=== design 1 ===
$ cat src/rtl/micro_fetch_sequencer_pkg.sv
// Shared microword layout, sequencing codes and FSM encoding for the microinstruction stages.
package micro_pkg;

    localparam int SEQ_W  = 2;
    localparam int COND_W = 3;
    localparam int DA_W   = 11;

    localparam logic [SEQ_W-1:0] SEQ_INC  = 2'b00;
    localparam logic [SEQ_W-1:0] SEQ_JMP  = 2'b01;
    localparam logic [SEQ_W-1:0] SEQ_BRC  = 2'b10;
    localparam logic [SEQ_W-1:0] SEQ_HALT = 2'b11;

    typedef enum logic [1:0] {
        ST_IDLE   = 2'd0,
        ST_RUN    = 2'd1,
        ST_HALTED = 2'd2
    } state_e;

    // Stage-1 fields, MSB first; da sits directly above the SEQ field in the microword.
    typedef struct packed {
        logic [3:0]      alu;
        logic [1:0]      sh;
        logic            kmx;
        logic [1:0]      m;
        logic [5:0]      b;
        logic [5:0]      c;
        logic [6:0]      t;
        logic [4:0]      a;
        logic [DA_W-1:0] da;
    } uinst_t;

    // Everything above NA in the microword.
    typedef struct packed {
        uinst_t            ui;
        logic [SEQ_W-1:0]  seq;
        logic [COND_W-1:0] cond;
    } mw_ctl_t;

    localparam int     MW_HI_W   = $bits(mw_ctl_t);
    localparam uinst_t NOP_UINST = '0;

endpackage

$ cat src/rtl/micro_fetch_sequencer_if.sv
// Control-store port and stage-1 microinstruction bus of the fetch sequencer.
interface micro_fetch_sequencer_if #(parameter int UPC_W = 8);
    import micro_pkg::*;

    localparam int MW = UPC_W + MW_HI_W;

    logic [UPC_W-1:0] rom_addr;
    logic             rom_en;
    logic [MW-1:0]    rom_data;

    logic [3:0]       ALU_OUT;
    logic [1:0]       SH_OUT;
    logic             KMx_OUT;
    logic [1:0]       M_OUT;
    logic [5:0]       B_OUT;
    logic [5:0]       C_OUT;
    logic [6:0]       T_OUT;
    logic [4:0]       A_OUT;
    logic [DA_W-1:0]  data_address_out;
    logic             uinst_valid;

    modport master (
        output rom_addr, rom_en,
        input  rom_data,
        output ALU_OUT, SH_OUT, KMx_OUT, M_OUT, B_OUT, C_OUT, T_OUT, A_OUT,
        output data_address_out, uinst_valid
    );

    modport slave (
        input  rom_addr, rom_en,
        output rom_data,
        input  ALU_OUT, SH_OUT, KMx_OUT, M_OUT, B_OUT, C_OUT, T_OUT, A_OUT,
        input  data_address_out, uinst_valid
    );

endinterface

$ cat src/rtl/micro_fetch_sequencer_next_addr.sv
// Next-microaddress select: taken JMP/BRC goes to NA, everything else falls through (wrapping).
module micro_next_addr
    import micro_pkg::*;
#(
    parameter int UPC_W = 8
) (
    input  logic [SEQ_W-1:0]  i_seq,
    input  logic [COND_W-1:0] i_cond,
    input  logic [7:0]        i_cond_in,
    input  logic [UPC_W-1:0]  i_upc,
    input  logic [UPC_W-1:0]  i_na,
    output logic [UPC_W-1:0]  o_next_upc,
    output logic              o_take
);

    always_comb begin
        o_take = 1'b0;
        case (i_seq)
            SEQ_JMP: o_take = 1'b1;
            SEQ_BRC: o_take = i_cond_in[i_cond];
            default: o_take = 1'b0;
        endcase
        o_next_upc = o_take ? i_na : i_upc + 1'b1;
    end

endmodule

$ cat src/rtl/micro_fetch_sequencer.sv
// Microprogram fetch/sequence stage: drives the control-store ROM, decodes sequencing,
// and issues one registered microinstruction per cycle to stage 1.
module micro_fetch_sequencer
    import micro_pkg::*;
#(
    parameter int               UPC_W      = 8,
    parameter logic [UPC_W-1:0] START_ADDR = '0
) (
    input  logic                   clock,
    input  logic                   reset_n,
    input  logic                   start,
    input  logic                   stall,
    input  logic                   redirect_valid,
    input  logic [UPC_W-1:0]       redirect_addr,
    input  logic [7:0]             cond_in,
    output logic                   halted,
    micro_fetch_sequencer_if.master bus
);

    state_e           r_state, w_state_nxt;
    logic [UPC_W-1:0] r_upc, w_upc_nxt;
    logic             r_pend, w_pend_nxt;
    logic             r_kill, w_kill_nxt;
    uinst_t           r_ui, w_ui_nxt;
    logic             r_vld, w_vld_nxt;

    mw_ctl_t          w_ctl;
    logic [UPC_W-1:0] w_na;
    logic [UPC_W-1:0] w_seq_upc;
    logic             w_take;
    logic             w_word_ok;

    assign w_na      = bus.rom_data[UPC_W-1:0];
    assign w_ctl     = mw_ctl_t'(bus.rom_data[UPC_W +: MW_HI_W]);
    assign w_word_ok = r_pend && !r_kill;

    micro_next_addr #(.UPC_W(UPC_W)) u_next_addr (
        .i_seq      (w_ctl.seq),
        .i_cond     (w_ctl.cond),
        .i_cond_in  (cond_in),
        .i_upc      (r_upc),
        .i_na       (w_na),
        .o_next_upc (w_seq_upc),
        .o_take     (w_take)
    );

    always_ff @(posedge clock or negedge reset_n) begin
        if (!reset_n) begin
            r_state <= ST_IDLE;
            r_upc   <= '0;
            r_pend  <= 1'b0;
            r_kill  <= 1'b0;
            r_ui    <= NOP_UINST;
            r_vld   <= 1'b0;
        end else begin
            r_state <= w_state_nxt;
            r_upc   <= w_upc_nxt;
            r_pend  <= w_pend_nxt;
            r_kill  <= w_kill_nxt;
            r_ui    <= w_ui_nxt;
            r_vld   <= w_vld_nxt;
        end
    end

    always_comb begin
        w_state_nxt = r_state;
        w_upc_nxt   = r_upc;
        w_pend_nxt  = r_pend;
        w_kill_nxt  = r_kill;
        w_ui_nxt    = r_ui;
        w_vld_nxt   = r_vld;
        if (r_state == ST_RUN && redirect_valid) begin
            // Dropping pend discards both the word now on rom_data and any fetch issued this cycle.
            w_upc_nxt  = redirect_addr;
            w_pend_nxt = 1'b0;
            w_kill_nxt = 1'b0;
            w_ui_nxt   = NOP_UINST;
            w_vld_nxt  = 1'b0;
        end else if (stall) begin
            w_state_nxt = r_state;
        end else if (r_state != ST_RUN) begin
            w_ui_nxt  = NOP_UINST;
            w_vld_nxt = 1'b0;
            if (start) begin
                w_state_nxt = ST_RUN;
                w_upc_nxt   = START_ADDR;
                w_pend_nxt  = 1'b0;
                w_kill_nxt  = 1'b0;
            end
        end else begin
            w_pend_nxt = 1'b1;
            w_kill_nxt = 1'b0;
            w_upc_nxt  = r_upc + 1'b1;
            w_ui_nxt   = NOP_UINST;
            w_vld_nxt  = 1'b0;
            if (w_word_ok) begin
                w_ui_nxt  = w_ctl.ui;
                w_vld_nxt = 1'b1;
                if (w_ctl.seq == SEQ_HALT) begin
                    w_state_nxt = ST_HALTED;
                    w_pend_nxt  = 1'b0;
                    w_upc_nxt   = r_upc;
                end else begin
                    // A taken target replaces the sequential fetch in flight, so that word is killed.
                    w_upc_nxt  = w_seq_upc;
                    w_kill_nxt = w_take;
                end
            end
        end
    end

    assign bus.rom_addr         = r_upc;
    assign bus.rom_en           = (r_state == ST_RUN) && !stall;
    assign bus.ALU_OUT          = r_ui.alu;
    assign bus.SH_OUT           = r_ui.sh;
    assign bus.KMx_OUT          = r_ui.kmx;
    assign bus.M_OUT            = r_ui.m;
    assign bus.B_OUT            = r_ui.b;
    assign bus.C_OUT            = r_ui.c;
    assign bus.T_OUT            = r_ui.t;
    assign bus.A_OUT            = r_ui.a;
    assign bus.data_address_out = r_ui.da;
    assign bus.uinst_valid      = r_vld;
    assign halted               = (r_state == ST_HALTED);

endmodule

$ cat src/flat_wrapper.sv
// flat-port wrapper written by rule: the top's interface ports become plain ports
module micro_fetch_sequencer_flat import micro_pkg::*;
#(
    parameter int               UPC_W      = 8,
    parameter logic [UPC_W-1:0] START_ADDR = '0
)
  (clock, reset_n, start, stall, redirect_valid, redirect_addr, cond_in, halted, bus_rom_addr, bus_rom_en, bus_rom_data, bus_ALU_OUT, bus_SH_OUT, bus_KMx_OUT, bus_M_OUT, bus_B_OUT, bus_C_OUT, bus_T_OUT, bus_A_OUT, bus_data_address_out, bus_uinst_valid);
  micro_fetch_sequencer_if #(.UPC_W(UPC_W)) bus_i ();
  input  logic clock;
  input  logic reset_n;
  input  logic start;
  input  logic stall;
  input  logic redirect_valid;
  input  logic [UPC_W-1:0] redirect_addr;
  input  logic [7:0] cond_in;
  output logic halted;
  output wire logic [$bits(bus_i.rom_addr)-1:0] bus_rom_addr;
  output wire logic [$bits(bus_i.rom_en)-1:0] bus_rom_en;
  input wire logic [$bits(bus_i.rom_data)-1:0] bus_rom_data;
  output wire logic [$bits(bus_i.ALU_OUT)-1:0] bus_ALU_OUT;
  output wire logic [$bits(bus_i.SH_OUT)-1:0] bus_SH_OUT;
  output wire logic [$bits(bus_i.KMx_OUT)-1:0] bus_KMx_OUT;
  output wire logic [$bits(bus_i.M_OUT)-1:0] bus_M_OUT;
  output wire logic [$bits(bus_i.B_OUT)-1:0] bus_B_OUT;
  output wire logic [$bits(bus_i.C_OUT)-1:0] bus_C_OUT;
  output wire logic [$bits(bus_i.T_OUT)-1:0] bus_T_OUT;
  output wire logic [$bits(bus_i.A_OUT)-1:0] bus_A_OUT;
  output wire logic [$bits(bus_i.data_address_out)-1:0] bus_data_address_out;
  output wire logic [$bits(bus_i.uinst_valid)-1:0] bus_uinst_valid;
  assign bus_rom_addr = bus_i.rom_addr;
  assign bus_rom_en = bus_i.rom_en;
  assign bus_i.rom_data = bus_rom_data;
  assign bus_ALU_OUT = bus_i.ALU_OUT;
  assign bus_SH_OUT = bus_i.SH_OUT;
  assign bus_KMx_OUT = bus_i.KMx_OUT;
  assign bus_M_OUT = bus_i.M_OUT;
  assign bus_B_OUT = bus_i.B_OUT;
  assign bus_C_OUT = bus_i.C_OUT;
  assign bus_T_OUT = bus_i.T_OUT;
  assign bus_A_OUT = bus_i.A_OUT;
  assign bus_data_address_out = bus_i.data_address_out;
  assign bus_uinst_valid = bus_i.uinst_valid;
  micro_fetch_sequencer #(.UPC_W(UPC_W), .START_ADDR(START_ADDR)) u_core (.clock(clock), .reset_n(reset_n), .start(start), .stall(stall), .redirect_valid(redirect_valid), .redirect_addr(redirect_addr), .cond_in(cond_in), .halted(halted), .bus(bus_i));
endmodule
$ cat config.mk
export PLATFORM = sky130hd
export DESIGN_NAME = micro_fetch_sequencer_flat
export DESIGN_NICKNAME = d
export VERILOG_FILES = /design/src/rtl/micro_fetch_sequencer_pkg.sv /design/src/rtl/micro_fetch_sequencer_if.sv /design/src/rtl/micro_fetch_sequencer_next_addr.sv /design/src/rtl/micro_fetch_sequencer.sv /design/src/flat_wrapper.sv
export SDC_FILE = /design/constraint.sdc
export NUM_CORES = 1
export LEC_CHECK = 0
export CORE_ASPECT_RATIO = 0.9
export CORE_UTILIZATION = 42
export DETAILED_ROUTE_END_ITERATION = 16
export GPL_TIMING_DRIVEN = 0
export PLACE_DENSITY_LB_ADDON = 0.3
export SYNTH_ARGS = -nofsm -noshare
export SYNTH_HDL_FRONTEND = slang
export SYNTH_SLANG_ARGS = --single-unit
$ cat constraint.sdc
create_clock -name clock -period 4.9 [get_ports clock]
set_input_delay 0.98 -clock clock [delete_from_list [all_inputs] [get_ports clock]]
set_output_delay 0.98 -clock clock [all_outputs]
set_load 0.01 [all_outputs]
Fig. 1: design 1, routing congestion
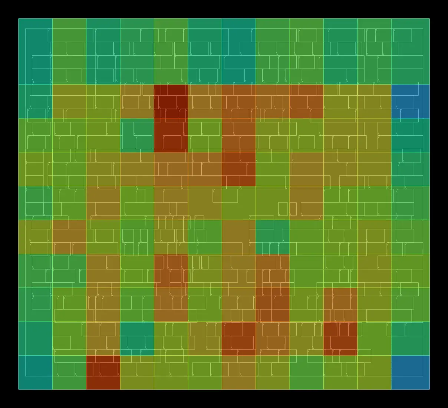
met1 usage: 27.0%
drt wl/cell: 15.9 um
GR peak layer: met2
met2 Use GR: 34.3%

==> impl_metrics.py <==
# Synthesis and PnR figures
metrics = {
    "final_timing": {
        "rsz0062_at_grt": "false",
        "maxSlewHeadroom_pct": 52.0,
        "tightest_slew_ns": 0.719,
    },
    "routing": {
        "vias": 2161,
        "wl_met2_um": 3270,
        "via_per_inst": 5.19,
    },
    "worst_hold_path": {
        "hold_depth": 1,
    },
    "power_and_ir_drop": {
        "switching_share_pct": 29.1,
        "power_leader": "sequential cells",
    },
    "cells_and_area": {
        "area_delta_synth_final_pct": 64.3,
        "nFillCells": 413,
        "n_all_buffers": 143,
    },
    "setup_path": {
        "path_class": "input pin to output pin",
        "path_delay_family": "buffers and inverters",
        "cp_max_fo": 7,
    },
    "clocking": {
        "htreeDepth": 3,
        "cts-root-buf": "clkbuf_8",
        "cts_tree": "yes",
    },
    "job": {
        "warning_count": 28,
    },
    "synthesis": {
        "ys_types": 38,
        "simple_gate_share_pct": 6.90,
    },
    "grt": {
        "grtUsageMet3_pct": 6.07,
        "grt-ovfl-total": 0,
    },
    "floorplan": {
        "die_y_um": 75.5,
    },
    "run_status": {
        "status": "completed",
    },
}

=== design 2 ===
Fig. 2: design 2, routing congestion
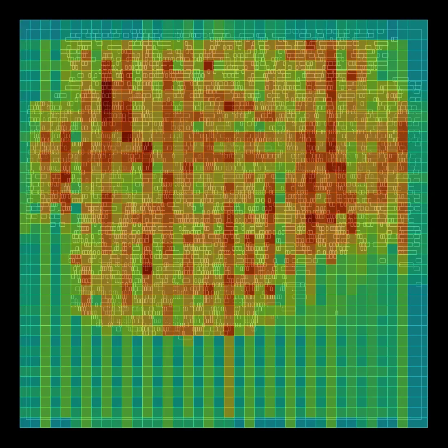
===== src/rtl/muldiv_unit_if.sv =====
// Controller-side bus of the multiply/divide unit: launch handshake, HI/LO moves and HI/LO readback.
interface muldiv_unit_if #(
    parameter int WIDTH = 32
);
    logic             start;
    logic [1:0]       op;
    logic [WIDTH-1:0] opa;
    logic [WIDTH-1:0] opb;
    logic             mthi;
    logic             mtlo;
    logic [WIDTH-1:0] wdata;
    logic             busy;
    logic             done;
    logic             divzero;
    logic [WIDTH-1:0] hi;
    logic [WIDTH-1:0] lo;

    modport master (
        output start, op, opa, opb, mthi, mtlo, wdata,
        input  busy, done, divzero, hi, lo
    );

    modport slave (
        input  start, op, opa, opb, mthi, mtlo, wdata,
        output busy, done, divzero, hi, lo
    );
endinterface


===== src/rtl/muldiv_unit.sv =====
// Iterative 33-cycle multiply/divide unit owning the architectural HI/LO registers.
// Shift-add multiply and restoring divide share one double-width accumulator.
module muldiv_unit #(
    parameter int WIDTH = 32,
    parameter int CNT_W = 5
) (
    input  logic         clk,
    input  logic         rst,
    muldiv_unit_if.slave bus
);

    typedef enum logic [1:0] {S_IDLE, S_CALC, S_FIX} state_t;

    state_t             r_state;
    state_t             w_state_nxt;
    logic [CNT_W-1:0]   r_cnt;
    logic               r_is_div;
    logic               r_neg_res;
    logic               r_neg_rem;
    logic               r_div_by_zero;
    logic [WIDTH-1:0]   r_operand;
    logic [2*WIDTH-1:0] r_acc;
    logic [WIDTH-1:0]   r_hi;
    logic [WIDTH-1:0]   r_lo;
    logic               r_busy;
    logic               r_done;
    logic               r_divzero;

    logic               w_sign_a;
    logic               w_sign_b;
    logic [WIDTH-1:0]   w_mag_a;
    logic [WIDTH-1:0]   w_mag_b;
    logic [WIDTH-1:0]   w_addend;
    logic [WIDTH:0]     w_mul_sum;
    logic [WIDTH:0]     w_div_trial;
    logic [2*WIDTH-1:0] w_acc_step;
    logic [2*WIDTH-1:0] w_prod_fix;
    logic [WIDTH-1:0]   w_quo_fix;
    logic [WIDTH-1:0]   w_rem_fix;

    // op[0] marks the unsigned variants, op[1] marks divide.
    assign w_sign_a = ~bus.op[0] & bus.opa[WIDTH-1];
    assign w_sign_b = ~bus.op[0] & bus.opb[WIDTH-1];
    assign w_mag_a  = w_sign_a ? -bus.opa : bus.opa;
    assign w_mag_b  = w_sign_b ? -bus.opb : bus.opb;

    // NOTE: state registers use non-blocking assignments so every flop samples pre-edge values.
    always_ff @(posedge clk or posedge rst) begin
        if (rst) r_state <= S_IDLE;
        else     r_state <= w_state_nxt;
    end

    // NOTE: each always_comb output gets a default first so no path can infer a latch.
    always_comb begin
        w_state_nxt = r_state;
        unique case (r_state)
            S_IDLE:  if (bus.start)     w_state_nxt = S_CALC;
            S_CALC:  if (r_cnt == '0)   w_state_nxt = S_FIX;
            S_FIX:                      w_state_nxt = S_IDLE;
            default:                    w_state_nxt = S_IDLE;
        endcase
    end

    // Multiply: acc = {partial, multiplier}, add-then-shift right.
    // Divide:   acc = {remainder, dividend/quotient}, shift left and trial-subtract.
    always_comb begin
        w_addend    = r_acc[0] ? r_operand : '0;
        w_mul_sum   = {1'b0, r_acc[2*WIDTH-1:WIDTH]} + {1'b0, w_addend};
        w_div_trial = r_acc[2*WIDTH-1:WIDTH-1] - {1'b0, r_operand};
        w_acc_step  = {w_mul_sum, r_acc[WIDTH-1:1]};
        if (r_is_div) begin
            if (w_div_trial[WIDTH]) w_acc_step = {r_acc[2*WIDTH-2:0], 1'b0};
            else                    w_acc_step = {w_div_trial[WIDTH-1:0], r_acc[WIDTH-2:0], 1'b1};
        end
    end

    assign w_prod_fix = r_neg_res ? -r_acc : r_acc;
    assign w_quo_fix  = r_neg_res ? -r_acc[WIDTH-1:0] : r_acc[WIDTH-1:0];
    assign w_rem_fix  = r_neg_rem ? -r_acc[2*WIDTH-1:WIDTH] : r_acc[2*WIDTH-1:WIDTH];

    always_ff @(posedge clk or posedge rst) begin
        if (rst) begin
            r_cnt         <= '0;
            r_is_div      <= 1'b0;
            r_neg_res     <= 1'b0;
            r_neg_rem     <= 1'b0;
            r_div_by_zero <= 1'b0;
            r_operand     <= '0;
            r_acc         <= '0;
            r_hi          <= '0;
            r_lo          <= '0;
            r_busy        <= 1'b0;
            r_done        <= 1'b0;
            r_divzero     <= 1'b0;
        end else begin
            r_done    <= 1'b0;
            r_divzero <= 1'b0;
            unique case (r_state)
                S_IDLE: begin
                    if (bus.start) begin
                        r_cnt         <= CNT_W'(WIDTH - 1);
                        r_busy        <= 1'b1;
                        r_is_div      <= bus.op[1];
                        r_neg_res     <= w_sign_a ^ w_sign_b;
                        r_neg_rem     <= w_sign_a;
                        r_div_by_zero <= bus.op[1] && (bus.opb == '0);
                        r_operand     <= bus.op[1] ? w_mag_b : w_mag_a;
                        r_acc         <= {{WIDTH{1'b0}}, (bus.op[1] ? w_mag_a : w_mag_b)};
                    end else begin
                        if (bus.mthi) r_hi <= bus.wdata;
                        if (bus.mtlo) r_lo <= bus.wdata;
                    end
                end
                S_CALC: begin
                    r_acc <= w_acc_step;
                    if (r_cnt != '0) r_cnt <= r_cnt - CNT_W'(1);
                end
                S_FIX: begin
                    r_busy <= 1'b0;
                    r_done <= 1'b1;
                    if (!r_is_div) begin
                        r_hi <= w_prod_fix[2*WIDTH-1:WIDTH];
                        r_lo <= w_prod_fix[WIDTH-1:0];
                    end else if (r_div_by_zero) begin
                        // Remainder of a zero divisor is the dividend, restored to its raw value.
                        r_hi      <= w_rem_fix;
                        r_lo      <= '1;
                        r_divzero <= 1'b1;
                    end else begin
                        r_hi <= w_rem_fix;
                        r_lo <= w_quo_fix;
                    end
                end
                default: r_busy <= 1'b0;
            endcase
        end
    end

    assign bus.busy    = r_busy;
    assign bus.done    = r_done;
    assign bus.divzero = r_divzero;
    assign bus.hi      = r_hi;
    assign bus.lo      = r_lo;

endmodule


===== src/flat_wrapper.sv =====
// flat-port wrapper written by rule: the top's interface ports become plain ports
module muldiv_unit_flat 
#(
    parameter int WIDTH = 32,
    parameter int CNT_W = 5
)
  (clk, rst, bus_start, bus_op, bus_opa, bus_opb, bus_mthi, bus_mtlo, bus_wdata, bus_busy, bus_done, bus_divzero, bus_hi, bus_lo);
  muldiv_unit_if #(.WIDTH(WIDTH)) bus_i ();
  input  logic clk;
  input  logic rst;
  input wire logic [$bits(bus_i.start)-1:0] bus_start;
  input wire logic [$bits(bus_i.op)-1:0] bus_op;
  input wire logic [$bits(bus_i.opa)-1:0] bus_opa;
  input wire logic [$bits(bus_i.opb)-1:0] bus_opb;
  input wire logic [$bits(bus_i.mthi)-1:0] bus_mthi;
  input wire logic [$bits(bus_i.mtlo)-1:0] bus_mtlo;
  input wire logic [$bits(bus_i.wdata)-1:0] bus_wdata;
  output wire logic [$bits(bus_i.busy)-1:0] bus_busy;
  output wire logic [$bits(bus_i.done)-1:0] bus_done;
  output wire logic [$bits(bus_i.divzero)-1:0] bus_divzero;
  output wire logic [$bits(bus_i.hi)-1:0] bus_hi;
  output wire logic [$bits(bus_i.lo)-1:0] bus_lo;
  assign bus_i.start = bus_start;
  assign bus_i.op = bus_op;
  assign bus_i.opa = bus_opa;
  assign bus_i.opb = bus_opb;
  assign bus_i.mthi = bus_mthi;
  assign bus_i.mtlo = bus_mtlo;
  assign bus_i.wdata = bus_wdata;
  assign bus_busy = bus_i.busy;
  assign bus_done = bus_i.done;
  assign bus_divzero = bus_i.divzero;
  assign bus_hi = bus_i.hi;
  assign bus_lo = bus_i.lo;
  muldiv_unit #(.WIDTH(WIDTH), .CNT_W(CNT_W)) u_core (.clk(clk), .rst(rst), .bus(bus_i));
endmodule

===== config.mk =====
export PLATFORM = sky130hd
export DESIGN_NAME = muldiv_unit_flat
export DESIGN_NICKNAME = d
export VERILOG_FILES = /design/src/rtl/muldiv_unit_if.sv /design/src/rtl/muldiv_unit.sv /design/src/flat_wrapper.sv
export SDC_FILE = /design/constraint.sdc
export NUM_CORES = 1
export LEC_CHECK = 0
export ABC_AREA = 1
export CORE_MARGIN = 4
export CORE_UTILIZATION = 25
export CTS_CLUSTER_DIAMETER = 150
export DETAILED_ROUTE_END_ITERATION = 12
export PLACE_DENSITY_LB_ADDON = 0.25
export SETUP_SLACK_MARGIN = 0.15
export SYNTH_ARGS = -nofsm -noshare
export SYNTH_HDL_FRONTEND = slang
export SYNTH_SLANG_ARGS = --single-unit

===== constraint.sdc =====
create_clock -name clk -period 15.55 [get_ports clk]
set_input_delay 4.665 -clock clk [delete_from_list [all_inputs] [get_ports clk]]
set_output_delay 4.665 -clock clk [all_outputs]
set_load 0.05 [all_outputs]

==> impl_metrics.py <==
# Synthesis and PnR figures
metrics = {
    "synthesis": {
        "top_cells_by_count": "950 x nand2_1, 422 x inv_1, 363 x nand3_1",
        "ys_sh_xor_pct": 2.98,
        "most_common_cell": "nand2_1",
    },
    "power_and_ir_drop": {
        "clock_power_mw": 0.461,
        "leakagePower_nw": 10.2,
    },
    "setup_path": {
        "cp_max_fo": 35,
        "critPathLaunch": "bus_op[0]",
        "path_class": "input pin to register",
        "setup.worst_path.end": "u_core.r_acc[14]$_DFFE_PP0P_",
        "crit_chain": "clkdlybuf4s50_1 > inv_1 > nand2_1 > clkinv_1 > o21ai_0 > nand2_1 > nand3_1 > nand3_1 > a21boi_0",
        "path_delay_family": "buffers and inverters",
    },
    "cells_and_area": {
        "fin_nets": 3330,
        "flop-count": 174,
        "seq_area_share_pct": 20.7,
    },
    "placed_design": {
        "place_ws_ns": 7.85,
        "dpl_cell_area_sq_um": 20500,
    },
    "clocking": {
        "cts_max_path_buffers": 2,
        "cts_buffers": 17,
    },
    "routing": {
        "first_pass_iters": 6,
        "via_per_inst": 4.96,
    },
    "floorplan": {
        "chipArea_sq_um": 76000,
    },
    "final_timing": {
        "maxSlewHeadroom_pct": 25.6,
        "fin_ws_ns": 8.24,
        "drv_slew": 0,
    },
    "run_status": {
        "status": "completed",
    },
    "worst_hold_path": {
        "hold_path_startpoint": "u_core.bus.busy$_DFFE_PP0P_",
    },
}
## Picture notes: Fig. 2
fin util: 29.9%
GR peak layer: met2
met2 Use GR: 31.6%
met1 usage: 30.6%


=== design 3 ===
==> config.mk <==
export PLATFORM = sky130hd
export DESIGN_NAME = spike_aer_arbiter_flat
export DESIGN_NICKNAME = d
export VERILOG_FILES = /design/src/rtl/spike_aer_pkg.sv /design/src/rtl/spike_aer_arbiter_if.sv /design/src/rtl/spike_aer_arbiter_rr_arbiter.sv /design/src/rtl/spike_aer_arbiter.sv /design/src/flat_wrapper.sv
export SDC_FILE = /design/constraint.sdc
export NUM_CORES = 1
export LEC_CHECK = 0
export ABC_AREA = 1
export CORE_MARGIN = 10
export CORE_UTILIZATION = 50
export DETAILED_ROUTE_END_ITERATION = 8
export DONT_BUFFER_PORTS = 1
export PLACE_DENSITY = 0.62
export SYNTH_ARGS = -nofsm -noshare
export SYNTH_HDL_FRONTEND = slang
export SYNTH_SLANG_ARGS = --single-unit
==> constraint.sdc <==
create_clock -name clk -period 4.4 [get_ports clk]
set_input_delay 0.88 -clock clk [delete_from_list [all_inputs] [get_ports clk]]
set_output_delay 0.88 -clock clk [all_outputs]
set_load 0.01 [all_outputs]
==> src/rtl/spike_aer_pkg.sv <==
// spike_aer_pkg: shared constants and types for the AER spike arbiter.
// The event entry carries a timestamp only when AER_TIMESTAMP_EN is defined.
package spike_aer_pkg;
    localparam int N_CH_DEF       = 8;
    localparam int FIFO_DEPTH_DEF = 4;
    localparam int TS_W           = 16;
    localparam int DROP_W         = 16;
    typedef logic [TS_W-1:0]   ts_t;
    typedef logic [DROP_W-1:0] drop_t;
    typedef struct packed {
`ifdef AER_TIMESTAMP_EN
        ts_t                         ts;
`endif
        logic [$clog2(N_CH_DEF)-1:0] addr;
    } aer_event_t;
endpackage

==> src/rtl/spike_aer_arbiter_if.sv <==
// spike_aer_arbiter_if: spike request/ack lines plus the AER valid/ready output.
// The aer_ts signal exists only with AER_TIMESTAMP_EN.
interface spike_aer_arbiter_if import spike_aer_pkg::*; #(
    parameter int N_CH   = N_CH_DEF,
    parameter int ADDR_W = $clog2(N_CH)
);
    logic [N_CH-1:0]   spikes_in;
    logic [N_CH-1:0]   acks_out;
    logic              aer_valid;
    logic [ADDR_W-1:0] aer_addr;
    logic              aer_ready;
    logic              fifo_full;
    drop_t             drop_cnt;
`ifdef AER_TIMESTAMP_EN
    ts_t               aer_ts;
`endif
    modport master (
        input  spikes_in, aer_ready,
        output acks_out, aer_valid, aer_addr, fifo_full, drop_cnt
`ifdef AER_TIMESTAMP_EN
        , output aer_ts
`endif
    );
    modport slave (
        output spikes_in, aer_ready,
        input  acks_out, aer_valid, aer_addr, fifo_full, drop_cnt
`ifdef AER_TIMESTAMP_EN
        , input aer_ts
`endif
    );
endinterface

==> src/rtl/spike_aer_arbiter_rr_arbiter.sv <==
// rr_arbiter: one-hot grant over req_i, searching from ptr_i (RR_MODE=1)
// or from index 0 (RR_MODE=0, lowest index wins).
module rr_arbiter #(
    parameter int N_CH    = 8,
    parameter int ADDR_W  = $clog2(N_CH),
    parameter bit RR_MODE = 1'b1
) (
    input  logic [N_CH-1:0]   req_i,
    input  logic [ADDR_W-1:0] ptr_i,
    output logic [N_CH-1:0]   gnt_o,
    output logic [ADDR_W-1:0] idx_o
);
    localparam logic [ADDR_W:0] NC = (ADDR_W+1)'(N_CH);
    logic [ADDR_W:0] s;
    logic            found;
    always_comb begin
        gnt_o = '0;
        idx_o = '0;
        found = 1'b0;
        s     = '0;
        for (int i = 0; i < N_CH; i++) begin
            s = (RR_MODE ? {1'b0, ptr_i} : '0) + (ADDR_W+1)'(i);
            s = s >= NC ? s - NC : s;
            if (!found && req_i[s[ADDR_W-1:0]]) begin
                found                  = 1'b1;
                gnt_o[s[ADDR_W-1:0]]   = 1'b1;
                idx_o                  = s[ADDR_W-1:0];
            end
        end
    end
endmodule

==> src/rtl/spike_aer_arbiter.sv <==
// spike_aer_arbiter: arbitrates spike requests, encodes the winner as an AER
// event and buffers it in a small FIFO. AER_TIMESTAMP_EN adds per-event timestamps.
module spike_aer_arbiter import spike_aer_pkg::*; #(
    parameter int N_CH       = N_CH_DEF,
    parameter int ADDR_W     = $clog2(N_CH),
    parameter int FIFO_DEPTH = FIFO_DEPTH_DEF,
    parameter bit RR_MODE    = 1'b1
) (
    input  logic                clk,
    input  logic                rst_n,
    spike_aer_arbiter_if.master bus
);
    localparam int PW = $clog2(FIFO_DEPTH);
    typedef struct packed {
`ifdef AER_TIMESTAMP_EN
        ts_t               ts;
`endif
        logic [ADDR_W-1:0] addr;
    } entry_t;
    entry_t            mem_q [FIFO_DEPTH];
    entry_t            wr_ent;
    logic [PW:0]       wr_q, rd_q;
    logic [ADDR_W-1:0] ptr_q, ptr_d, idx;
    logic [N_CH-1:0]   gnt;
    drop_t             drop_q;
    logic              empty, full, push, pop;
    rr_arbiter #(.N_CH(N_CH), .ADDR_W(ADDR_W), .RR_MODE(RR_MODE)) u_arb (
        .req_i(bus.spikes_in),
        .ptr_i(ptr_q),
        .gnt_o(gnt),
        .idx_o(idx)
    );
    assign empty = wr_q == rd_q;
    assign full  = wr_q == {~rd_q[PW], rd_q[PW-1:0]};
    assign push  = |bus.spikes_in && !full;
    assign pop   = !empty && bus.aer_ready;
    assign ptr_d = idx == ADDR_W'(N_CH-1) ? '0 : idx + 1'b1;
    // gating with rst_n drops acks the instant reset asserts
    assign bus.acks_out  = (rst_n && push) ? gnt : '0;
    assign bus.aer_valid = !empty;
    assign bus.aer_addr  = mem_q[rd_q[PW-1:0]].addr;
    assign bus.fifo_full = full;
    assign bus.drop_cnt  = drop_q;
`ifdef AER_TIMESTAMP_EN
    ts_t ts_q;
    always_ff @(posedge clk or negedge rst_n) begin
        if (!rst_n) ts_q <= '0;
        else        ts_q <= ts_q + 1'b1;
    end
    assign wr_ent     = '{ts: ts_q, addr: idx};
    assign bus.aer_ts = mem_q[rd_q[PW-1:0]].ts;
`else
    assign wr_ent = '{addr: idx};
`endif
    always_ff @(posedge clk or negedge rst_n) begin
        if (!rst_n) begin
            wr_q   <= '0;
            rd_q   <= '0;
            ptr_q  <= '0;
            drop_q <= '0;
            for (int i = 0; i < FIFO_DEPTH; i++) mem_q[i] <= '0;
        end else begin
            if (push) begin
                mem_q[wr_q[PW-1:0]] <= wr_ent;
                wr_q                <= wr_q + 1'b1;
                if (RR_MODE) ptr_q  <= ptr_d;
            end
            if (pop) rd_q <= rd_q + 1'b1;
            if (full && |bus.spikes_in && drop_q != '1) drop_q <= drop_q + 1'b1;
        end
    end
endmodule

==> src/flat_wrapper.sv <==
// flat-port wrapper written by rule: the top's interface ports become plain ports
module spike_aer_arbiter_flat import spike_aer_pkg::*;
#(
    parameter int N_CH       = N_CH_DEF,
    parameter int ADDR_W     = $clog2(N_CH),
    parameter int FIFO_DEPTH = FIFO_DEPTH_DEF,
    parameter bit RR_MODE    = 1'b1
)
  (clk, rst_n, bus_spikes_in, bus_aer_ready, bus_acks_out, bus_aer_valid, bus_aer_addr, bus_fifo_full, bus_drop_cnt);
  spike_aer_arbiter_if #(.N_CH(N_CH), .ADDR_W(ADDR_W)) bus_i ();
  input  logic clk;
  input  logic rst_n;
  input wire logic [$bits(bus_i.spikes_in)-1:0] bus_spikes_in;
  input wire logic [$bits(bus_i.aer_ready)-1:0] bus_aer_ready;
  output wire logic [$bits(bus_i.acks_out)-1:0] bus_acks_out;
  output wire logic [$bits(bus_i.aer_valid)-1:0] bus_aer_valid;
  output wire logic [$bits(bus_i.aer_addr)-1:0] bus_aer_addr;
  output wire logic [$bits(bus_i.fifo_full)-1:0] bus_fifo_full;
  output wire logic [$bits(bus_i.drop_cnt)-1:0] bus_drop_cnt;
  assign bus_i.spikes_in = bus_spikes_in;
  assign bus_i.aer_ready = bus_aer_ready;
  assign bus_acks_out = bus_i.acks_out;
  assign bus_aer_valid = bus_i.aer_valid;
  assign bus_aer_addr = bus_i.aer_addr;
  assign bus_fifo_full = bus_i.fifo_full;
  assign bus_drop_cnt = bus_i.drop_cnt;
  spike_aer_arbiter #(.N_CH(N_CH), .ADDR_W(ADDR_W), .FIFO_DEPTH(FIFO_DEPTH), .RR_MODE(RR_MODE)) u_core (.clk(clk), .rst_n(rst_n), .bus(bus_i));
endmodule
==> impl_metrics.py <==
# Synthesis and PnR figures
metrics = {
    "run_status": {
        "status": "completed",
    },
    "routing": {
        "wl_met1_um": 3640,
        "drt_iter0_markers": 133,
    },
    "final_timing": {
        "rsz0062_at_grt": "false",
    },
    "job": {
        "warning_count": 33,
    },
    "setup_path": {
        "slowest_stage": "dfrtp_1",
        "path_delay_family": "simple AND/OR/NAND/NOR gates",
        "critPathLaunch": "u_core.ptr_q[1]$_DFFE_PN0P_",
        "cp.depth": 14,
        "path_buffers": 2,
    },
    "cells_and_area": {
        "layout-drive-gt1-share_pct": 12.7,
    },
    "clocking": {
        "cts_max_path_buffers": 2,
        "post_cts_buffers": 0,
    },
    "floorplan": {
        "num_tap_cells": 77,
    },
    "grt": {
        "grt_util_met1_pct": 20.5,
    },
    "placed_design": {
        "portBuffers": 0,
    },
}
Fig. 3: design 3, placed cells, one colour a class
Bar = 20 um. Fill, decap, tap and diode cells in grey.
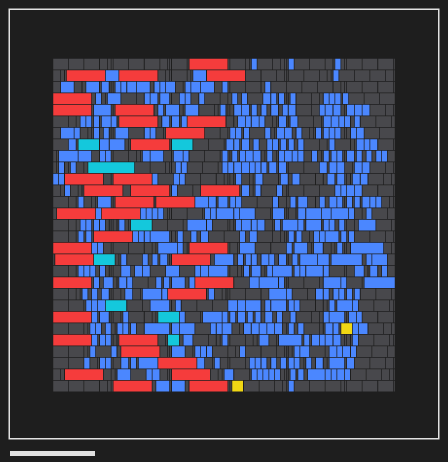
[blue] all other logic | cells: 448 | share of their area: 69%
[yellow] other buffers and delay cells | cells: 2 | share of their area: 0.45%
[red] flops | cells: 37 | share of their area: 27%
[cyan] clock drivers and dummy loads | cells: 8 | share of their area: 3.6%
flop share of the area: 26.7%
fin util: 54.3%
post-layout instance area: 3470 sq um
Core Area: 6390 sq um
FP Rows: 29

Fig. 4: design 3, placement density heat map
The die is cut into 10 by 10 equal tiles; white is low, dark blue is high, 0 to 100% covered.
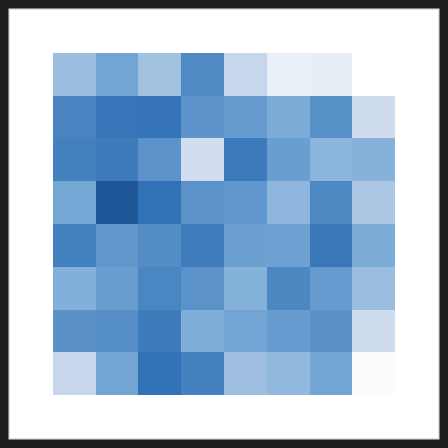
tiles over 75% full: 1.0%
nearly empty tiles: 37%
emptiest ninth of the die: north-east
FP Util: 51.6%


=== design 4 ===
<file path="src/rtl/prog_sequencer.sv">
// Control sequencer for the 3BC program counter: start/done handshake,
// branch/halt decode, branch offset LUT, cycle counting and timeout.
module prog_sequencer #(
  parameter int PC_W   = 10,
  parameter int LUT_AW = 4,
  parameter int CNT_W  = 16,
  parameter logic [CNT_W-1:0] MAX_CYCLES = 16'hFFFF
) (
  input  logic              Clk,
  input  logic              Reset,
  input  logic              Start,
  input  logic [8:0]        Instr,
  input  logic              CondFlag,
  input  logic              LutWe,
  input  logic [LUT_AW-1:0] LutAddr,
  input  logic [PC_W-1:0]   LutData,
  output logic              PcClear,
  output logic              En,
  output logic              BranchEn,
  output logic [PC_W-1:0]   Offset,
  output logic              Done,
  output logic              Timeout,
  output logic [CNT_W-1:0]  CycleCount
);

  localparam logic [3:0] OP_BR   = 4'b1100;
  localparam logic [3:0] OP_HALT = 4'b1111;
  localparam int DEPTH = 1 << LUT_AW;
  localparam logic [CNT_W-1:0] LIMIT = MAX_CYCLES - 1'b1;

  typedef enum logic [2:0] {
    IDLE, ARM, LAUNCH, RUN, DONE
  } state_t;

  state_t state_q, state_d;
  logic [CNT_W-1:0] cnt_q, cnt_d;
  logic done_q, done_d;
  logic tmo_q, tmo_d;
  logic [PC_W-1:0] lut [DEPTH];

  logic [3:0] opcode;
  logic [LUT_AW-1:0] idx;
  logic is_br, is_halt, at_limit;
  logic unused_instr;

  assign opcode   = Instr[8:5];
  assign idx      = Instr[LUT_AW-1:0];
  assign is_br    = (opcode == OP_BR);
  assign is_halt  = (opcode == OP_HALT);
  assign at_limit = (cnt_q == LIMIT);
  assign unused_instr = ^Instr;

  always_ff @(posedge Clk) begin
    if (Reset) begin
      state_q <= IDLE;
      cnt_q   <= '0;
      done_q  <= 1'b0;
      tmo_q   <= 1'b0;
    end else begin
      state_q <= state_d;
      cnt_q   <= cnt_d;
      done_q  <= done_d;
      tmo_q   <= tmo_d;
    end
  end

  // Write lands at the edge; a same-cycle read sees the old entry.
  always_ff @(posedge Clk) begin
    if (Reset) begin
      for (int i = 0; i < DEPTH; i++) begin
        lut[i] <= '0;
      end
    end else if (LutWe) begin
      lut[LutAddr] <= LutData;
    end
  end

  always_comb begin
    state_d  = state_q;
    cnt_d    = cnt_q;
    done_d   = done_q;
    tmo_d    = tmo_q;
    En       = 1'b0;
    BranchEn = 1'b0;
    PcClear  = 1'b0;
    unique case (state_q)
      IDLE: begin
        if (Start) begin
          state_d = ARM;
          done_d  = 1'b0;
          tmo_d   = 1'b0;
        end
      end
      ARM: begin
        if (!Start) begin
          state_d = LAUNCH;
        end
      end
      LAUNCH: begin
        PcClear = 1'b1;
        cnt_d   = '0;
        state_d = RUN;
      end
      RUN: begin
        En       = !is_halt;
        BranchEn = is_br && CondFlag;
        if (!at_limit) begin
          cnt_d = cnt_q + 1'b1;
        end
        // Halt wins over a timeout landing on the same cycle.
        if (is_halt) begin
          state_d = DONE;
          done_d  = 1'b1;
        end else if (at_limit) begin
          state_d = DONE;
          done_d  = 1'b1;
          tmo_d   = 1'b1;
        end
      end
      DONE: begin
        if (Start) begin
          state_d = ARM;
          done_d  = 1'b0;
          tmo_d   = 1'b0;
        end
      end
      default: begin
        state_d = IDLE;
      end
    endcase
  end

  assign Offset     = BranchEn ? lut[idx] : '0;
  assign Done       = done_q;
  assign Timeout    = tmo_q;
  assign CycleCount = cnt_q;

endmodule
</file>
<file path="config.mk">
export PLATFORM = sky130hd
export DESIGN_NAME = prog_sequencer
export DESIGN_NICKNAME = d
export VERILOG_FILES = /design/src/rtl/prog_sequencer.sv
export SDC_FILE = /design/constraint.sdc
export NUM_CORES = 1
export LEC_CHECK = 0
export ABC_AREA = 0
export CAP_MARGIN = 0
export CORE_MARGIN = 10
export CORE_UTILIZATION = 50
export CTS_CLUSTER_SIZE = 14
export DETAILED_ROUTE_END_ITERATION = 7
export GPL_TIMING_DRIVEN = 0
export PLACE_DENSITY = 0.67
export SLEW_MARGIN = 25
export SYNTH_ARGS = -nofsm -noshare
export SYNTH_HDL_FRONTEND = slang
export SYNTH_SLANG_ARGS = --single-unit
</file>
<file path="constraint.sdc">
create_clock -name Clk -period 3.8 [get_ports Clk]
set_input_delay 0.95 -clock Clk [delete_from_list [all_inputs] [get_ports Clk]]
set_output_delay 0.95 -clock Clk [all_outputs]
set_load 0.005 [all_outputs]
</file>
Fig. 5: design 4, placed cells, one colour a class
Bar = 50 um. Fill, decap, tap and diode cells in grey.
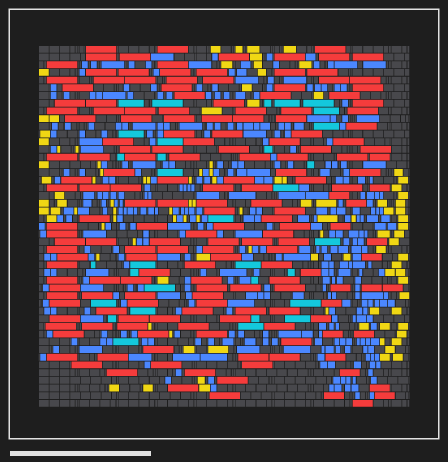
[red] flops | cells: 181 | share of their area: 53%
[blue] all other logic | cells: 386 | share of their area: 32%
[cyan] clock drivers and dummy loads | cells: 32 | share of their area: 6.4%
[yellow] other buffers and delay cells | cells: 104 | share of their area: 8.9%
fin util: 60.9%
FP Rows: 47
post-layout instance area: 10200 sq um
flop share of the area: 51.2%
Core Area: 16800 sq um

==> impl_metrics.py <==
# Synthesis and PnR figures
metrics = {
    "run_status": {
        "status": "finished, violations left",
        "violations": "setup timing",
    },
    "synthesis": {
        "yosysWarnings": 0,
        "edf_count": 160,
        "top_cells_by_count": "160 x and2_1, 160 x edfxtp_1, 35 x clkbuf_1",
        "netlist_instances": 610,
        "top_logic_kind": "simple AND/OR/NAND/NOR gates",
    },
    "floorplan": {
        "chipArea_sq_um": 22900,
    },
    "grt": {
        "top_usage_layer": "met2",
        "met2_usage_pct": 30.6,
    },
    "placed_design": {
        "globalplace.congestion": 0.832,
    },
    "setup_path": {
        "reg2reg_depth": 4,
        "cpPeakStageDelay_ns": 0.55,
        "critPathLaunchType": "input pin",
    },
    "cells_and_area": {
        "layout-drive-gt1-share_pct": 15.9,
        "area_delta_synth_final_pct": 18.4,
        "nFillCells": 1301,
        "regArea_sq_um": 5230,
        "fin_nets": 720,
        "comb_area_sq_um": 3180,
    },
    "power_and_ir_drop": {
        "p_comb_share_pct": 7.6,
        "seqPwrFrac_pct": 50.9,
    },
    "final_timing": {
        "setup_violations": 1,
        "fin_ws_ns": -0.0855,
    },
    "worst_hold_path": {
        "hold_path_startpoint": "Done$_SDFFE_PP0P_",
    },
    "clocking": {
        "cts_buffers": 17,
    },
    "routing": {
        "routed_wl_um": 21900,
        "first_pass_iters": 6,
        "highest_layer": "met4",
    },
}
Fig. 6: design 4, placement density heat map
The die is cut into 15 by 15 equal tiles; white is low, dark blue is high, 0 to 100% covered.
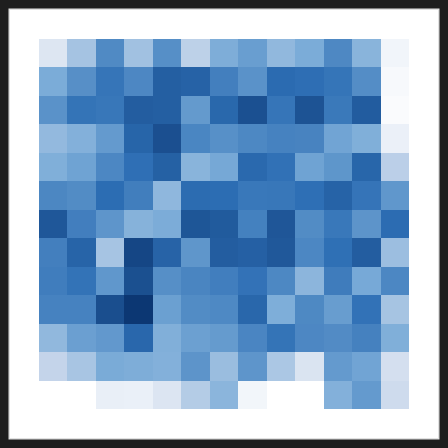
fullest tile: 97%
mean over tiles: 43%
nearly empty tiles: 27%
densest ninth of the die: centre
tiles over 75% full: 16%
FP Util: 51.4%


=== design 5 ===
Fig. 7: design 5, placement density heat map
The die is cut into 18 by 18 equal tiles; white is low, dark blue is high, 0 to 100% covered.
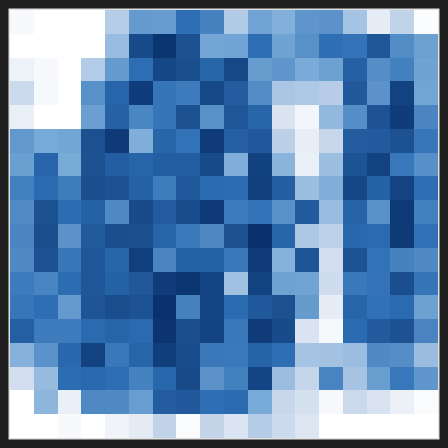
Fig. 8: design 5, signal wires on met1
Supply wires on this layer in grey.
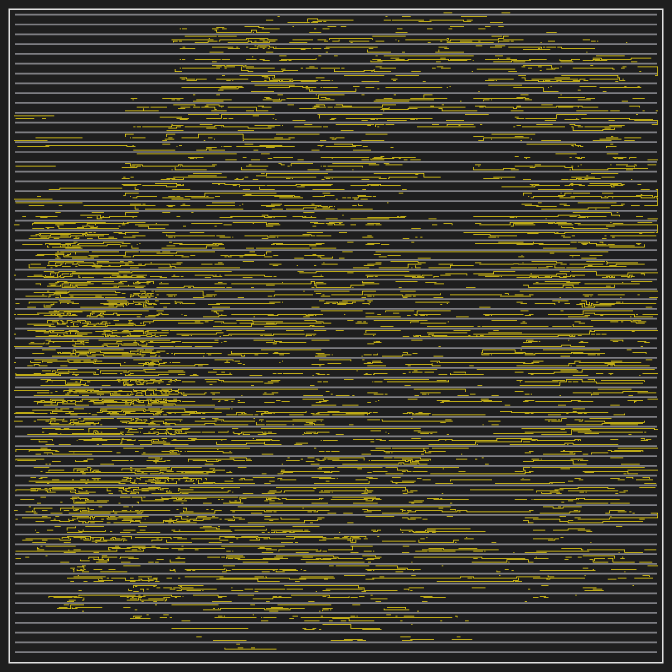
Fig. 9: design 5, met4 routing
Bar = 50 um. Supply wires on this layer in grey.
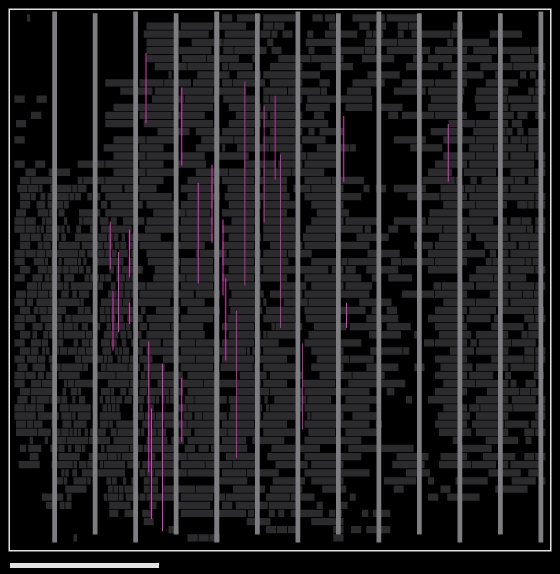
### src/rtl/fetch_pkg.sv
// Shared types and constants for the streaming fetch stage.
package fetch_pkg;

    typedef enum logic [1:0] {
        S_IDLE  = 2'd0,
        S_FETCH = 2'd1,
        S_FLUSH = 2'd2
    } fetch_state_e;

    localparam int unsigned INSN_BYTES   = 4;
    localparam int unsigned FETCH_AWIDTH = 32;
    localparam int unsigned FETCH_DWIDTH = 32;

    // One decoded-side queue entry: fetch PC and the instruction word returned for it.
    typedef struct packed {
        logic [FETCH_AWIDTH-1:0] pc;
        logic [FETCH_DWIDTH-1:0] insn;
    } fetch_entry_t;

endpackage

### src/rtl/fetch_fifo.sv
// Synchronous FIFO with flush; combinational read of the head entry.
module fetch_fifo #(
    parameter int unsigned WIDTH = 32,
    parameter int unsigned DEPTH = 4
) (
    input  logic                     clk,
    input  logic                     rst,
    input  logic                     push,
    input  logic                     pop,
    input  logic                     flush,
    input  logic [WIDTH-1:0]         wdata,
    output logic [WIDTH-1:0]         rdata,
    output logic [$clog2(DEPTH):0]   count,
    output logic                     empty,
    output logic                     full
);

    localparam int unsigned PW = $clog2(DEPTH);
    localparam int unsigned CW = PW + 1;

    logic [WIDTH-1:0] mem [DEPTH];
    logic [PW-1:0]    wr_ptr;
    logic [PW-1:0]    rd_ptr;
    logic             do_push;
    logic             do_pop;

    // Flush wins; overflow pushes and underflow pops are ignored.
    assign do_push = push && !full && !flush;
    assign do_pop  = pop && !empty && !flush;

    // Pointer and count update.
    always_ff @(posedge clk) begin
        if (!rst || flush) begin
            wr_ptr <= '0;
            rd_ptr <= '0;
            count  <= '0;
        end else begin
            if (do_push) wr_ptr <= wr_ptr + PW'(1);
            if (do_pop)  rd_ptr <= rd_ptr + PW'(1);
            case ({do_push, do_pop})
                2'b10:   count <= count + CW'(1);
                2'b01:   count <= count - CW'(1);
                default: count <= count;
            endcase
        end
    end

    // Storage write; contents need no reset because count gates visibility.
    always_ff @(posedge clk) begin
        if (do_push) mem[wr_ptr] <= wdata;
    end

    assign rdata = mem[rd_ptr];
    assign empty = (count == '0);
    assign full  = (count == CW'(DEPTH));

endmodule

### src/rtl/fetch_stream.sv
// Decoupled fetch stage: credit-limited request issue, in-order responses, redirect flush.
module fetch_stream
    import fetch_pkg::*;
#(
    parameter int unsigned       AWIDTH    = 32,
    parameter int unsigned       DWIDTH    = 32,
    parameter int unsigned       DEPTH     = 4,
    parameter logic [AWIDTH-1:0] BASE_ADDR = AWIDTH'(32'h0100_0000)
) (
    input  logic                     clk,
    input  logic                     rst,
    input  logic                     redirect_i,
    input  logic [AWIDTH-1:0]        redirect_pc_i,
    output logic                     mem_req_valid_o,
    input  logic                     mem_req_ready_i,
    output logic [AWIDTH-1:0]        mem_req_addr_o,
    input  logic                     mem_rsp_valid_i,
    input  logic [DWIDTH-1:0]        mem_rsp_data_i,
    output logic                     insn_valid_o,
    input  logic                     insn_ready_i,
    output logic [AWIDTH-1:0]        pc_o,
    output logic [DWIDTH-1:0]        insn_o,
    output logic [$clog2(DEPTH):0]   occupancy_o
);

    localparam int unsigned CW = $clog2(DEPTH) + 1;
    localparam int unsigned EW = AWIDTH + DWIDTH;

    fetch_state_e      state_q, state_d;
    logic [AWIDTH-1:0] fetch_pc_q, fetch_pc_d;
    logic [CW-1:0]     inflight_q, inflight_d;
    logic [CW-1:0]     discard_q, discard_d;

    logic [CW-1:0]     occupancy;
    logic [CW:0]       credit_used;
    logic              req_valid;
    logic              req_fire;
    logic              rsp_fire;
    logic              rsp_push;
    logic              head_pop;
    logic              q_empty;
    logic              q_full;
    logic [EW-1:0]     head;
    logic [AWIDTH-1:0] rsp_pc;
    logic [CW-1:0]     tag_count;
    logic              tag_empty;
    logic              tag_full;

    // Handshake qualifiers; redirect masks issue, drops responses and cancels pops.
    assign credit_used = (CW+1)'(occupancy) + (CW+1)'(inflight_q);
    assign req_valid   = (state_q == S_FETCH) && !redirect_i && (credit_used < (CW+1)'(DEPTH));
    assign req_fire    = req_valid && mem_req_ready_i;
    assign rsp_fire    = mem_rsp_valid_i && (inflight_q != '0);
    assign rsp_push    = rsp_fire && (discard_q == '0) && !redirect_i;
    assign head_pop    = !q_empty && insn_ready_i && !redirect_i;

    // PC tags of outstanding requests, popped by every response (kept or dropped).
    fetch_fifo #(.WIDTH(AWIDTH), .DEPTH(DEPTH)) u_tag_fifo (
        .clk   (clk),
        .rst   (rst),
        .push  (req_fire),
        .pop   (rsp_fire),
        .flush (1'b0),
        .wdata (fetch_pc_q),
        .rdata (rsp_pc),
        .count (tag_count),
        .empty (tag_empty),
        .full  (tag_full)
    );

    // Instruction queue feeding decode; cleared on redirect.
    fetch_fifo #(.WIDTH(EW), .DEPTH(DEPTH)) u_insn_fifo (
        .clk   (clk),
        .rst   (rst),
        .push  (rsp_push),
        .pop   (head_pop),
        .flush (redirect_i),
        .wdata ({rsp_pc, mem_rsp_data_i}),
        .rdata (head),
        .count (occupancy),
        .empty (q_empty),
        .full  (q_full)
    );

    // State, PC and counter registers.
    always_ff @(posedge clk) begin
        if (!rst) begin
            state_q    <= S_IDLE;
            fetch_pc_q <= BASE_ADDR;
            inflight_q <= '0;
            discard_q  <= '0;
        end else begin
            state_q    <= state_d;
            fetch_pc_q <= fetch_pc_d;
            inflight_q <= inflight_d;
            discard_q  <= discard_d;
        end
    end

    // Next-state: redirect turns everything still in flight into responses to discard.
    always_comb begin
        state_d    = state_q;
        fetch_pc_d = fetch_pc_q;
        discard_d  = discard_q;
        inflight_d = inflight_q + CW'(req_fire) - CW'(rsp_fire);

        if (redirect_i) begin
            discard_d  = inflight_d;
            fetch_pc_d = redirect_pc_i & ~AWIDTH'(INSN_BYTES - 1);
        end else begin
            if (req_fire) fetch_pc_d = fetch_pc_q + AWIDTH'(INSN_BYTES);
            if (rsp_fire && (discard_q != '0)) discard_d = discard_q - CW'(1);
        end

        if (state_q == S_IDLE) state_d = S_FETCH;
        else                   state_d = (discard_d != '0) ? S_FLUSH : S_FETCH;
    end

    assign mem_req_valid_o = req_valid;
    assign mem_req_addr_o  = fetch_pc_q;
    assign insn_valid_o    = !q_empty;
    assign pc_o            = q_empty ? '0 : head[EW-1:DWIDTH];
    assign insn_o          = q_empty ? '0 : head[DWIDTH-1:0];
    assign occupancy_o     = occupancy;

    // Protocol and credit invariants.
    a_rsp_legal: assert property (@(posedge clk) disable iff (!rst)
        !(mem_rsp_valid_i && (inflight_q == '0)));
    a_no_overflow: assert property (@(posedge clk) disable iff (!rst)
        !(rsp_push && q_full) && !(req_fire && tag_full) && !(rsp_fire && tag_empty));
    a_tags_track: assert property (@(posedge clk) disable iff (!rst)
        tag_count == inflight_q);

endmodule

### config.mk
export PLATFORM = sky130hd
export DESIGN_NAME = fetch_stream
export DESIGN_NICKNAME = d
export VERILOG_FILES = /design/src/rtl/fetch_pkg.sv /design/src/rtl/fetch_fifo.sv /design/src/rtl/fetch_stream.sv
export SDC_FILE = /design/constraint.sdc
export NUM_CORES = 1
export LEC_CHECK = 0
export CORE_MARGIN = 1
export CORE_UTILIZATION = 55
export CTS_CLUSTER_DIAMETER = 80
export CTS_CLUSTER_SIZE = 30
export DETAILED_ROUTE_END_ITERATION = 6
export PLACE_DENSITY = 0.89
export RECOVER_POWER = 25
export SETUP_SLACK_MARGIN = 0.05
export SLEW_MARGIN = 20
export SYNTH_ARGS = -nofsm -noshare
export SYNTH_HDL_FRONTEND = slang
export SYNTH_HIERARCHICAL = 1
export SYNTH_SLANG_ARGS = --single-unit
export TNS_END_PERCENT = 10
### constraint.sdc
create_clock -name clk -period 6 [get_ports clk]
set_clock_uncertainty 0.15 [all_clocks]
set_input_delay 1.2 -clock clk [delete_from_list [all_inputs] [get_ports clk]]
set_output_delay 1.2 -clock clk [all_outputs]
set_load 0.01 [all_outputs]
==> impl_metrics.py <==
# Synthesis and PnR figures
metrics = {
    "floorplan": {
        "row_count": 65,
    },
    "run_status": {
        "status": "completed",
    },
    "power_and_ir_drop": {
        "design_power_total_mw": 5.39,
        "p_comb_share_pct": 7.9,
        "seqPwrFrac_pct": 64.3,
    },
    "setup_path": {
        "arrival_ns": 3.05,
        "path_delay_family": "buffers and inverters",
    },
    "cells_and_area": {
        "nFillCells": 2072,
        "area_delta_synth_final_pct": 14.4,
        "area_dominant_class": "sequential cells",
        "n_all_buffers": 179,
    },
    "clocking": {
        "cts_max_path_buffers": 3,
        "cts_buffers": 19,
        "post_cts_buffers": 0,
        "clk_pin_slew_ns": 0.10,
        "htreeDepth": 1,
    },
    "synthesis": {
        "netlist_instances": 965,
    },
    "routing": {
        "drt_iter0_markers": 826,
    },
    "final_timing": {
        "tns_ns": 0,
    },
    "job": {
        "warning_count": 34,
    },
}
About Fig. 7:
nearly empty tiles: 6.2%
mean over tiles: 60%
fullest tile: 99%
tiles over 75% full: 41%
FP Util: 55.9%
fin util: 63.9%
Core Area: 31500 sq um

About Fig. 8:
share of all routed wire: 40%
wire length on this layer: 13800 um
longest straight run: 64.4 um
nets with wire on the layer: 1105
main direction: horizontal
vias: 9273
WL final: 34500 um

About Fig. 9:
nets with wire on the layer: 19
share of all routed wire: 2.1%
main direction: vertical
wire length on this layer: 721 um
longest straight run: 68.0 um


=== design 6 ===
## src/rtl/bus_endpoint_pkg.sv

```systemverilog
// bus_endpoint_pkg: shared types, constants and the destination decoder for
// the bus endpoint slice.
package bus_endpoint_pkg;

    // Device identifier carried in the top byte of every packet.
    typedef logic [7:0] dev_id_t;

    // Destination ID accepted by every device on the bus.
    localparam dev_id_t BCAST_ID = 8'hFF;

    // Widest packet the decoder handles; packets are zero-extended to this width.
    localparam int PKT_MAX = 256;

    // Return the top byte of a packet of width sz that was zero-extended to PKT_MAX bits.
    function automatic dev_id_t dest_of(input logic [PKT_MAX-1:0] pkt, input int unsigned sz);
        return dev_id_t'(pkt >> (sz - 32'd8));
    endfunction

endpackage

```

## src/rtl/bus_endpoint_if.sv

```systemverilog
// bus_endpoint_if: arbiter-facing handshake signals of one endpoint.
// master = arbiter side (consumes pndng/D_pop, delivers push/D_push),
// slave  = endpoint side.
interface bus_endpoint_if #(
    parameter int pckg_sz = 32
);
    logic               pndng;
    logic [pckg_sz-1:0] D_pop;
    logic               pop;
    logic               push;
    logic [pckg_sz-1:0] D_push;

    modport master (
        input  pndng,
        input  D_pop,
        output pop,
        output push,
        output D_push
    );

    modport slave (
        output pndng,
        output D_pop,
        input  pop,
        input  push,
        input  D_push
    );
endinterface

```

## src/rtl/bus_endpoint_fifo.sv

```systemverilog
// endpoint_fifo: first-word fall-through FIFO with extended-pointer full/empty
// detection. A write is accepted while full when a read happens in the same
// cycle; a read on an empty FIFO is ignored. Storage is not reset.
module endpoint_fifo #(
    parameter int width = 32,
    parameter int depth = 4
) (
    input  logic             clk,
    input  logic             reset,
    input  logic             push,
    input  logic [width-1:0] din,
    input  logic             pop,
    output logic             full,
    output logic             empty,
    output logic [width-1:0] head
);
    localparam int AW = $clog2(depth);

    logic [AW:0]      wr_ptr_r;
    logic [AW:0]      rd_ptr_r;
    logic [width-1:0] mem_r [depth];
    logic             wr_en_s;
    logic             rd_en_s;

    // Status flags straight from the pointers, and qualified read/write enables.
    always_comb begin
        empty   = (wr_ptr_r == rd_ptr_r);
        full    = (wr_ptr_r[AW] != rd_ptr_r[AW]) &&
                  (wr_ptr_r[AW-1:0] == rd_ptr_r[AW-1:0]);
        rd_en_s = pop & ~empty;
        wr_en_s = push & (~full | pop);
    end

    // Pointer update; reset empties the FIFO immediately.
    always_ff @(posedge clk or negedge reset) begin
        if (!reset) begin
            wr_ptr_r <= '0;
            rd_ptr_r <= '0;
        end else begin
            if (wr_en_s) begin
                wr_ptr_r <= wr_ptr_r + {{AW{1'b0}}, 1'b1};
            end
            if (rd_en_s) begin
                rd_ptr_r <= rd_ptr_r + {{AW{1'b0}}, 1'b1};
            end
        end
    end

    // Storage write at the tail slot.
    always_ff @(posedge clk) begin
        if (wr_en_s) begin
            mem_r[wr_ptr_r[AW-1:0]] <= din;
        end
    end

    // Head slot is presented directly (fall-through).
    assign head = mem_r[rd_ptr_r[AW-1:0]];

endmodule

```

## src/rtl/bus_endpoint.sv

```systemverilog
// bus_endpoint: device-side endpoint of the shared bus. A TX FIFO buffers
// host packets for the arbiter; an RX FIFO buffers bus deliveries whose
// destination byte matches this device's ID or the broadcast ID.
// Optional feature macro: BUS_ENDPOINT_DROP_CNT_EN adds the drop_cnt
// (saturating RX loss counter) and tx_ovf (sticky TX overflow) outputs.
module bus_endpoint
    import bus_endpoint_pkg::*;
#(
    parameter int      pckg_sz   = 32,
    parameter int      depth     = 4,
    parameter int      id        = 0,
    parameter dev_id_t broadcast = BCAST_ID
) (
    input  logic               clk,
    input  logic               reset,
    bus_endpoint_if.slave      bus,
    input  logic               tx_push,
    input  logic [pckg_sz-1:0] tx_data,
    output logic               tx_full,
    output logic               rx_valid,
    output logic [pckg_sz-1:0] rx_data,
    input  logic               rx_pop
`ifdef BUS_ENDPOINT_DROP_CNT_EN
    ,
    output logic [15:0]        drop_cnt,
    output logic               tx_ovf
`endif
);
    localparam dev_id_t MY_ID = dev_id_t'(id);

    logic [PKT_MAX-1:0] push_ext_s;
    dev_id_t            dest_s;
    logic               accept_s;
    logic               rx_push_s;
    logic               tx_empty_s;
    logic               rx_empty_s;
    logic               rx_full_s;
    logic [pckg_sz-1:0] tx_head_s;

    // Destination filter: accept packets addressed to this device or to everyone.
    always_comb begin
        push_ext_s = PKT_MAX'(bus.D_push);
        dest_s     = dest_of(push_ext_s, pckg_sz);
        accept_s   = (dest_s == MY_ID) || (dest_s == broadcast);
        rx_push_s  = bus.push & accept_s;
    end

    endpoint_fifo #(
        .width (pckg_sz),
        .depth (depth)
    ) u_tx_fifo (
        .clk   (clk),
        .reset (reset),
        .push  (tx_push),
        .din   (tx_data),
        .pop   (bus.pop),
        .full  (tx_full),
        .empty (tx_empty_s),
        .head  (tx_head_s)
    );

    endpoint_fifo #(
        .width (pckg_sz),
        .depth (depth)
    ) u_rx_fifo (
        .clk   (clk),
        .reset (reset),
        .push  (rx_push_s),
        .din   (bus.D_push),
        .pop   (rx_pop),
        .full  (rx_full_s),
        .empty (rx_empty_s),
        .head  (rx_data)
    );

    assign bus.pndng = ~tx_empty_s;
    assign bus.D_pop = tx_head_s;
    assign rx_valid  = ~rx_empty_s;

`ifdef BUS_ENDPOINT_DROP_CNT_EN
    logic        rx_lost_s;
    logic        tx_drop_s;
    logic [15:0] drop_cnt_r;
    logic        tx_ovf_r;

    // Loss events: an accepted packet with no room, or a host write with no room.
    always_comb begin
        rx_lost_s = rx_push_s & rx_full_s & ~rx_pop;
        tx_drop_s = tx_push & tx_full & ~bus.pop;
    end

    // Saturating RX loss counter and sticky TX overflow flag.
    always_ff @(posedge clk or negedge reset) begin
        if (!reset) begin
            drop_cnt_r <= 16'h0000;
            tx_ovf_r   <= 1'b0;
        end else begin
            if (rx_lost_s && (drop_cnt_r != 16'hFFFF)) begin
                drop_cnt_r <= drop_cnt_r + 16'h0001;
            end
            if (tx_drop_s) begin
                tx_ovf_r <= 1'b1;
            end
        end
    end

    assign drop_cnt = drop_cnt_r;
    assign tx_ovf   = tx_ovf_r;
`else
    // RX overflow is silent in this build; the full flag has no consumer.
    logic unused_rx_full_s;
    assign unused_rx_full_s = rx_full_s;
`endif

endmodule

```

## src/flat_wrapper.sv

```systemverilog
// flat-port wrapper written by rule: the top's interface ports become plain ports
module bus_endpoint_flat import bus_endpoint_pkg::*;
#(
    parameter int      pckg_sz   = 32,
    parameter int      depth     = 4,
    parameter int      id        = 0,
    parameter dev_id_t broadcast = BCAST_ID
)
  (clk, reset, tx_push, tx_data, tx_full, rx_valid, rx_data, rx_pop, bus_pndng, bus_D_pop, bus_pop, bus_push, bus_D_push);
  bus_endpoint_if #(.pckg_sz(pckg_sz)) bus_i ();
  input  logic clk;
  input  logic reset;
  input  logic tx_push;
  input  logic [pckg_sz-1:0] tx_data;
  output logic tx_full;
  output logic rx_valid;
  output logic [pckg_sz-1:0] rx_data;
  input  logic rx_pop;
  output wire logic [$bits(bus_i.pndng)-1:0] bus_pndng;
  output wire logic [$bits(bus_i.D_pop)-1:0] bus_D_pop;
  input wire logic [$bits(bus_i.pop)-1:0] bus_pop;
  input wire logic [$bits(bus_i.push)-1:0] bus_push;
  input wire logic [$bits(bus_i.D_push)-1:0] bus_D_push;
  assign bus_pndng = bus_i.pndng;
  assign bus_D_pop = bus_i.D_pop;
  assign bus_i.pop = bus_pop;
  assign bus_i.push = bus_push;
  assign bus_i.D_push = bus_D_push;
  bus_endpoint #(.pckg_sz(pckg_sz), .depth(depth), .id(id), .broadcast(broadcast)) u_core (.clk(clk), .reset(reset), .bus(bus_i), .tx_push(tx_push), .tx_data(tx_data), .tx_full(tx_full), .rx_valid(rx_valid), .rx_data(rx_data), .rx_pop(rx_pop));
endmodule
```

## config.mk

```make
export PLATFORM = sky130hd
export DESIGN_NAME = bus_endpoint_flat
export DESIGN_NICKNAME = d
export VERILOG_FILES = /design/src/rtl/bus_endpoint_pkg.sv /design/src/rtl/bus_endpoint_if.sv /design/src/rtl/bus_endpoint_fifo.sv /design/src/rtl/bus_endpoint.sv /design/src/flat_wrapper.sv
export SDC_FILE = /design/constraint.sdc
export NUM_CORES = 1
export LEC_CHECK = 0
export CELL_PAD_IN_SITES_DETAIL_PLACEMENT = 0
export CELL_PAD_IN_SITES_GLOBAL_PLACEMENT = 1
export CORE_MARGIN = 3
export CORE_UTILIZATION = 42
export DETAILED_ROUTE_END_ITERATION = 7
export HOLD_SLACK_MARGIN = 0.12
export PLACE_DENSITY_LB_ADDON = 0.08
export SYNTH_ARGS = -nofsm -noshare
export SYNTH_HDL_FRONTEND = slang
export SYNTH_SLANG_ARGS = --single-unit
```

## constraint.sdc

```tcl
create_clock -name clk -period 8.6 [get_ports clk]
set_input_delay 2.15 -clock clk [delete_from_list [all_inputs] [get_ports clk]]
set_output_delay 2.15 -clock clk [all_outputs]
set_load 0.03 [all_outputs]
```

Fig. 10: design 6, met4 routing
Bar = 50 um. Supply wires on this layer in grey.
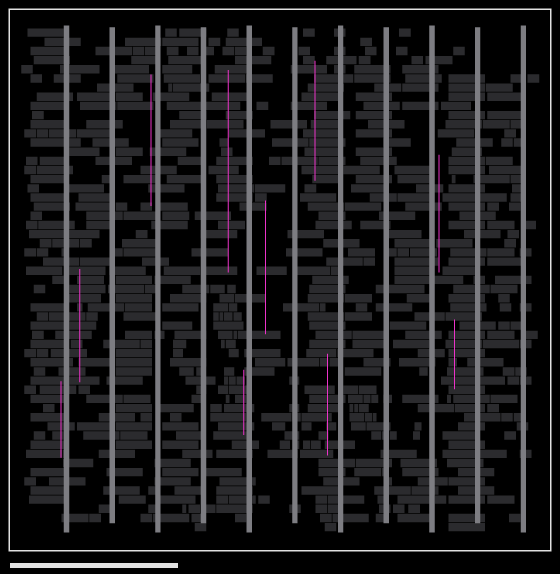
longest straight run: 59.8 um
main direction: vertical
share of all routed wire: 1.8%
wire length on this layer: 333 um
vias: 4480
WL final: 18000 um

Fig. 11: design 6, signal wires on met1
Supply wires on this layer in grey.
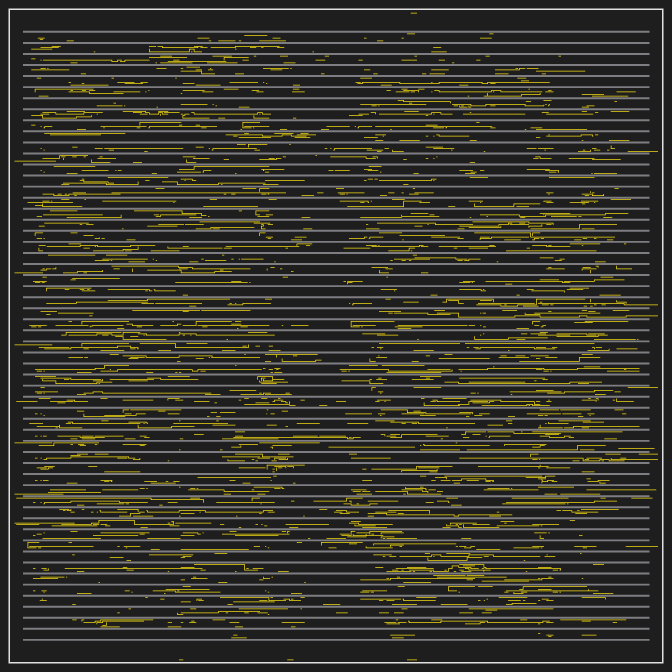
main direction: horizontal
share of all routed wire: 41%
nets with wire on the layer: 579
met1 usage: 17.8%

==> impl_metrics.py <==
# Synthesis and PnR figures
metrics = {
    "routing": {
        "highest_layer": "met4",
        "first_pass_iters": 4,
    },
    "run_status": {
        "status": "completed",
    },
    "power_and_ir_drop": {
        "seqPwrFrac_pct": 39.5,
        "power_leader": "sequential cells",
    },
    "final_timing": {
        "worst_clock_skew_ns": 0.0129,
        "timing.final.hold_violations": 0,
        "rsz0062_at_grt": "false",
        "drv_slew": 0,
    },
    "clocking": {
        "cts_max_path_buffers": 3,
    },
    "setup_path": {
        "critPathLaunchType": "register",
        "r2r_slack_ns": 5.74,
        "reg2reg_depth": 6,
        "required_ns": 6.45,
        "cp_max_fo": 24,
    },
    "cells_and_area": {
        "stdcell_area_sq_um": 12600,
        "final_cell_mix": "256 x edfxtp_1, 136 x clkdlybuf4s50_1, 64 x mux4_2",
        "postLayoutCoreUtil_pct": 54.6,
    },
    "synthesis": {
        "netlist_instances": 408,
        "simple_gate_share_pct": 1.25,
        "synthAdderAreaFrac_pct": 1.25,
        "mux_share_pct": 14.8,
        "syn-cell-area_sq_um": 10000,
        "synthArstFlopShare_pct": 4.48,
    },
    "floorplan": {
        "die_y_um": 160,
    },
    "grt": {
        "grt_pass1_wl_um": 28400,
    },
}

=== design 7 ===
Fig. 12: design 7, signal wires on met1
Supply wires on this layer in grey.
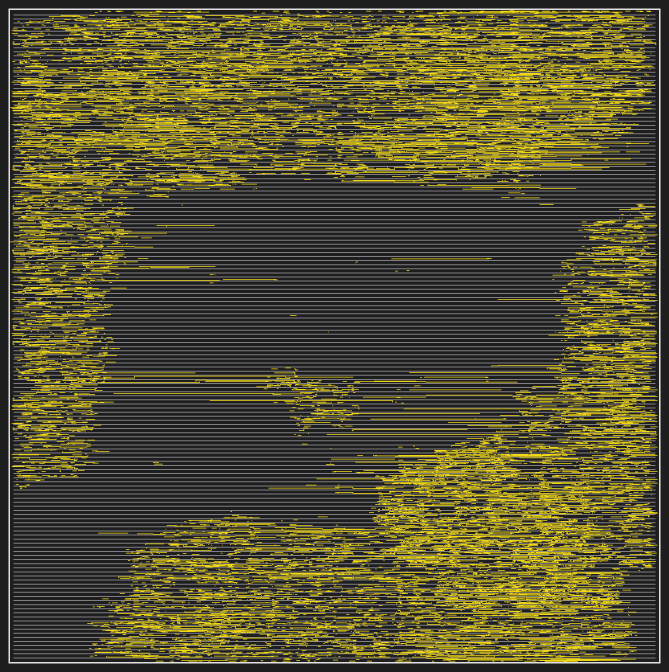
--- config.mk ---
export PLATFORM = sky130hd
export DESIGN_NAME = data_reshuffler_stream_gate
export DESIGN_NICKNAME = d
export VERILOG_FILES = /design/src/rtl/data_reshuffler_stream_gate.sv
export SDC_FILE = /design/constraint.sdc
export NUM_CORES = 2
export LEC_CHECK = 0
export CAP_MARGIN = 20
export CORE_AREA = 2 2 429 431
export CTS_BUF_LIST = sky130_fd_sc_hd__clkbuf_16
export DETAILED_ROUTE_END_ITERATION = 10
export DIE_AREA = 0 0 431 433
export HOLD_SLACK_MARGIN = 0.1
export PLACE_DENSITY = 0.62
export SYNTH_ARGS = -nofsm -noshare
export SYNTH_HDL_FRONTEND = slang
export SYNTH_SLANG_ARGS = --single-unit
--- constraint.sdc ---
create_clock -name clk_i -period 2.9 [get_ports clk_i]
set_input_delay 0.58 -clock clk_i [delete_from_list [all_inputs] [get_ports clk_i]]
set_output_delay 0.58 -clock clk_i [all_outputs]
set_load 0.02 [all_outputs]
--- src/rtl/data_reshuffler_stream_gate.sv ---
// Stream gate in front of the data reshuffler: cuts an open-ended stream into
// CSR-configured transfers of N beats through a 2-entry registered buffer.
module data_reshuffler_stream_gate #(
    parameter int DataWidth  = 512,
    parameter int CountWidth = 32
) (
    input  logic                  clk_i,
    input  logic                  rst_ni,
    input  logic [CountWidth-1:0] csr_beats_i,
    input  logic                  csr_transpose_i,
    input  logic                  csr_valid_i,
    output logic                  csr_ready_o,
    input  logic [DataWidth-1:0]  stream2gate_data_i,
    input  logic                  stream2gate_valid_i,
    output logic                  stream2gate_ready_o,
    output logic [DataWidth-1:0]  gate2resh_data_o,
    output logic                  gate2resh_valid_o,
    input  logic                  gate2resh_ready_i,
    output logic                  gate2resh_transpose_o,
    output logic                  busy_o,
    output logic                  done_o,
    output logic [CountWidth-1:0] beats_out_o
);

    localparam logic [0:0] Idle   = 1'b0;
    localparam logic [0:0] Stream = 1'b1;
    localparam logic [CountWidth-1:0] One = 1;

    logic [0:0]            state_q;
    logic                  init_q;
    logic                  done_q;
    logic                  transpose_q;
    logic [CountWidth-1:0] beats_q;
    logic [CountWidth-1:0] in_cnt_q;
    logic [CountWidth-1:0] out_cnt_q;
    logic [DataWidth-1:0]  mem_q [2];
    logic                  wr_ptr_q;
    logic                  rd_ptr_q;
    logic [1:0]            fifo_cnt_q;
    logic                  csr_fire;
    logic                  push;
    logic                  pop;
    logic                  last_pop;

    // init_q keeps csr_ready low while in reset so every output reads 0 there.
    assign csr_ready_o         = init_q & (state_q == Idle);
    assign csr_fire            = csr_valid_i & csr_ready_o;
    assign stream2gate_ready_o = (state_q == Stream) & (fifo_cnt_q != 2'd2) & (in_cnt_q < beats_q);
    assign push                = stream2gate_valid_i & stream2gate_ready_o;
    assign gate2resh_valid_o   = (fifo_cnt_q != 2'd0);
    assign pop                 = gate2resh_valid_o & gate2resh_ready_i;
    assign last_pop            = pop & ((out_cnt_q + One) == beats_q);

    assign gate2resh_data_o      = mem_q[rd_ptr_q];
    assign gate2resh_transpose_o = transpose_q;
    assign busy_o                = (state_q == Stream);
    assign done_o                = done_q;
    assign beats_out_o           = out_cnt_q;

    always_ff @(posedge clk_i or negedge rst_ni) begin
        if (!rst_ni) begin
            wr_ptr_q   <= 1'b0;
            rd_ptr_q   <= 1'b0;
            fifo_cnt_q <= 2'd0;
            for (int i = 0; i < 2; i++) mem_q[i] <= '0;
        end else begin
            if (push) begin
                mem_q[wr_ptr_q] <= stream2gate_data_i;
                wr_ptr_q        <= ~wr_ptr_q;
            end
            if (pop) rd_ptr_q <= ~rd_ptr_q;
            case ({push, pop})
                2'b10:   fifo_cnt_q <= fifo_cnt_q + 2'd1;
                2'b01:   fifo_cnt_q <= fifo_cnt_q - 2'd1;
                default: fifo_cnt_q <= fifo_cnt_q;
            endcase
        end
    end

    always_ff @(posedge clk_i or negedge rst_ni) begin
        if (!rst_ni) begin
            state_q     <= Idle;
            init_q      <= 1'b0;
            done_q      <= 1'b0;
            transpose_q <= 1'b0;
            beats_q     <= '0;
            in_cnt_q    <= '0;
            out_cnt_q   <= '0;
        end else begin
            init_q <= 1'b1;
            done_q <= 1'b0;
            if (state_q == Idle) begin
                if (csr_fire) begin
                    beats_q     <= csr_beats_i;
                    transpose_q <= csr_transpose_i;
                    in_cnt_q    <= '0;
                    out_cnt_q   <= '0;
                    // An empty transfer completes immediately without streaming.
                    if (csr_beats_i == '0) done_q  <= 1'b1;
                    else                   state_q <= Stream;
                end
            end else begin
                if (push) in_cnt_q  <= in_cnt_q + One;
                if (pop)  out_cnt_q <= out_cnt_q + One;
                if (last_pop) begin
                    state_q <= Idle;
                    done_q  <= 1'b1;
                end
            end
        end
    end

endmodule

==> impl_metrics.py <==
# Synthesis and PnR figures
metrics = {
    "run_status": {
        "status": "finished, violations left",
        "violations": "setup timing",
    },
    "placed_design": {
        "globalplace.congestion": 0.882,
        "place_ws_ns": -0.451,
    },
    "worst_hold_path": {
        "hold_class": "input pin to async pin",
    },
    "synthesis": {
        "ys_types": 65,
        "avgSynthCellArea_sq_um": 14.3,
    },
    "final_timing": {
        "maxSlewHeadroom_pct": 54.6,
        "setup_violations": 1477,
        "tightest_slew_ns": 0.678,
        "fin_ws_ns": -0.363,
        "fin_crit_ns": 3.26,
    },
    "cells_and_area": {
        "layout_top_cell": "mux2_2",
        "final_cell_mix": "1512 x mux2_2, 1127 x dfrtp_1, 590 x clkdlybuf4s50_1",
    },
    "setup_path": {
        "arrival_ns": 3.91,
    },
    "routing": {
        "wl_met1_um": 75000,
    },
    "power_and_ir_drop": {
        "ir_worst_vdd_mv": 0.638,
    },
}
Notes on Fig. 12 above:
nets with wire on the layer: 5154
share of all routed wire: 41%
longest straight run: 132 um
main direction: horizontal
met1 usage: 23.2%
vias: 35.6k
WL final: 184000 um


=== design 8 ===
Fig. 13: design 8, placed cells, one colour a class
Bar = 10 um. Fill, decap, tap and diode cells in grey.
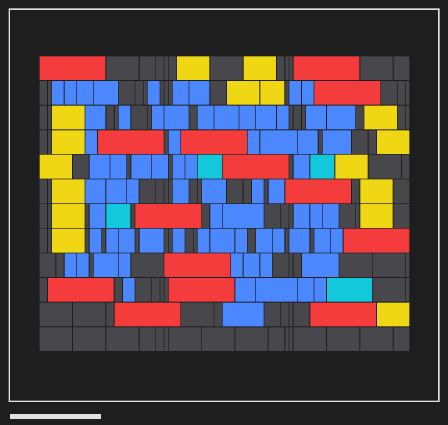
Fig. 14: design 8, placement density heat map
The die is cut into 9 by 9 equal tiles; white is low, dark blue is high, 0 to 100% covered.
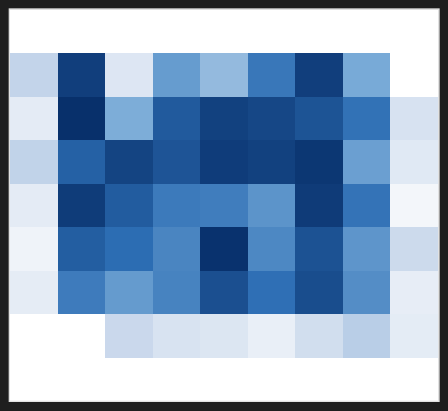
`src/rtl/bit_serializer_if.sv`:
```
// ----------------------------------------------------------------------------
// bit_serializer_if
//   Handshake and serial-output bundle for bit_serializer.
//   Ports / signals:
//     data_in     parallel word from the upstream producer
//     data_valid  upstream word available, held until accepted
//     data_ready  serializer can take a word this cycle
//     out         serial bit toward the pattern detector
//     out_valid   out carries a data bit
//     word_done   pulse on the last bit of a word
//     busy        serializer is not idle
//   master: upstream producer / consumer view; slave: serializer view.
// ----------------------------------------------------------------------------
interface bit_serializer_if #(
    parameter int WIDTH = 8
);
    logic [WIDTH-1:0] data_in;
    logic             data_valid;
    logic             data_ready;
    logic             out;
    logic             out_valid;
    logic             word_done;
    logic             busy;

    modport master (
        output data_in, data_valid,
        input  data_ready, out, out_valid, word_done, busy
    );

    modport slave (
        input  data_in, data_valid,
        output data_ready, out, out_valid, word_done, busy
    );
endinterface

```
`src/rtl/bit_serializer.sv`:
```
// ----------------------------------------------------------------------------
// bit_serializer
//   Parallel-to-serial stage feeding the serial pattern detector. Takes
//   WIDTH-bit words over valid/ready and shifts them out one bit per clock,
//   with an optional idle gap after each word and selectable bit order.
//   Ports:
//     clk   system clock, all logic on posedge
//     rst   synchronous active-high reset
//     bus   bit_serializer_if.slave (data_in/data_valid/data_ready in,
//           out/out_valid/word_done/busy out)
//
//   state | meaning
//   ------+-----------------------------------------------------------
//   IDLE  | no word in flight, ready for a new word
//   SHIFT | bits of the current word on out, bit_cnt = bits still to go
//   GAP   | idle spacing after a word, gap_cnt counts down to 0
// ----------------------------------------------------------------------------
module bit_serializer #(
    parameter int WIDTH     = 8,
    parameter int GAP       = 0,
    parameter bit MSB_FIRST = 1'b1,
    parameter bit IDLE_LVL  = 1'b0
) (
    input  logic              clk,
    input  logic              rst,
    bit_serializer_if.slave   bus
);
    localparam int                CNT_W     = (WIDTH > 1) ? $clog2(WIDTH) : 1;
    localparam logic [CNT_W-1:0]  LAST_LOAD = CNT_W'(WIDTH - 1);
    localparam logic [7:0]        GAP_LOAD  = (GAP > 0) ? 8'(GAP - 1) : 8'd0;

    typedef enum logic [1:0] {
        S_IDLE  = 2'd0,
        S_SHIFT = 2'd1,
        S_GAP   = 2'd2
    } state_t;

    state_t           state;
    state_t           state_nxt;
    logic [WIDTH-1:0] shift_reg;
    logic [CNT_W-1:0] bit_cnt;
    logic [7:0]       gap_cnt;
    logic             out_r;
    logic             out_valid_r;
    logic             word_done_r;
    logic             ready;
    logic             accept;
    logic             last_bit;
    logic             load_bit;
    logic [WIDTH-1:0] load_rest;
    logic             cur_bit;
    logic [WIDTH-1:0] cur_rest;

    assign last_bit = (state == S_SHIFT) && (bit_cnt == '0);

    // Head bit and remaining bits, both for a freshly accepted word and for
    // the word currently being shifted.
    always_comb begin
        load_bit  = 1'b0;
        load_rest = '0;
        cur_bit   = 1'b0;
        cur_rest  = '0;
        if (MSB_FIRST) begin
            load_bit  = bus.data_in[WIDTH-1];
            load_rest = {bus.data_in[WIDTH-2:0], 1'b0};
            cur_bit   = shift_reg[WIDTH-1];
            cur_rest  = {shift_reg[WIDTH-2:0], 1'b0};
        end else begin
            load_bit  = bus.data_in[0];
            load_rest = {1'b0, bus.data_in[WIDTH-1:1]};
            cur_bit   = shift_reg[0];
            cur_rest  = {1'b0, shift_reg[WIDTH-1:1]};
        end
    end

    always_ff @(posedge clk) begin
        if (rst) begin
            state <= S_IDLE;
        end else begin
            state <= state_nxt;
        end
    end

    always_comb begin
        state_nxt = state;
        ready     = !rst && ((state == S_IDLE) || (last_bit && (GAP == 0)));
        accept    = bus.data_valid && ready;
        case (state)
            S_IDLE: begin
                if (accept) state_nxt = S_SHIFT;
            end
            S_SHIFT: begin
                if (bit_cnt == '0) begin
                    if (accept)       state_nxt = S_SHIFT;
                    else if (GAP > 0) state_nxt = S_GAP;
                    else              state_nxt = S_IDLE;
                end
            end
            S_GAP: begin
                if (gap_cnt == 8'd0) state_nxt = S_IDLE;
            end
            default: state_nxt = S_IDLE;
        endcase
    end

    always_ff @(posedge clk) begin
        if (rst) begin
            shift_reg   <= '0;
            bit_cnt     <= '0;
            gap_cnt     <= 8'd0;
            out_r       <= IDLE_LVL;
            out_valid_r <= 1'b0;
            word_done_r <= 1'b0;
        end else begin
            word_done_r <= 1'b0;
            if (accept) begin
                out_r       <= load_bit;
                out_valid_r <= 1'b1;
                shift_reg   <= load_rest;
                bit_cnt     <= LAST_LOAD;
            end else if ((state == S_SHIFT) && (bit_cnt != '0)) begin
                out_r       <= cur_bit;
                shift_reg   <= cur_rest;
                bit_cnt     <= bit_cnt - 1'b1;
                // Registered alongside the final bit so both appear together.
                word_done_r <= (bit_cnt == CNT_W'(1));
            end else if (state == S_SHIFT) begin
                out_r       <= IDLE_LVL;
                out_valid_r <= 1'b0;
                gap_cnt     <= GAP_LOAD;
            end else if ((state == S_GAP) && (gap_cnt != 8'd0)) begin
                gap_cnt     <= gap_cnt - 1'b1;
            end
        end
    end

    assign bus.data_ready = ready;
    assign bus.out        = out_r;
    assign bus.out_valid  = out_valid_r;
    assign bus.word_done  = word_done_r;
    assign bus.busy       = (state != S_IDLE);

endmodule

```
`src/flat_wrapper.sv`:
```
// flat-port wrapper written by rule: the top's interface ports become plain ports
module bit_serializer_flat 
#(
    parameter int WIDTH     = 8,
    parameter int GAP       = 0,
    parameter bit MSB_FIRST = 1'b1,
    parameter bit IDLE_LVL  = 1'b0
)
  (clk, rst, bus_data_in, bus_data_valid, bus_data_ready, bus_out, bus_out_valid, bus_word_done, bus_busy);
  bit_serializer_if #(.WIDTH(WIDTH)) bus_i ();
  input  logic clk;
  input  logic rst;
  input wire logic [$bits(bus_i.data_in)-1:0] bus_data_in;
  input wire logic [$bits(bus_i.data_valid)-1:0] bus_data_valid;
  output wire logic [$bits(bus_i.data_ready)-1:0] bus_data_ready;
  output wire logic [$bits(bus_i.out)-1:0] bus_out;
  output wire logic [$bits(bus_i.out_valid)-1:0] bus_out_valid;
  output wire logic [$bits(bus_i.word_done)-1:0] bus_word_done;
  output wire logic [$bits(bus_i.busy)-1:0] bus_busy;
  assign bus_i.data_in = bus_data_in;
  assign bus_i.data_valid = bus_data_valid;
  assign bus_data_ready = bus_i.data_ready;
  assign bus_out = bus_i.out;
  assign bus_out_valid = bus_i.out_valid;
  assign bus_word_done = bus_i.word_done;
  assign bus_busy = bus_i.busy;
  bit_serializer #(.WIDTH(WIDTH), .GAP(GAP), .MSB_FIRST(MSB_FIRST), .IDLE_LVL(IDLE_LVL)) u_core (.clk(clk), .rst(rst), .bus(bus_i));
endmodule
```
`config.mk`:
```
export PLATFORM = sky130hd
export DESIGN_NAME = bit_serializer_flat
export DESIGN_NICKNAME = d
export VERILOG_FILES = /design/src/rtl/bit_serializer_if.sv /design/src/rtl/bit_serializer.sv /design/src/flat_wrapper.sv
export SDC_FILE = /design/constraint.sdc
export NUM_CORES = 1
export LEC_CHECK = 0
export ABC_AREA = 1
export CORE_ASPECT_RATIO = 0.9
export CORE_MARGIN = 3
export CORE_UTILIZATION = 47
export DETAILED_ROUTE_END_ITERATION = 16
export PLACE_DENSITY = 0.83
export SKIP_CTS_REPAIR_TIMING = 1
export SLEW_MARGIN = 20
export SYNTH_ARGS = -nofsm -noshare
export SYNTH_HDL_FRONTEND = slang
export SYNTH_SLANG_ARGS = --single-unit
```
`constraint.sdc`:
```
create_clock -name clk -period 3.4 [get_ports clk]
set_clock_uncertainty 0.05 [all_clocks]
set_input_delay 0.51 -clock clk [delete_from_list [all_inputs] [get_ports clk]]
set_output_delay 0.51 -clock clk [all_outputs]
set_load 0.01 [all_outputs]
```
==> impl_metrics.py <==
# Synthesis and PnR figures
metrics = {
    "floorplan": {
        "die_y_um": 43.2,
    },
    "setup_path": {
        "r2r-start": "u_core.bit_cnt[0]$_SDFFE_PP0P_",
        "arrival_ns": 1.97,
    },
    "grt": {
        "top_usage_layer": "met1",
        "grt_max_degree": 23,
        "grtUsageTotal_pct": 14.8,
        "grt_pass1_wl_um": 2170,
    },
    "cells_and_area": {
        "fin_nets": 122,
        "largest_reg_flops": 7,
    },
    "job": {
        "warning_count": 28,
    },
    "run_status": {
        "status": "completed",
    },
    "clocking": {
        "cts_buffers": 3,
    },
    "routing": {
        "routed_wl_um": 1340,
        "via_per_inst": 5.51,
    },
    "synthesis": {
        "mux_share_pct": 0,
    },
}
Notes on Fig. 13 above:
[cyan] clock drivers and dummy loads | cells: 4 | share of their area: 4.1%
[red] flops | cells: 14 | share of their area: 32%
[blue] all other logic | cells: 73 | share of their area: 46%
[yellow] other buffers and delay cells | cells: 16 | share of their area: 18%
flop share of the area: 31.4%
Core Area: 1340 sq um
post-layout instance area: 892 sq um

Notes on Fig. 14 above:
emptiest ninth of the die: south-west
densest ninth of the die: centre
mean over tiles: 43%
fullest tile: 100%
FP Util: 53.9%
fin util: 66.8%


=== design 9 ===
### config.mk
export PLATFORM = sky130hd
export DESIGN_NAME = act_stream
export DESIGN_NICKNAME = d
export VERILOG_FILES = /design/src/rtl/mlp_pkg.sv /design/src/rtl/act_lane.sv /design/src/rtl/act_stream.sv
export SDC_FILE = /design/constraint.sdc
export NUM_CORES = 1
export LEC_CHECK = 0
export ABC_AREA = 1
export ABC_CLOCK_PERIOD_IN_PS = 3150
export CAP_MARGIN = 5
export CORE_MARGIN = 1
export CORE_UTILIZATION = 30
export CTS_BUF_LIST = sky130_fd_sc_hd__clkbuf_2
export CTS_CLUSTER_DIAMETER = 60
export DETAILED_ROUTE_END_ITERATION = 6
export PLACE_DENSITY = 0.59
export SETUP_SLACK_MARGIN = 0.1
export SYNTH_ARGS = -nofsm -noshare
export SYNTH_HDL_FRONTEND = slang
export SYNTH_SLANG_ARGS = --single-unit
### constraint.sdc
create_clock -name clk -period 3.15 [get_ports clk]
set_clock_uncertainty 0.2 [all_clocks]
set_input_delay 0.315 -clock clk [delete_from_list [all_inputs] [get_ports clk]]
set_output_delay 0.315 -clock clk [all_outputs]
set_load 0.01 [all_outputs]
### src/rtl/mlp_pkg.sv
// Shared types and fixed-point defaults for the MLP datapath blocks.
package mlp_pkg;

   localparam int FP_TOTAL_BITS = 16;
   localparam int FP_FRAC_BITS  = 8;

   localparam logic signed [FP_TOTAL_BITS-1:0] FP_ZERO = '0;

   typedef enum logic [1:0] {
      ACT_RELU      = 2'd0,
      ACT_RELU_CLIP = 2'd1,
      ACT_LEAKY     = 2'd2,
      ACT_IDENTITY  = 2'd3
   } act_mode_e;

   typedef enum logic [1:0] {
      ST_IDLE  = 2'd0,
      ST_RUN   = 2'd1,
      ST_DRAIN = 2'd2,
      ST_DONE  = 2'd3
   } act_state_e;

endpackage

### src/rtl/act_lane.sv
// Per-element activation, purely combinational. The LEAKY shifter exists only
// when ACT_LEAKY_EN is defined; otherwise mode LEAKY falls through to ReLU.
module act_lane
   import mlp_pkg::*;
#(
   parameter int W = FP_TOTAL_BITS
`ifdef ACT_LEAKY_EN
   ,
   parameter int LEAK_SHIFT = 3
`endif
) (
   input  logic signed [W-1:0] x,
   input  act_mode_e           mode,
   input  logic signed [W-1:0] clip_val,
   input  logic                pad,
   output logic signed [W-1:0] y
);

   logic signed [W-1:0] zero;
   logic signed [W-1:0] clip_min;

   assign zero     = W'(FP_ZERO);
   // min first, then floor at zero, so a negative clip_val forces 0
   assign clip_min = (x < clip_val) ? x : clip_val;

   always_comb begin
      y = zero;
      if (!pad) begin
         case (mode)
            ACT_RELU_CLIP: y = clip_min[W-1] ? zero : clip_min;
            ACT_IDENTITY:  y = x;
`ifdef ACT_LEAKY_EN
            ACT_LEAKY:     y = x[W-1] ? (x >>> LEAK_SHIFT) : x;
`endif
            default:       y = x[W-1] ? zero : x;
         endcase
      end
   end

endmodule

### src/rtl/act_stream.sv
// Streaming multi-lane activation unit: FSM, beat counter, one-deep output
// register. Optional LEAKY mode is compiled in with ACT_LEAKY_EN.
//
// state    | meaning
// ST_IDLE  | waiting for start, in_ready low
// ST_RUN   | accepting beats, one output register slot
// ST_DRAIN | final beat held in output register until taken
// ST_DONE  | one-cycle done pulse
module act_stream #(
   parameter int NUM_ELEMS     = 784,
   parameter int LANES         = 4,
   parameter int FP_TOTAL_BITS = mlp_pkg::FP_TOTAL_BITS,
   parameter int FP_FRAC_BITS  = mlp_pkg::FP_FRAC_BITS,
   parameter int LEAK_SHIFT    = 3
) (
   input  logic                           clk,
   input  logic                           reset,
   input  logic                           start,
   input  logic [1:0]                     mode,
   input  logic [FP_TOTAL_BITS-1:0]       clip_val,
   input  logic                           in_valid,
   output logic                           in_ready,
   input  logic [LANES*FP_TOTAL_BITS-1:0] in_data,
   output logic                           out_valid,
   input  logic                           out_ready,
   output logic [LANES*FP_TOTAL_BITS-1:0] out_data,
   output logic                           out_last,
   output logic                           busy,
   output logic                           done
);
   import mlp_pkg::*;

   localparam int BEATS = (NUM_ELEMS + LANES - 1) / LANES;
   localparam int CNT_W = (BEATS > 1) ? $clog2(BEATS) : 1;
   localparam int DW    = LANES * FP_TOTAL_BITS;
   localparam logic [CNT_W-1:0] LAST_BEAT = CNT_W'(BEATS - 1);

   if (FP_FRAC_BITS >= FP_TOTAL_BITS || LEAK_SHIFT >= FP_TOTAL_BITS) begin : g_bad_cfg
      $error("act_stream: fractional bits or leak shift exceed word width");
   end

   act_state_e               state_q, state_d;
   act_mode_e                mode_q, mode_d;
   logic [FP_TOTAL_BITS-1:0] clip_q, clip_d;
   logic [CNT_W-1:0]         beat_cnt_q, beat_cnt_d;
   logic                     out_valid_q, out_valid_d;
   logic                     out_last_q, out_last_d;
   logic [DW-1:0]            out_data_q, out_data_d;
   logic [DW-1:0]            lane_res;
   logic [LANES-1:0]         lane_pad;
   logic                     accept;
   logic                     handoff;

   assign handoff  = out_valid_q && out_ready;
   assign in_ready = (state_q == ST_RUN) && (!out_valid_q || out_ready);
   assign accept   = in_valid && in_ready;

   for (genvar i = 0; i < LANES; i++) begin : g_lane
      assign lane_pad[i] = (int'(beat_cnt_q) * LANES + i) >= NUM_ELEMS;

      act_lane #(
         .W          (FP_TOTAL_BITS)
`ifdef ACT_LEAKY_EN
         ,
         .LEAK_SHIFT (LEAK_SHIFT)
`endif
      ) u_lane (
         .x        (in_data[i*FP_TOTAL_BITS +: FP_TOTAL_BITS]),
         .mode     (mode_q),
         .clip_val (clip_q),
         .pad      (lane_pad[i]),
         .y        (lane_res[i*FP_TOTAL_BITS +: FP_TOTAL_BITS])
      );
   end

   always_comb begin
      state_d     = state_q;
      mode_d      = mode_q;
      clip_d      = clip_q;
      beat_cnt_d  = beat_cnt_q;
      out_valid_d = out_valid_q;
      out_last_d  = out_last_q;
      out_data_d  = out_data_q;

      if (handoff) begin
         out_valid_d = 1'b0;
         out_last_d  = 1'b0;
      end
      // a new beat may land in the same cycle the old one leaves
      if (accept) begin
         out_valid_d = 1'b1;
         out_data_d  = lane_res;
         out_last_d  = (beat_cnt_q == LAST_BEAT);
         beat_cnt_d  = beat_cnt_q + 1'b1;
      end

      case (state_q)
         ST_IDLE: begin
            if (start) begin
               state_d    = ST_RUN;
               mode_d     = act_mode_e'(mode);
               clip_d     = clip_val;
               beat_cnt_d = '0;
            end
         end
         ST_RUN:   if (accept && (beat_cnt_q == LAST_BEAT)) state_d = ST_DRAIN;
         ST_DRAIN: if (handoff && out_last_q) state_d = ST_DONE;
         ST_DONE:  state_d = ST_IDLE;
         default:  state_d = ST_IDLE;
      endcase
   end

   always_ff @(posedge clk) begin
      if (reset) begin
         state_q     <= ST_IDLE;
         mode_q      <= ACT_RELU;
         clip_q      <= '0;
         beat_cnt_q  <= '0;
         out_valid_q <= 1'b0;
         out_last_q  <= 1'b0;
         out_data_q  <= '0;
      end else begin
         state_q     <= state_d;
         mode_q      <= mode_d;
         clip_q      <= clip_d;
         beat_cnt_q  <= beat_cnt_d;
         out_valid_q <= out_valid_d;
         out_last_q  <= out_last_d;
         out_data_q  <= out_data_d;
      end
   end

   assign out_valid = out_valid_q;
   assign out_last  = out_last_q;
   assign out_data  = out_data_q;
   assign busy      = (state_q == ST_RUN) || (state_q == ST_DRAIN);
   assign done      = (state_q == ST_DONE);

endmodule

Fig. 15: design 9, met4 routing
Bar = 50 um. Supply wires on this layer in grey.
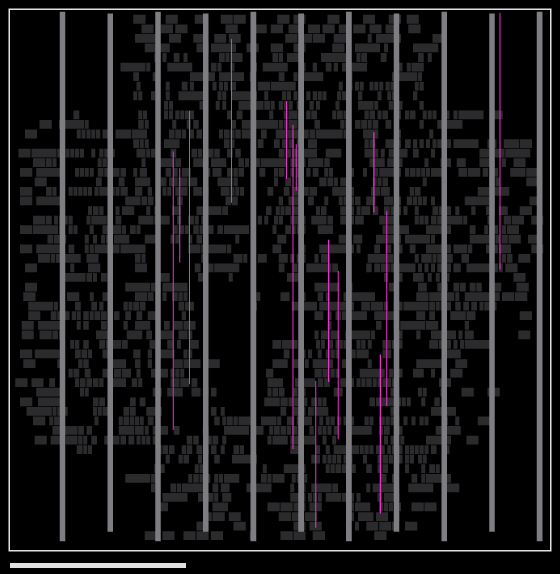
wire length on this layer: 680 um
main direction: vertical
longest straight run: 91.8 um
nets with wire on the layer: 12
WL final: 24700 um
vias: 7686

Fig. 16: design 9, signal wires on met1
Supply wires on this layer in grey.
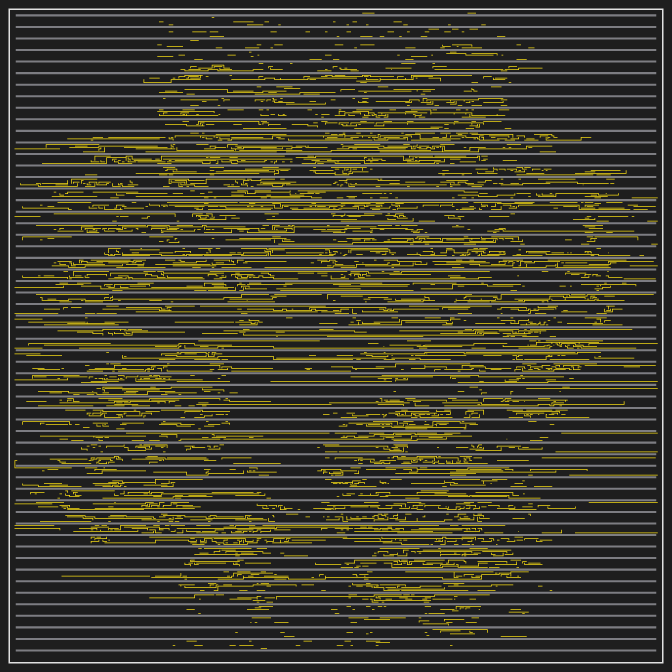
share of all routed wire: 46%
longest straight run: 56.6 um
nets with wire on the layer: 1285
met1 usage: 27.9%

==> impl_metrics.py <==
# Synthesis and PnR figures
metrics = {
    "setup_path": {
        "path_buffers": 2,
        "r2r-end": "out_data[5]$_SDFFE_PP0P_",
    },
    "grt": {
        "grt_pass1_wl_um": 39000,
        "grtUsageTotal_pct": 21.2,
        "grtUsageMet3_pct": 3.61,
    },
    "worst_hold_path": {
        "hold_path_startpoint": "clip_val[11]",
        "holdPathEnd": "clip_q[11]$_SDFFE_PP0P_",
    },
    "floorplan": {
        "chipArea_sq_um": 23600,
        "fp_util_pct": 30.5,
    },
    "synthesis": {
        "area_leaders": "dfxtp_1 27%, nand2_1 20%, ha_1 12%",
    },
    "cells_and_area": {
        "area_delta_synth_final_pct": 31.2,
        "fin_cells": 1561,
    },
    "placed_design": {
        "globalplace.congestion": 0.868,
    },
    "run_status": {
        "status": "completed",
    },
    "power_and_ir_drop": {
        "switching_share_pct": 49.2,
        "clockPowerShare_pct": 10.7,
        "comb-power_mw": 3.25,
    },
}

=== design 10 ===
### config.mk
export PLATFORM = sky130hd
export DESIGN_NAME = sgm_div_arbiter
export DESIGN_NICKNAME = d
export VERILOG_FILES = /design/src/rtl/sgm_div_arbiter.sv
export SDC_FILE = /design/constraint.sdc
export NUM_CORES = 1
export LEC_CHECK = 0
export CORE_MARGIN = 2
export CORE_UTILIZATION = 30
export CTS_BUF_LIST = sky130_fd_sc_hd__clkbuf_8
export DETAILED_ROUTE_END_ITERATION = 10
export GPL_ROUTABILITY_DRIVEN = 0
export HOLD_SLACK_MARGIN = 0.15
export PLACE_DENSITY = 0.66
export SLEW_MARGIN = 20
export SYNTH_ARGS = -nofsm -noshare
export SYNTH_HDL_FRONTEND = slang
export SYNTH_SLANG_ARGS = --single-unit
export TNS_END_PERCENT = 10
### constraint.sdc
create_clock -name clk -period 6.8 [get_ports clk]
set_clock_uncertainty 0.15 [all_clocks]
set_input_delay 2.04 -clock clk [delete_from_list [all_inputs] [get_ports clk]]
set_output_delay 2.04 -clock clk [all_outputs]
set_load 0.01 [all_outputs]
### src/rtl/sgm_div_arbiter.sv
// Round-robin front end for one shared pipelined SRT4 divider.
// Issues at most one division per enabled cycle, tracks each issue through a
// tag pipe matched to the divider latency, returns quotients to the owning
// requester, saturates divide-by-zero and flags tag/valid misalignment.
module sgm_div_arbiter #(
    parameter int N_REQ = 4,
    parameter int LAT   = 17,
    parameter int IDW   = 2
) (
    input  logic                 clk,
    input  logic                 rst,
    input  logic                 en,
    input  logic [N_REQ-1:0]     req_valid,
    output logic [N_REQ-1:0]     req_ready,
    input  logic [N_REQ*11-1:0]  req_x,
    input  logic [N_REQ*11-1:0]  req_d,
    input  logic [N_REQ-1:0]     req_f,
    output logic                 div_clken,
    output logic                 div_validin,
    output logic [10:0]          div_x,
    output logic [10:0]          div_d,
    output logic                 div_f,
    input  logic [16:0]          div_q,
    input  logic                 div_valid,
    output logic [N_REQ-1:0]     rsp_valid,
    output logic [16:0]          rsp_q,
    output logic                 busy,
    output logic                 err
);

    localparam int unsigned NR = N_REQ;
    localparam int unsigned NL = LAT;

    typedef struct packed {
        logic           v;
        logic [IDW-1:0] id;
        logic           dz;
        logic           f;
    } tag_t;

    logic [IDW-1:0] rr;
    logic [IDW-1:0] grant;
    logic           any_valid;
    logic           issue;
    logic           capture;
    logic [5:0]     inflight;
    tag_t           tags [LAT];
    tag_t           tag_head;

    // Round-robin search: first valid requester starting at the rr pointer.
    always_comb begin
        int unsigned    idx;
        logic [IDW-1:0] cand;
        any_valid = 1'b0;
        grant     = '0;
        idx       = 0;
        cand      = '0;
        for (int unsigned k = 0; k < NR; k++) begin
            idx = k + {{(32-IDW){1'b0}}, rr};
            if (idx >= NR) idx = idx - NR;
            cand = idx[IDW-1:0];
            if (!any_valid && req_valid[cand]) begin
                any_valid = 1'b1;
                grant     = cand;
            end
        end
    end

    assign issue       = en & any_valid;
    assign div_validin = issue;
    assign div_clken   = en;
    assign capture     = en & div_valid;
    assign tag_head    = tags[LAT-1];
    assign busy        = (inflight != '0);

    // Route the granted requester's operands to the divider and raise its ready.
    always_comb begin
        req_ready = '0;
        div_x     = '0;
        div_d     = '0;
        div_f     = 1'b0;
        for (int unsigned k = 0; k < NR; k++) begin
            if (issue && (IDW'(k) == grant)) begin
                req_ready[k] = 1'b1;
                div_x        = req_x[11*k +: 11];
                div_d        = req_d[11*k +: 11];
                div_f        = req_f[k];
            end
        end
    end

    // Tag pipe: shadows the divider pipeline, advancing only on enabled cycles.
    always_ff @(posedge clk or negedge rst) begin
        if (!rst) begin
            for (int unsigned i = 0; i < NL; i++) tags[i] <= '0;
        end else if (en) begin
            tags[0] <= '{v: issue, id: grant, dz: issue & (div_d == '0), f: div_f};
            for (int unsigned i = 1; i < NL; i++) tags[i] <= tags[i-1];
        end
    end

    // Round-robin pointer: moves just past the requester that was served.
    always_ff @(posedge clk or negedge rst) begin
        if (!rst) begin
            rr <= '0;
        end else if (issue) begin
            rr <= (grant == IDW'(N_REQ-1)) ? '0 : grant + 1'b1;
        end
    end

    // Result stage: one-cycle pulse to the tagged requester, saturate on /0.
    always_ff @(posedge clk or negedge rst) begin
        if (!rst) begin
            rsp_valid <= '0;
            rsp_q     <= '0;
        end else begin
            rsp_valid <= '0;
            if (capture) begin
                rsp_valid[tag_head.id] <= 1'b1;
                rsp_q <= tag_head.dz ? {tag_head.f, 16'hFFFF} : div_q;
            end
        end
    end

    // In-flight counter: issue and capture in the same cycle cancel out.
    always_ff @(posedge clk or negedge rst) begin
        if (!rst) begin
            inflight <= '0;
        end else begin
            case ({issue, capture})
                2'b10:   inflight <= inflight + 6'd1;
                2'b01:   inflight <= inflight - 6'd1;
                default: inflight <= inflight;
            endcase
        end
    end

    // Sticky error when divider valid and tag valid disagree at the head.
    always_ff @(posedge clk or negedge rst) begin
        if (!rst) begin
            err <= 1'b0;
        end else if (en && (div_valid ^ tag_head.v)) begin
            err <= 1'b1;
        end
    end

endmodule
Fig. 17: design 10, placed cells, one colour a class
Bar = 50 um. Fill, decap, tap and diode cells in grey.
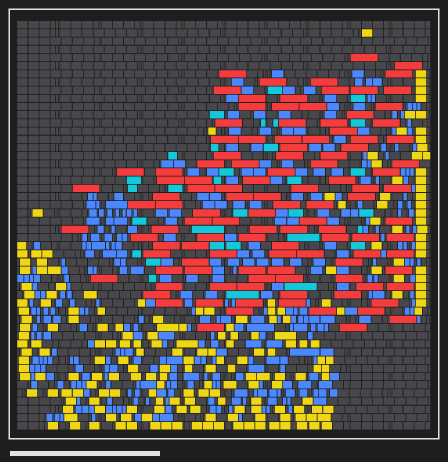
[red] flops | cells: 115 | share of their area: 36%
[yellow] other buffers and delay cells | cells: 209 | share of their area: 25%
[cyan] clock drivers and dummy loads | cells: 31 | share of their area: 5.4%
[blue] all other logic | cells: 367 | share of their area: 33%
Core Area: 18700 sq um
flop share of the area: 34.6%

Fig. 18: design 10, I/O nets highlighted
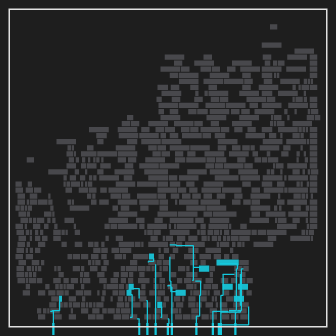
[cyan] div_d | direction: output | edge: south | end cells: 11 | buffers: 11 | wire: 331 um
IO buf count: 168
I/O Pins: 169

Fig. 19: design 10, signal wires on met1
Supply wires on this layer in grey.
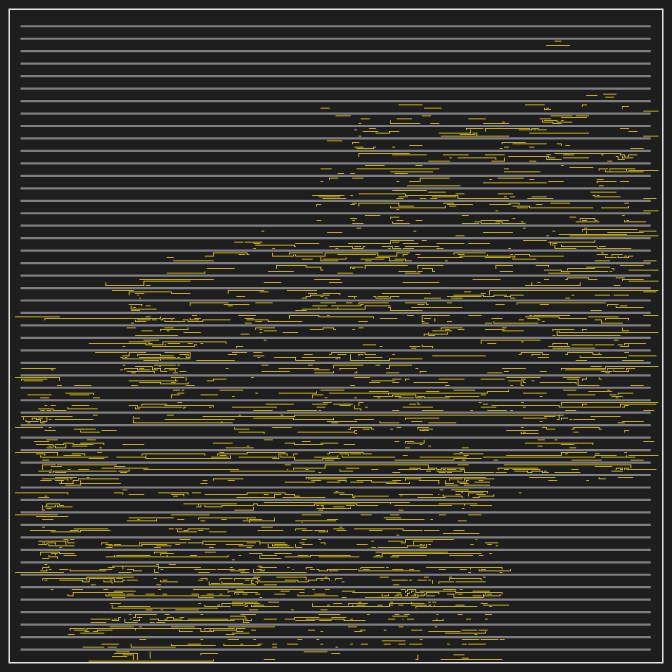
longest straight run: 58.6 um
share of all routed wire: 45%
met1 usage: 17.0%
WL final: 13000 um
vias: 4410

==> impl_metrics.py <==
# Synthesis and PnR figures
metrics = {
    "synthesis": {
        "ys_area_sq_um": 5740,
        "top_cells_by_count": "115 x dfrtp_1, 82 x mux2_2, 49 x a21oi_1",
        "mux_share_pct": 16.4,
        "most_common_cell": "dfrtp_1",
        "syn-cell-area_sq_um": 5740,
    },
    "routing": {
        "highest_layer": "met4",
        "post-route-drc-count": 0,
    },
    "cells_and_area": {
        "antenna_cells": 1,
        "area_dominant_class": "sequential cells",
        "nFillCells": 1794,
        "regMostFlops": "tags",
    },
    "setup_path": {
        "crit_path_end_kind": "output pin",
        "cp.depth": 12,
        "cp_max_fo": 20,
    },
    "floorplan": {
        "die_y_um": 142,
    },
    "worst_hold_path": {
        "hold_class": "register to register",
    },
    "run_status": {
        "status": "completed",
    },
    "power_and_ir_drop": {
        "p_per_area_nw_per_um2": 334,
        "p_comb_share_pct": 36.4,
        "seq_power_mw": 1.09,
    },
    "final_timing": {
        "setup_violations": 0,
        "finalCritPeriodShare_pct": 99.5,
    },
    "grt": {
        "antenna_found_initial": 1,
        "grt_pass1_wl_um": 21700,
    },
    "clocking": {
        "ctsResizeCount": 7,
    },
}

=== design 11 ===
Fig. 20: design 11, met4 routing
Bar = 100 um. Supply wires on this layer in grey.
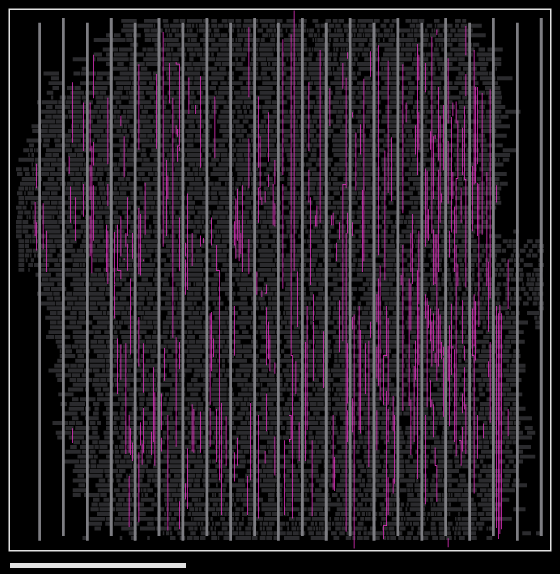
Fig. 21: design 11, placement density heat map
The die is cut into 31 by 31 equal tiles; white is low, dark blue is high, 0 to 100% covered.
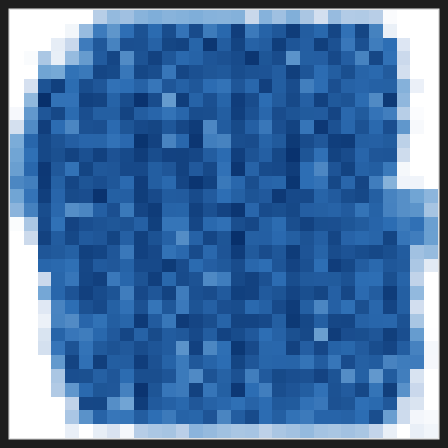
<file path="src/rtl/pipe_id_regbypass.sv">
// Decode-stage operand unit: GPR file, EX/MEM/WB forwarding, load-use
// hazard detection and the ID/EX operand latch with valid/ready and flush.
module pipe_id_regbypass #(
  parameter int unsigned DW     = 32,
  parameter int unsigned NREG   = 32,
  parameter int unsigned AW     = 5,
  parameter int unsigned FWD_EN = 1
) (
  input  logic          clk,
  input  logic          rst,
  input  logic          id_valid,
  output logic          id_ready,
  input  logic [AW-1:0] ra1,
  input  logic [AW-1:0] ra2,
  input  logic          use1,
  input  logic          use2,
  input  logic [AW-1:0] ex_wa,
  input  logic          ex_wen,
  input  logic          ex_load,
  input  logic [DW-1:0] ex_wd,
  input  logic [AW-1:0] mem_wa,
  input  logic          mem_wen,
  input  logic [DW-1:0] mem_wd,
  input  logic [AW-1:0] wb_wa,
  input  logic          wb_wen,
  input  logic [DW-1:0] wb_wd,
  input  logic          wb_ovf,
  input  logic          flush,
  input  logic          ex_ready,
  output logic          ex_valid,
  output logic [DW-1:0] rd1,
  output logic [DW-1:0] rd2,
  output logic          stall
);

  localparam bit FWD = (FWD_EN != 0);

  logic [DW-1:0] regs [NREG];
  logic          wb_commit;
  logic          hz;
  logic          adv;
  logic [DW-1:0] op1;
  logic [DW-1:0] op2;

  // Resolve one source operand: r0, then youngest in-flight producer first.
  function automatic logic [DW-1:0] sel_operand(input logic [AW-1:0] a);
    logic [DW-1:0] val;
    val = '0;
    if (a == '0) begin
      val = '0;
    end else if (FWD && ex_wen && (ex_wa == a) && !ex_load) begin
      val = ex_wd;
    end else if (FWD && mem_wen && (mem_wa == a)) begin
      val = mem_wd;
    end else if (wb_wen && !wb_ovf && (wb_wa == a)) begin
      val = wb_wd;
    end else if (32'(a) < NREG) begin
      val = regs[a];
    end
    return val;
  endfunction

  // Per-port hazard: load-use with forwarding, any EX/MEM producer without.
  function automatic logic port_hz(input logic [AW-1:0] a, input logic u);
    logic ex_hit;
    logic mem_hit;
    ex_hit  = ex_wen && (ex_wa == a);
    mem_hit = mem_wen && (mem_wa == a);
    if (!u || (a == '0)) begin
      return 1'b0;
    end else if (FWD) begin
      return ex_hit && ex_load;
    end else begin
      return ex_hit || mem_hit;
    end
  endfunction

  // Operand selection, hazard and handshake terms.
  always_comb begin
    wb_commit = wb_wen && !wb_ovf && (wb_wa != '0) && (32'(wb_wa) < NREG);
    op1       = sel_operand(ra1);
    op2       = sel_operand(ra2);
    hz        = id_valid && (port_hz(ra1, use1) || port_hz(ra2, use2));
    adv       = !ex_valid || ex_ready;
    id_ready  = adv && !hz && !flush;
    stall     = id_valid && (hz || !adv);
  end

  // Register file write from WB; r0 stays zero.
  always_ff @(posedge clk or negedge rst) begin
    if (!rst) begin
      for (int unsigned i = 0; i < NREG; i++) begin
        regs[i] <= '0;
      end
    end else if (wb_commit) begin
      regs[wb_wa] <= wb_wd;
    end
  end

  // ID/EX latch: flush kills, hazard inserts a bubble, backpressure holds.
  always_ff @(posedge clk or negedge rst) begin
    if (!rst) begin
      ex_valid <= 1'b0;
      rd1      <= '0;
      rd2      <= '0;
    end else if (flush) begin
      ex_valid <= 1'b0;
    end else if (adv) begin
      ex_valid <= id_valid && !hz;
      rd1      <= op1;
      rd2      <= op2;
    end
  end

endmodule
</file>
<file path="config.mk">
export PLATFORM = sky130hd
export DESIGN_NAME = pipe_id_regbypass
export DESIGN_NICKNAME = d
export VERILOG_FILES = /design/src/rtl/pipe_id_regbypass.sv
export SDC_FILE = /design/constraint.sdc
export NUM_CORES = 2
export LEC_CHECK = 0
export CORE_MARGIN = 3
export CORE_UTILIZATION = 65
export CTS_BUF_LIST = sky130_fd_sc_hd__clkbuf_8
export CTS_CLUSTER_SIZE = 12
export DETAILED_ROUTE_END_ITERATION = 12
export PLACE_DENSITY = 0.84
export SLEW_MARGIN = 10
export SYNTH_ARGS = -nofsm -noshare
export SYNTH_HDL_FRONTEND = slang
export SYNTH_SLANG_ARGS = --single-unit
</file>
<file path="constraint.sdc">
create_clock -name clk -period 4.3 [get_ports clk]
set_input_delay 0.86 -clock clk [delete_from_list [all_inputs] [get_ports clk]]
set_output_delay 0.86 -clock clk [all_outputs]
set_load 0.005 [all_outputs]
</file>
==> impl_metrics.py <==
# Synthesis and PnR figures
metrics = {
    "run_status": {
        "status": "completed",
    },
    "setup_path": {
        "path_class": "input pin to output pin",
        "arrival_ns": 3.31,
        "cp_max_fo": 17,
        "crit_chain": "clkdlybuf4s50_1 > buf_4 > xor2_1 > nor3_1 > nand3_1 > nor3_1 > o21a_2 > o21a_1 > clkdlybuf4s50_1",
    },
    "synthesis": {
        "avgSynthCellArea_sq_um": 13.3,
        "area_leaders": "dfrtp_1 46%, mux2_2 24%, mux4_2 8.6%",
        "top_logic_kind": "multiplexers",
        "synth_top_flop_cell": "dfrtp_1",
        "most_common_cell": "mux2_2",
    },
    "job": {
        "max-cap-violations": 0,
    },
    "clocking": {
        "clk_pin_slew_ns": 0.05,
        "cts_buffers": 174,
        "clk_latency_ns": 0.86,
    },
    "worst_hold_path": {
        "hold_class": "register to register",
        "holdPathEnd": "regs[1017]$_DFFE_PN0P_",
    },
    "routing": {
        "wl_met2_um": 82500,
        "via_per_inst": 7.46,
    },
    "power_and_ir_drop": {
        "clock_power_mw": 8.81,
        "seq_power_mw": 12.7,
    },
    "final_timing": {
        "setup_violations": 0,
    },
    "grt": {
        "grt-ovfl-total": 0,
        "grtUsageMet3_pct": 13.3,
    },
    "cells_and_area": {
        "comb_area_share_pct": 45.2,
        "comb_area_sq_um": 29600,
        "fin_nets": 4626,
        "area_dominant_class": "multi-input combinational cells",
    },
    "placed_design": {
        "placed_cells": 5481,
        "place_ws_ns": 0.0388,
    },
    "floorplan": {
        "chipWidth_um": 307,
    },
}
Notes on Fig. 20 above:
longest straight run: 182 um
wire length on this layer: 10800 um
nets with wire on the layer: 186
share of all routed wire: 5.8%
main direction: vertical
WL final: 187000 um
vias: 43.2k

Notes on Fig. 21 above:
emptiest ninth of the die: south-west
nearly empty tiles: 9.5%
tiles over 75% full: 63%
fullest tile: 100%
mean over tiles: 68%
fin util: 73.6%
Core Area: 89100 sq um
FP Util: 66.0%


=== design 12 ===
Fig. 22: design 12, signal wires on met1
Supply wires on this layer in grey.
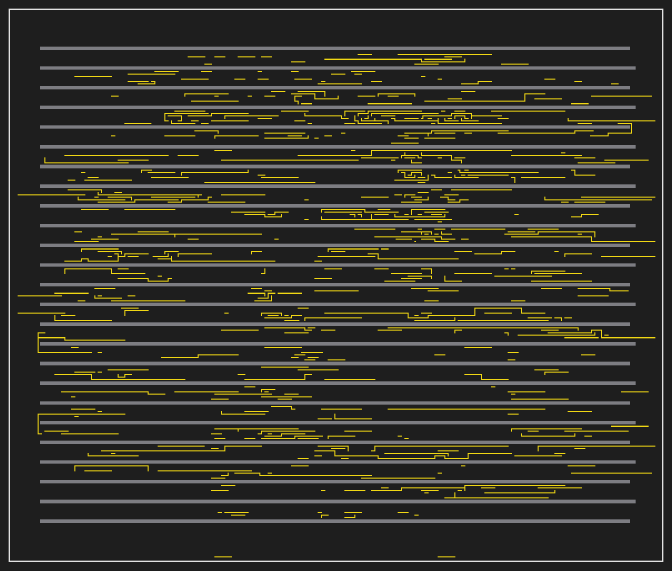
Fig. 23: design 12, placed cells, one colour a class
Bar = 20 um. Fill, decap, tap and diode cells in grey.
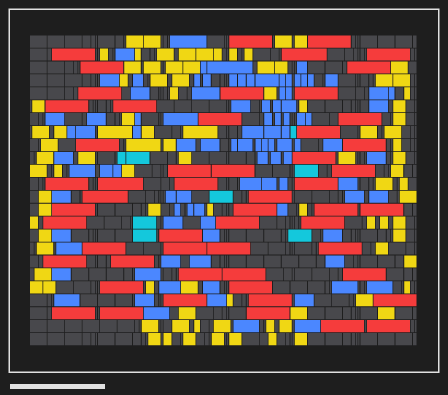
Fig. 24: design 12, I/O nets highlighted
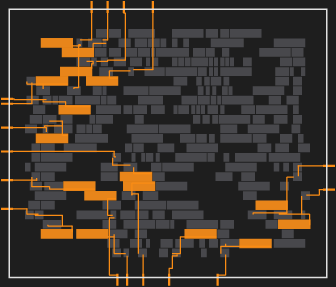
<file path="config.mk">
export PLATFORM = sky130hd
export DESIGN_NAME = rom_dl_loader
export DESIGN_NICKNAME = d
export VERILOG_FILES = /design/src/rtl/rom_dl_loader_pkg.sv /design/src/rtl/rom_dl_loader.sv
export SDC_FILE = /design/constraint.sdc
export NUM_CORES = 1
export LEC_CHECK = 0
export CAP_MARGIN = 30
export CORE_AREA = 4 4 86 72
export CTS_BUF_LIST = sky130_fd_sc_hd__clkbuf_8 sky130_fd_sc_hd__clkbuf_16
export DETAILED_ROUTE_END_ITERATION = 12
export DIE_AREA = 0 0 90 76
export PLACE_DENSITY = 0.8
export RECOVER_POWER = 50
export SYNTH_ARGS = -nofsm -noshare
export SYNTH_HDL_FRONTEND = slang
export SYNTH_SLANG_ARGS = --single-unit
export TNS_END_PERCENT = 10
</file>
<file path="constraint.sdc">
create_clock -name clk_sys_i -period 2.69 [get_ports clk_sys_i]
set_clock_uncertainty 0.2 [all_clocks]
set_input_delay 0.6725 -clock clk_sys_i [delete_from_list [all_inputs] [get_ports clk_sys_i]]
set_output_delay 0.6725 -clock clk_sys_i [all_outputs]
set_load 0.1 [all_outputs]
</file>
<file path="src/rtl/rom_dl_loader_pkg.sv">
// Shared types for the HPS download loader: FSM states, address regions and
// active-low byte-lane mask encodings.
package rom_dl_loader_pkg;

  typedef enum logic [1:0] {
    StIdle,
    StLoad,
    StDrain,
    StHold
  } state_e;

  typedef enum logic [1:0] {
    RegRom,
    RegGap,
    RegProm,
    RegOvf
  } region_e;

  localparam logic [1:0] MASK_LO   = 2'b10;
  localparam logic [1:0] MASK_HI   = 2'b01;
  localparam logic [1:0] MASK_NONE = 2'b11;

endpackage

</file>
<file path="src/rtl/rom_dl_loader.sv">
// Turns the hps_io ioctl byte stream into program-ROM / PROM write strobes and
// holds the game in reset across the download plus a settle window.
module rom_dl_loader
  import rom_dl_loader_pkg::*;
#(
  parameter int unsigned ROM_AW      = 17,
  parameter logic [24:0] PROM_START  = 25'h40000,
  parameter int unsigned PROM_CNT    = 8,
  parameter int unsigned PROM_AW     = 8,
  parameter int unsigned HOLD_CYCLES = 16
) (
  input  logic                clk_sys_i,
  input  logic                reset_i,
  input  logic                ioctl_download_i,
  input  logic                ioctl_wr_i,
  input  logic [24:0]         ioctl_addr_i,
  input  logic [7:0]          ioctl_dout_i,
  output logic [ROM_AW-1:0]   prog_addr_o,
  output logic [7:0]          prog_data_o,
  output logic [1:0]          prog_mask_o,
  output logic                prog_we_o,
  output logic [PROM_AW-1:0]  prom_addr_o,
  output logic [PROM_CNT-1:0] prom_we_o,
  output logic                game_rst_o,
  output logic                dl_done_o,
  output logic                dl_overflow_o
);

  localparam int unsigned IdxW = (PROM_CNT > 1) ? $clog2(PROM_CNT) : 1;
  localparam int unsigned CntW = (HOLD_CYCLES > 0) ? $clog2(HOLD_CYCLES + 1) : 1;
  // One extra bit so region ends at the top of the 25-bit space cannot wrap.
  localparam logic [25:0] RomEnd  = 26'(1) << (ROM_AW + 1);
  localparam logic [25:0] PromEnd = {1'b0, PROM_START} + (26'(PROM_CNT) << PROM_AW);

  function automatic region_e decode(input logic [24:0] addr);
    logic [25:0] a;
    a = {1'b0, addr};
    if (a < RomEnd) return RegRom;
    if (a >= PromEnd) return RegOvf;
    if (a >= {1'b0, PROM_START}) return RegProm;
    return RegGap;
  endfunction

  state_e                state_q;
  logic [CntW-1:0]       hold_cnt_q;
  logic [ROM_AW-1:0]     prog_addr_q;
  logic [7:0]            prog_data_q;
  logic [1:0]            prog_mask_q;
  logic                  prog_we_q;
  logic [PROM_AW-1:0]    prom_addr_q;
  logic [PROM_CNT-1:0]   prom_we_q;
  logic                  game_rst_q;
  logic                  dl_done_q;
  logic                  dl_overflow_q;

  region_e         region;
  logic [IdxW-1:0] prom_idx;
  logic            accept;

  always_comb begin
    region   = decode(ioctl_addr_i);
    prom_idx = IdxW'((ioctl_addr_i - PROM_START) >> PROM_AW);
    // The byte arriving on the falling edge of download is still in LOAD.
    accept   = ioctl_wr_i && (ioctl_download_i || state_q == StLoad);
  end

  always_ff @(posedge clk_sys_i or posedge reset_i) begin
    if (reset_i) begin
      state_q       <= StIdle;
      hold_cnt_q    <= '0;
      prog_addr_q   <= '0;
      prog_data_q   <= '0;
      prog_mask_q   <= MASK_NONE;
      prog_we_q     <= 1'b0;
      prom_addr_q   <= '0;
      prom_we_q     <= '0;
      game_rst_q    <= 1'b1;
      dl_done_q     <= 1'b0;
      dl_overflow_q <= 1'b0;
    end else begin
      prog_we_q <= 1'b0;
      prom_we_q <= '0;
      dl_done_q <= 1'b0;

      unique case (state_q)
        StIdle: begin
          if (ioctl_download_i) begin
            state_q       <= StLoad;
            game_rst_q    <= 1'b1;
            dl_overflow_q <= 1'b0;
          end
        end
        StLoad: begin
          if (!ioctl_download_i) state_q <= StDrain;
        end
        StDrain: begin
          hold_cnt_q <= '0;
          if (ioctl_download_i) begin
            state_q       <= StLoad;
            dl_overflow_q <= 1'b0;
          end else begin
            state_q   <= StHold;
            dl_done_q <= 1'b1;
          end
        end
        StHold: begin
          if (ioctl_download_i) begin
            state_q       <= StLoad;
            hold_cnt_q    <= '0;
            dl_overflow_q <= 1'b0;
          end else if (hold_cnt_q == CntW'(HOLD_CYCLES)) begin
            state_q    <= StIdle;
            game_rst_q <= 1'b0;
          end else begin
            hold_cnt_q <= hold_cnt_q + 1'b1;
          end
        end
        default: state_q <= StIdle;
      endcase

      // Placed after the FSM so an overflow byte on the rising edge still flags.
      if (accept) begin
        unique case (region)
          RegRom: begin
            prog_addr_q <= ioctl_addr_i[ROM_AW:1];
            prog_data_q <= ioctl_dout_i;
            prog_mask_q <= ioctl_addr_i[0] ? MASK_HI : MASK_LO;
            prog_we_q   <= 1'b1;
          end
          RegProm: begin
            prog_data_q         <= ioctl_dout_i;
            prom_addr_q         <= ioctl_addr_i[PROM_AW-1:0];
            prom_we_q[prom_idx] <= 1'b1;
          end
          RegOvf:  dl_overflow_q <= 1'b1;
          default: ;
        endcase
      end
    end
  end

  assign prog_addr_o   = prog_addr_q;
  assign prog_data_o   = prog_data_q;
  assign prog_mask_o   = prog_mask_q;
  assign prog_we_o     = prog_we_q;
  assign prom_addr_o   = prom_addr_q;
  assign prom_we_o     = prom_we_q;
  assign game_rst_o    = game_rst_q;
  assign dl_done_o     = dl_done_q;
  assign dl_overflow_o = dl_overflow_q;

endmodule

</file>
==> impl_metrics.py <==
# Synthesis and PnR figures
metrics = {
    "cells_and_area": {
        "stdcell_area_sq_um": 3160,
        "layout_top_cell": "dfrtp_1",
        "layout-drive-gt1-share_pct": 41.1,
        "nFillCells": 479,
        "fin_nets": 291,
    },
    "run_status": {
        "status": "completed",
    },
    "grt": {
        "grt_pass1_wl_um": 8110,
        "top_usage_layer": "met2",
    },
    "setup_path": {
        "slowest_stage": "clkdlybuf4s50_1",
        "setup.worst_path.end": "prog_data_o[3]$_DFFE_PP0P_",
        "cp.depth": 5,
    },
    "worst_hold_path": {
        "hold_path_startpoint": "prog_mask_o[1]$_DFFE_PP1P_",
    },
    "synthesis": {
        "yosysCellCount": 157,
        "synthAoiAreaFrac_pct": 5.71,
        "top_cells_by_count": "51 x dfrtp_1, 26 x mux2_2, 9 x mux2_4, 9 x nor2_1, 8 x nand2_1",
    },
    "power_and_ir_drop": {
        "switchingPower_mw": 0.581,
        "design_power_total_mw": 1.76,
        "ir_worst_vdd_mv": 0.272,
        "p_comb_share_pct": 24.8,
    },
    "final_timing": {
        "fin_crit_ns": 2.46,
        "fin_ws_ns": 0.228,
        "finalCritPeriodShare_pct": 91.5,
    },
    "floorplan": {
        "coreArea_sq_um": 5320,
    },
    "clocking": {
        "post_cts_buffers": 0,
    },
}
About Fig. 22:
longest straight run: 26.2 um
wire length on this layer: 2140 um
nets with wire on the layer: 254
WL final: 4750 um
met1 usage: 18.4%
vias: 1558

About Fig. 23:
[blue] all other logic | cells: 98 | share of their area: 28%
[yellow] other buffers and delay cells | cells: 93 | share of their area: 25%
[cyan] clock drivers and dummy loads | cells: 8 | share of their area: 3.0%
[red] flops | cells: 54 | share of their area: 44%
fin util: 59.5%
flop share of the area: 42.8%

About Fig. 24:
[orange] prog_addr_o | direction: output | edge: 6 west, 5 south, 4 north, 2 east | end cells: 17 | buffers: 17 | wire: 469 um
I/O Pins: 84
IO buf count: 83



==> gallery <==
Routing congestion.
image #1
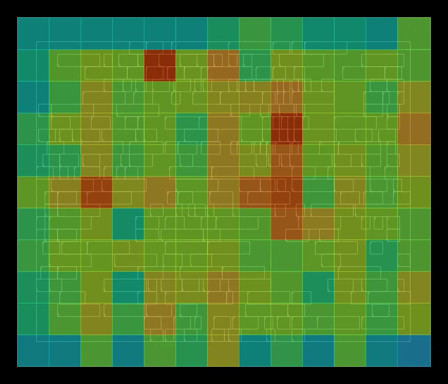
image #2
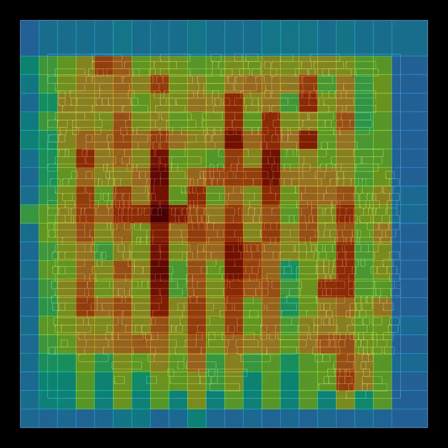
image #3
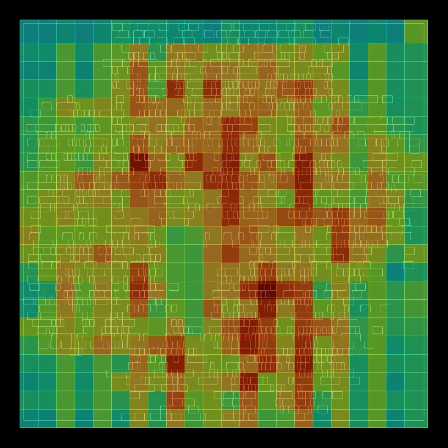
image #4
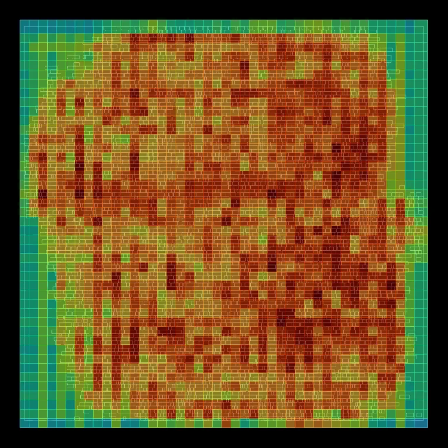
image #5
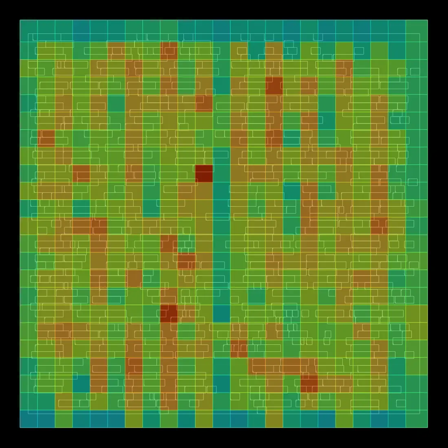
image #6
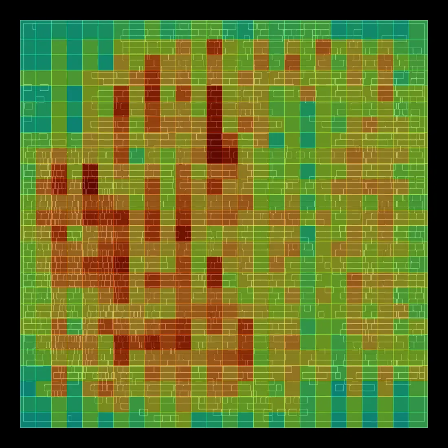
For design 12, see image #1.
For design 6, see image #5.
For design 5, see image #6.
For design 4, see image #2.
For design 11, see image #4.
For design 9, see image #3.


==> layout pictures side by side <==
Placed cells, one colour a class.
panel A
Bar = 20 um. Fill, decap, tap and diode cells in grey.
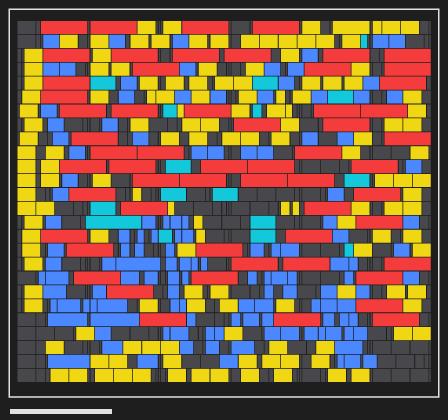
panel B
Bar = 50 um. Fill, decap, tap and diode cells in grey.
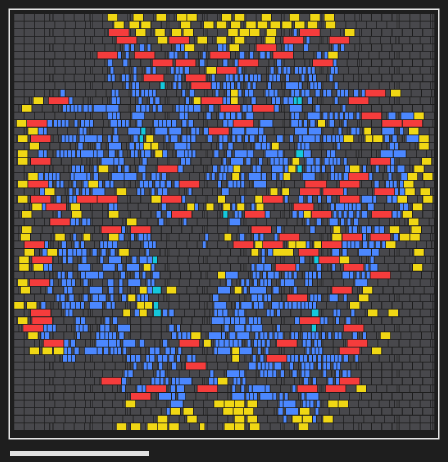
panel C
Bar = 100 um. Fill, decap, tap and diode cells in grey.
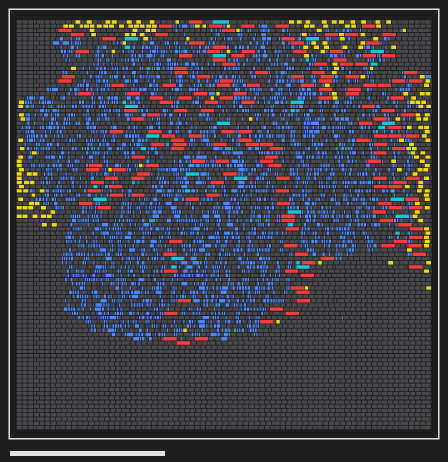
panel D
Bar = 50 um. Fill, decap, tap and diode cells in grey.
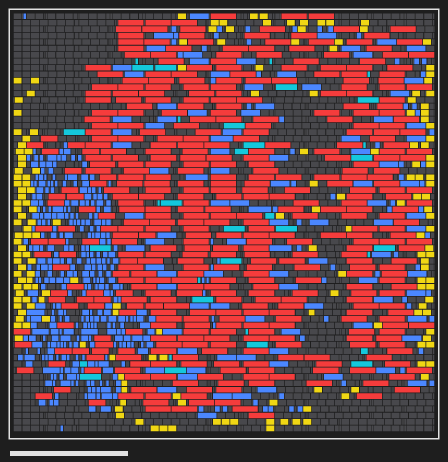
panel E
Bar = 100 um. Fill, decap, tap and diode cells in grey.
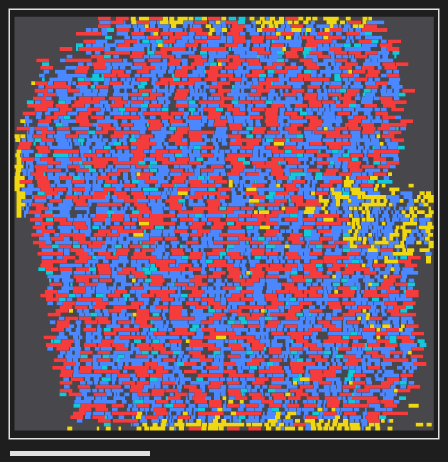
panel F
Bar = 50 um. Fill, decap, tap and diode cells in grey.
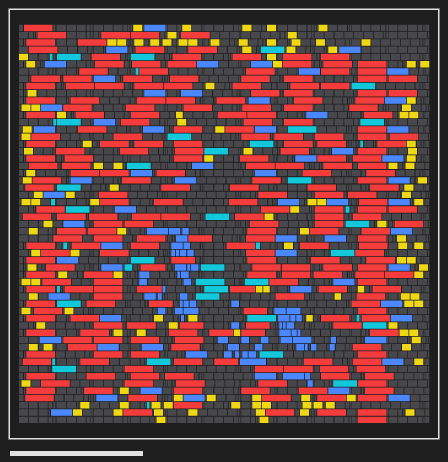
Of these, largest die: panel E
Of these, fewest cells: panel A
panel A: design 1
panel B: design 9
panel F: design 6
panel D: design 5
panel C: design 2
panel E: design 11

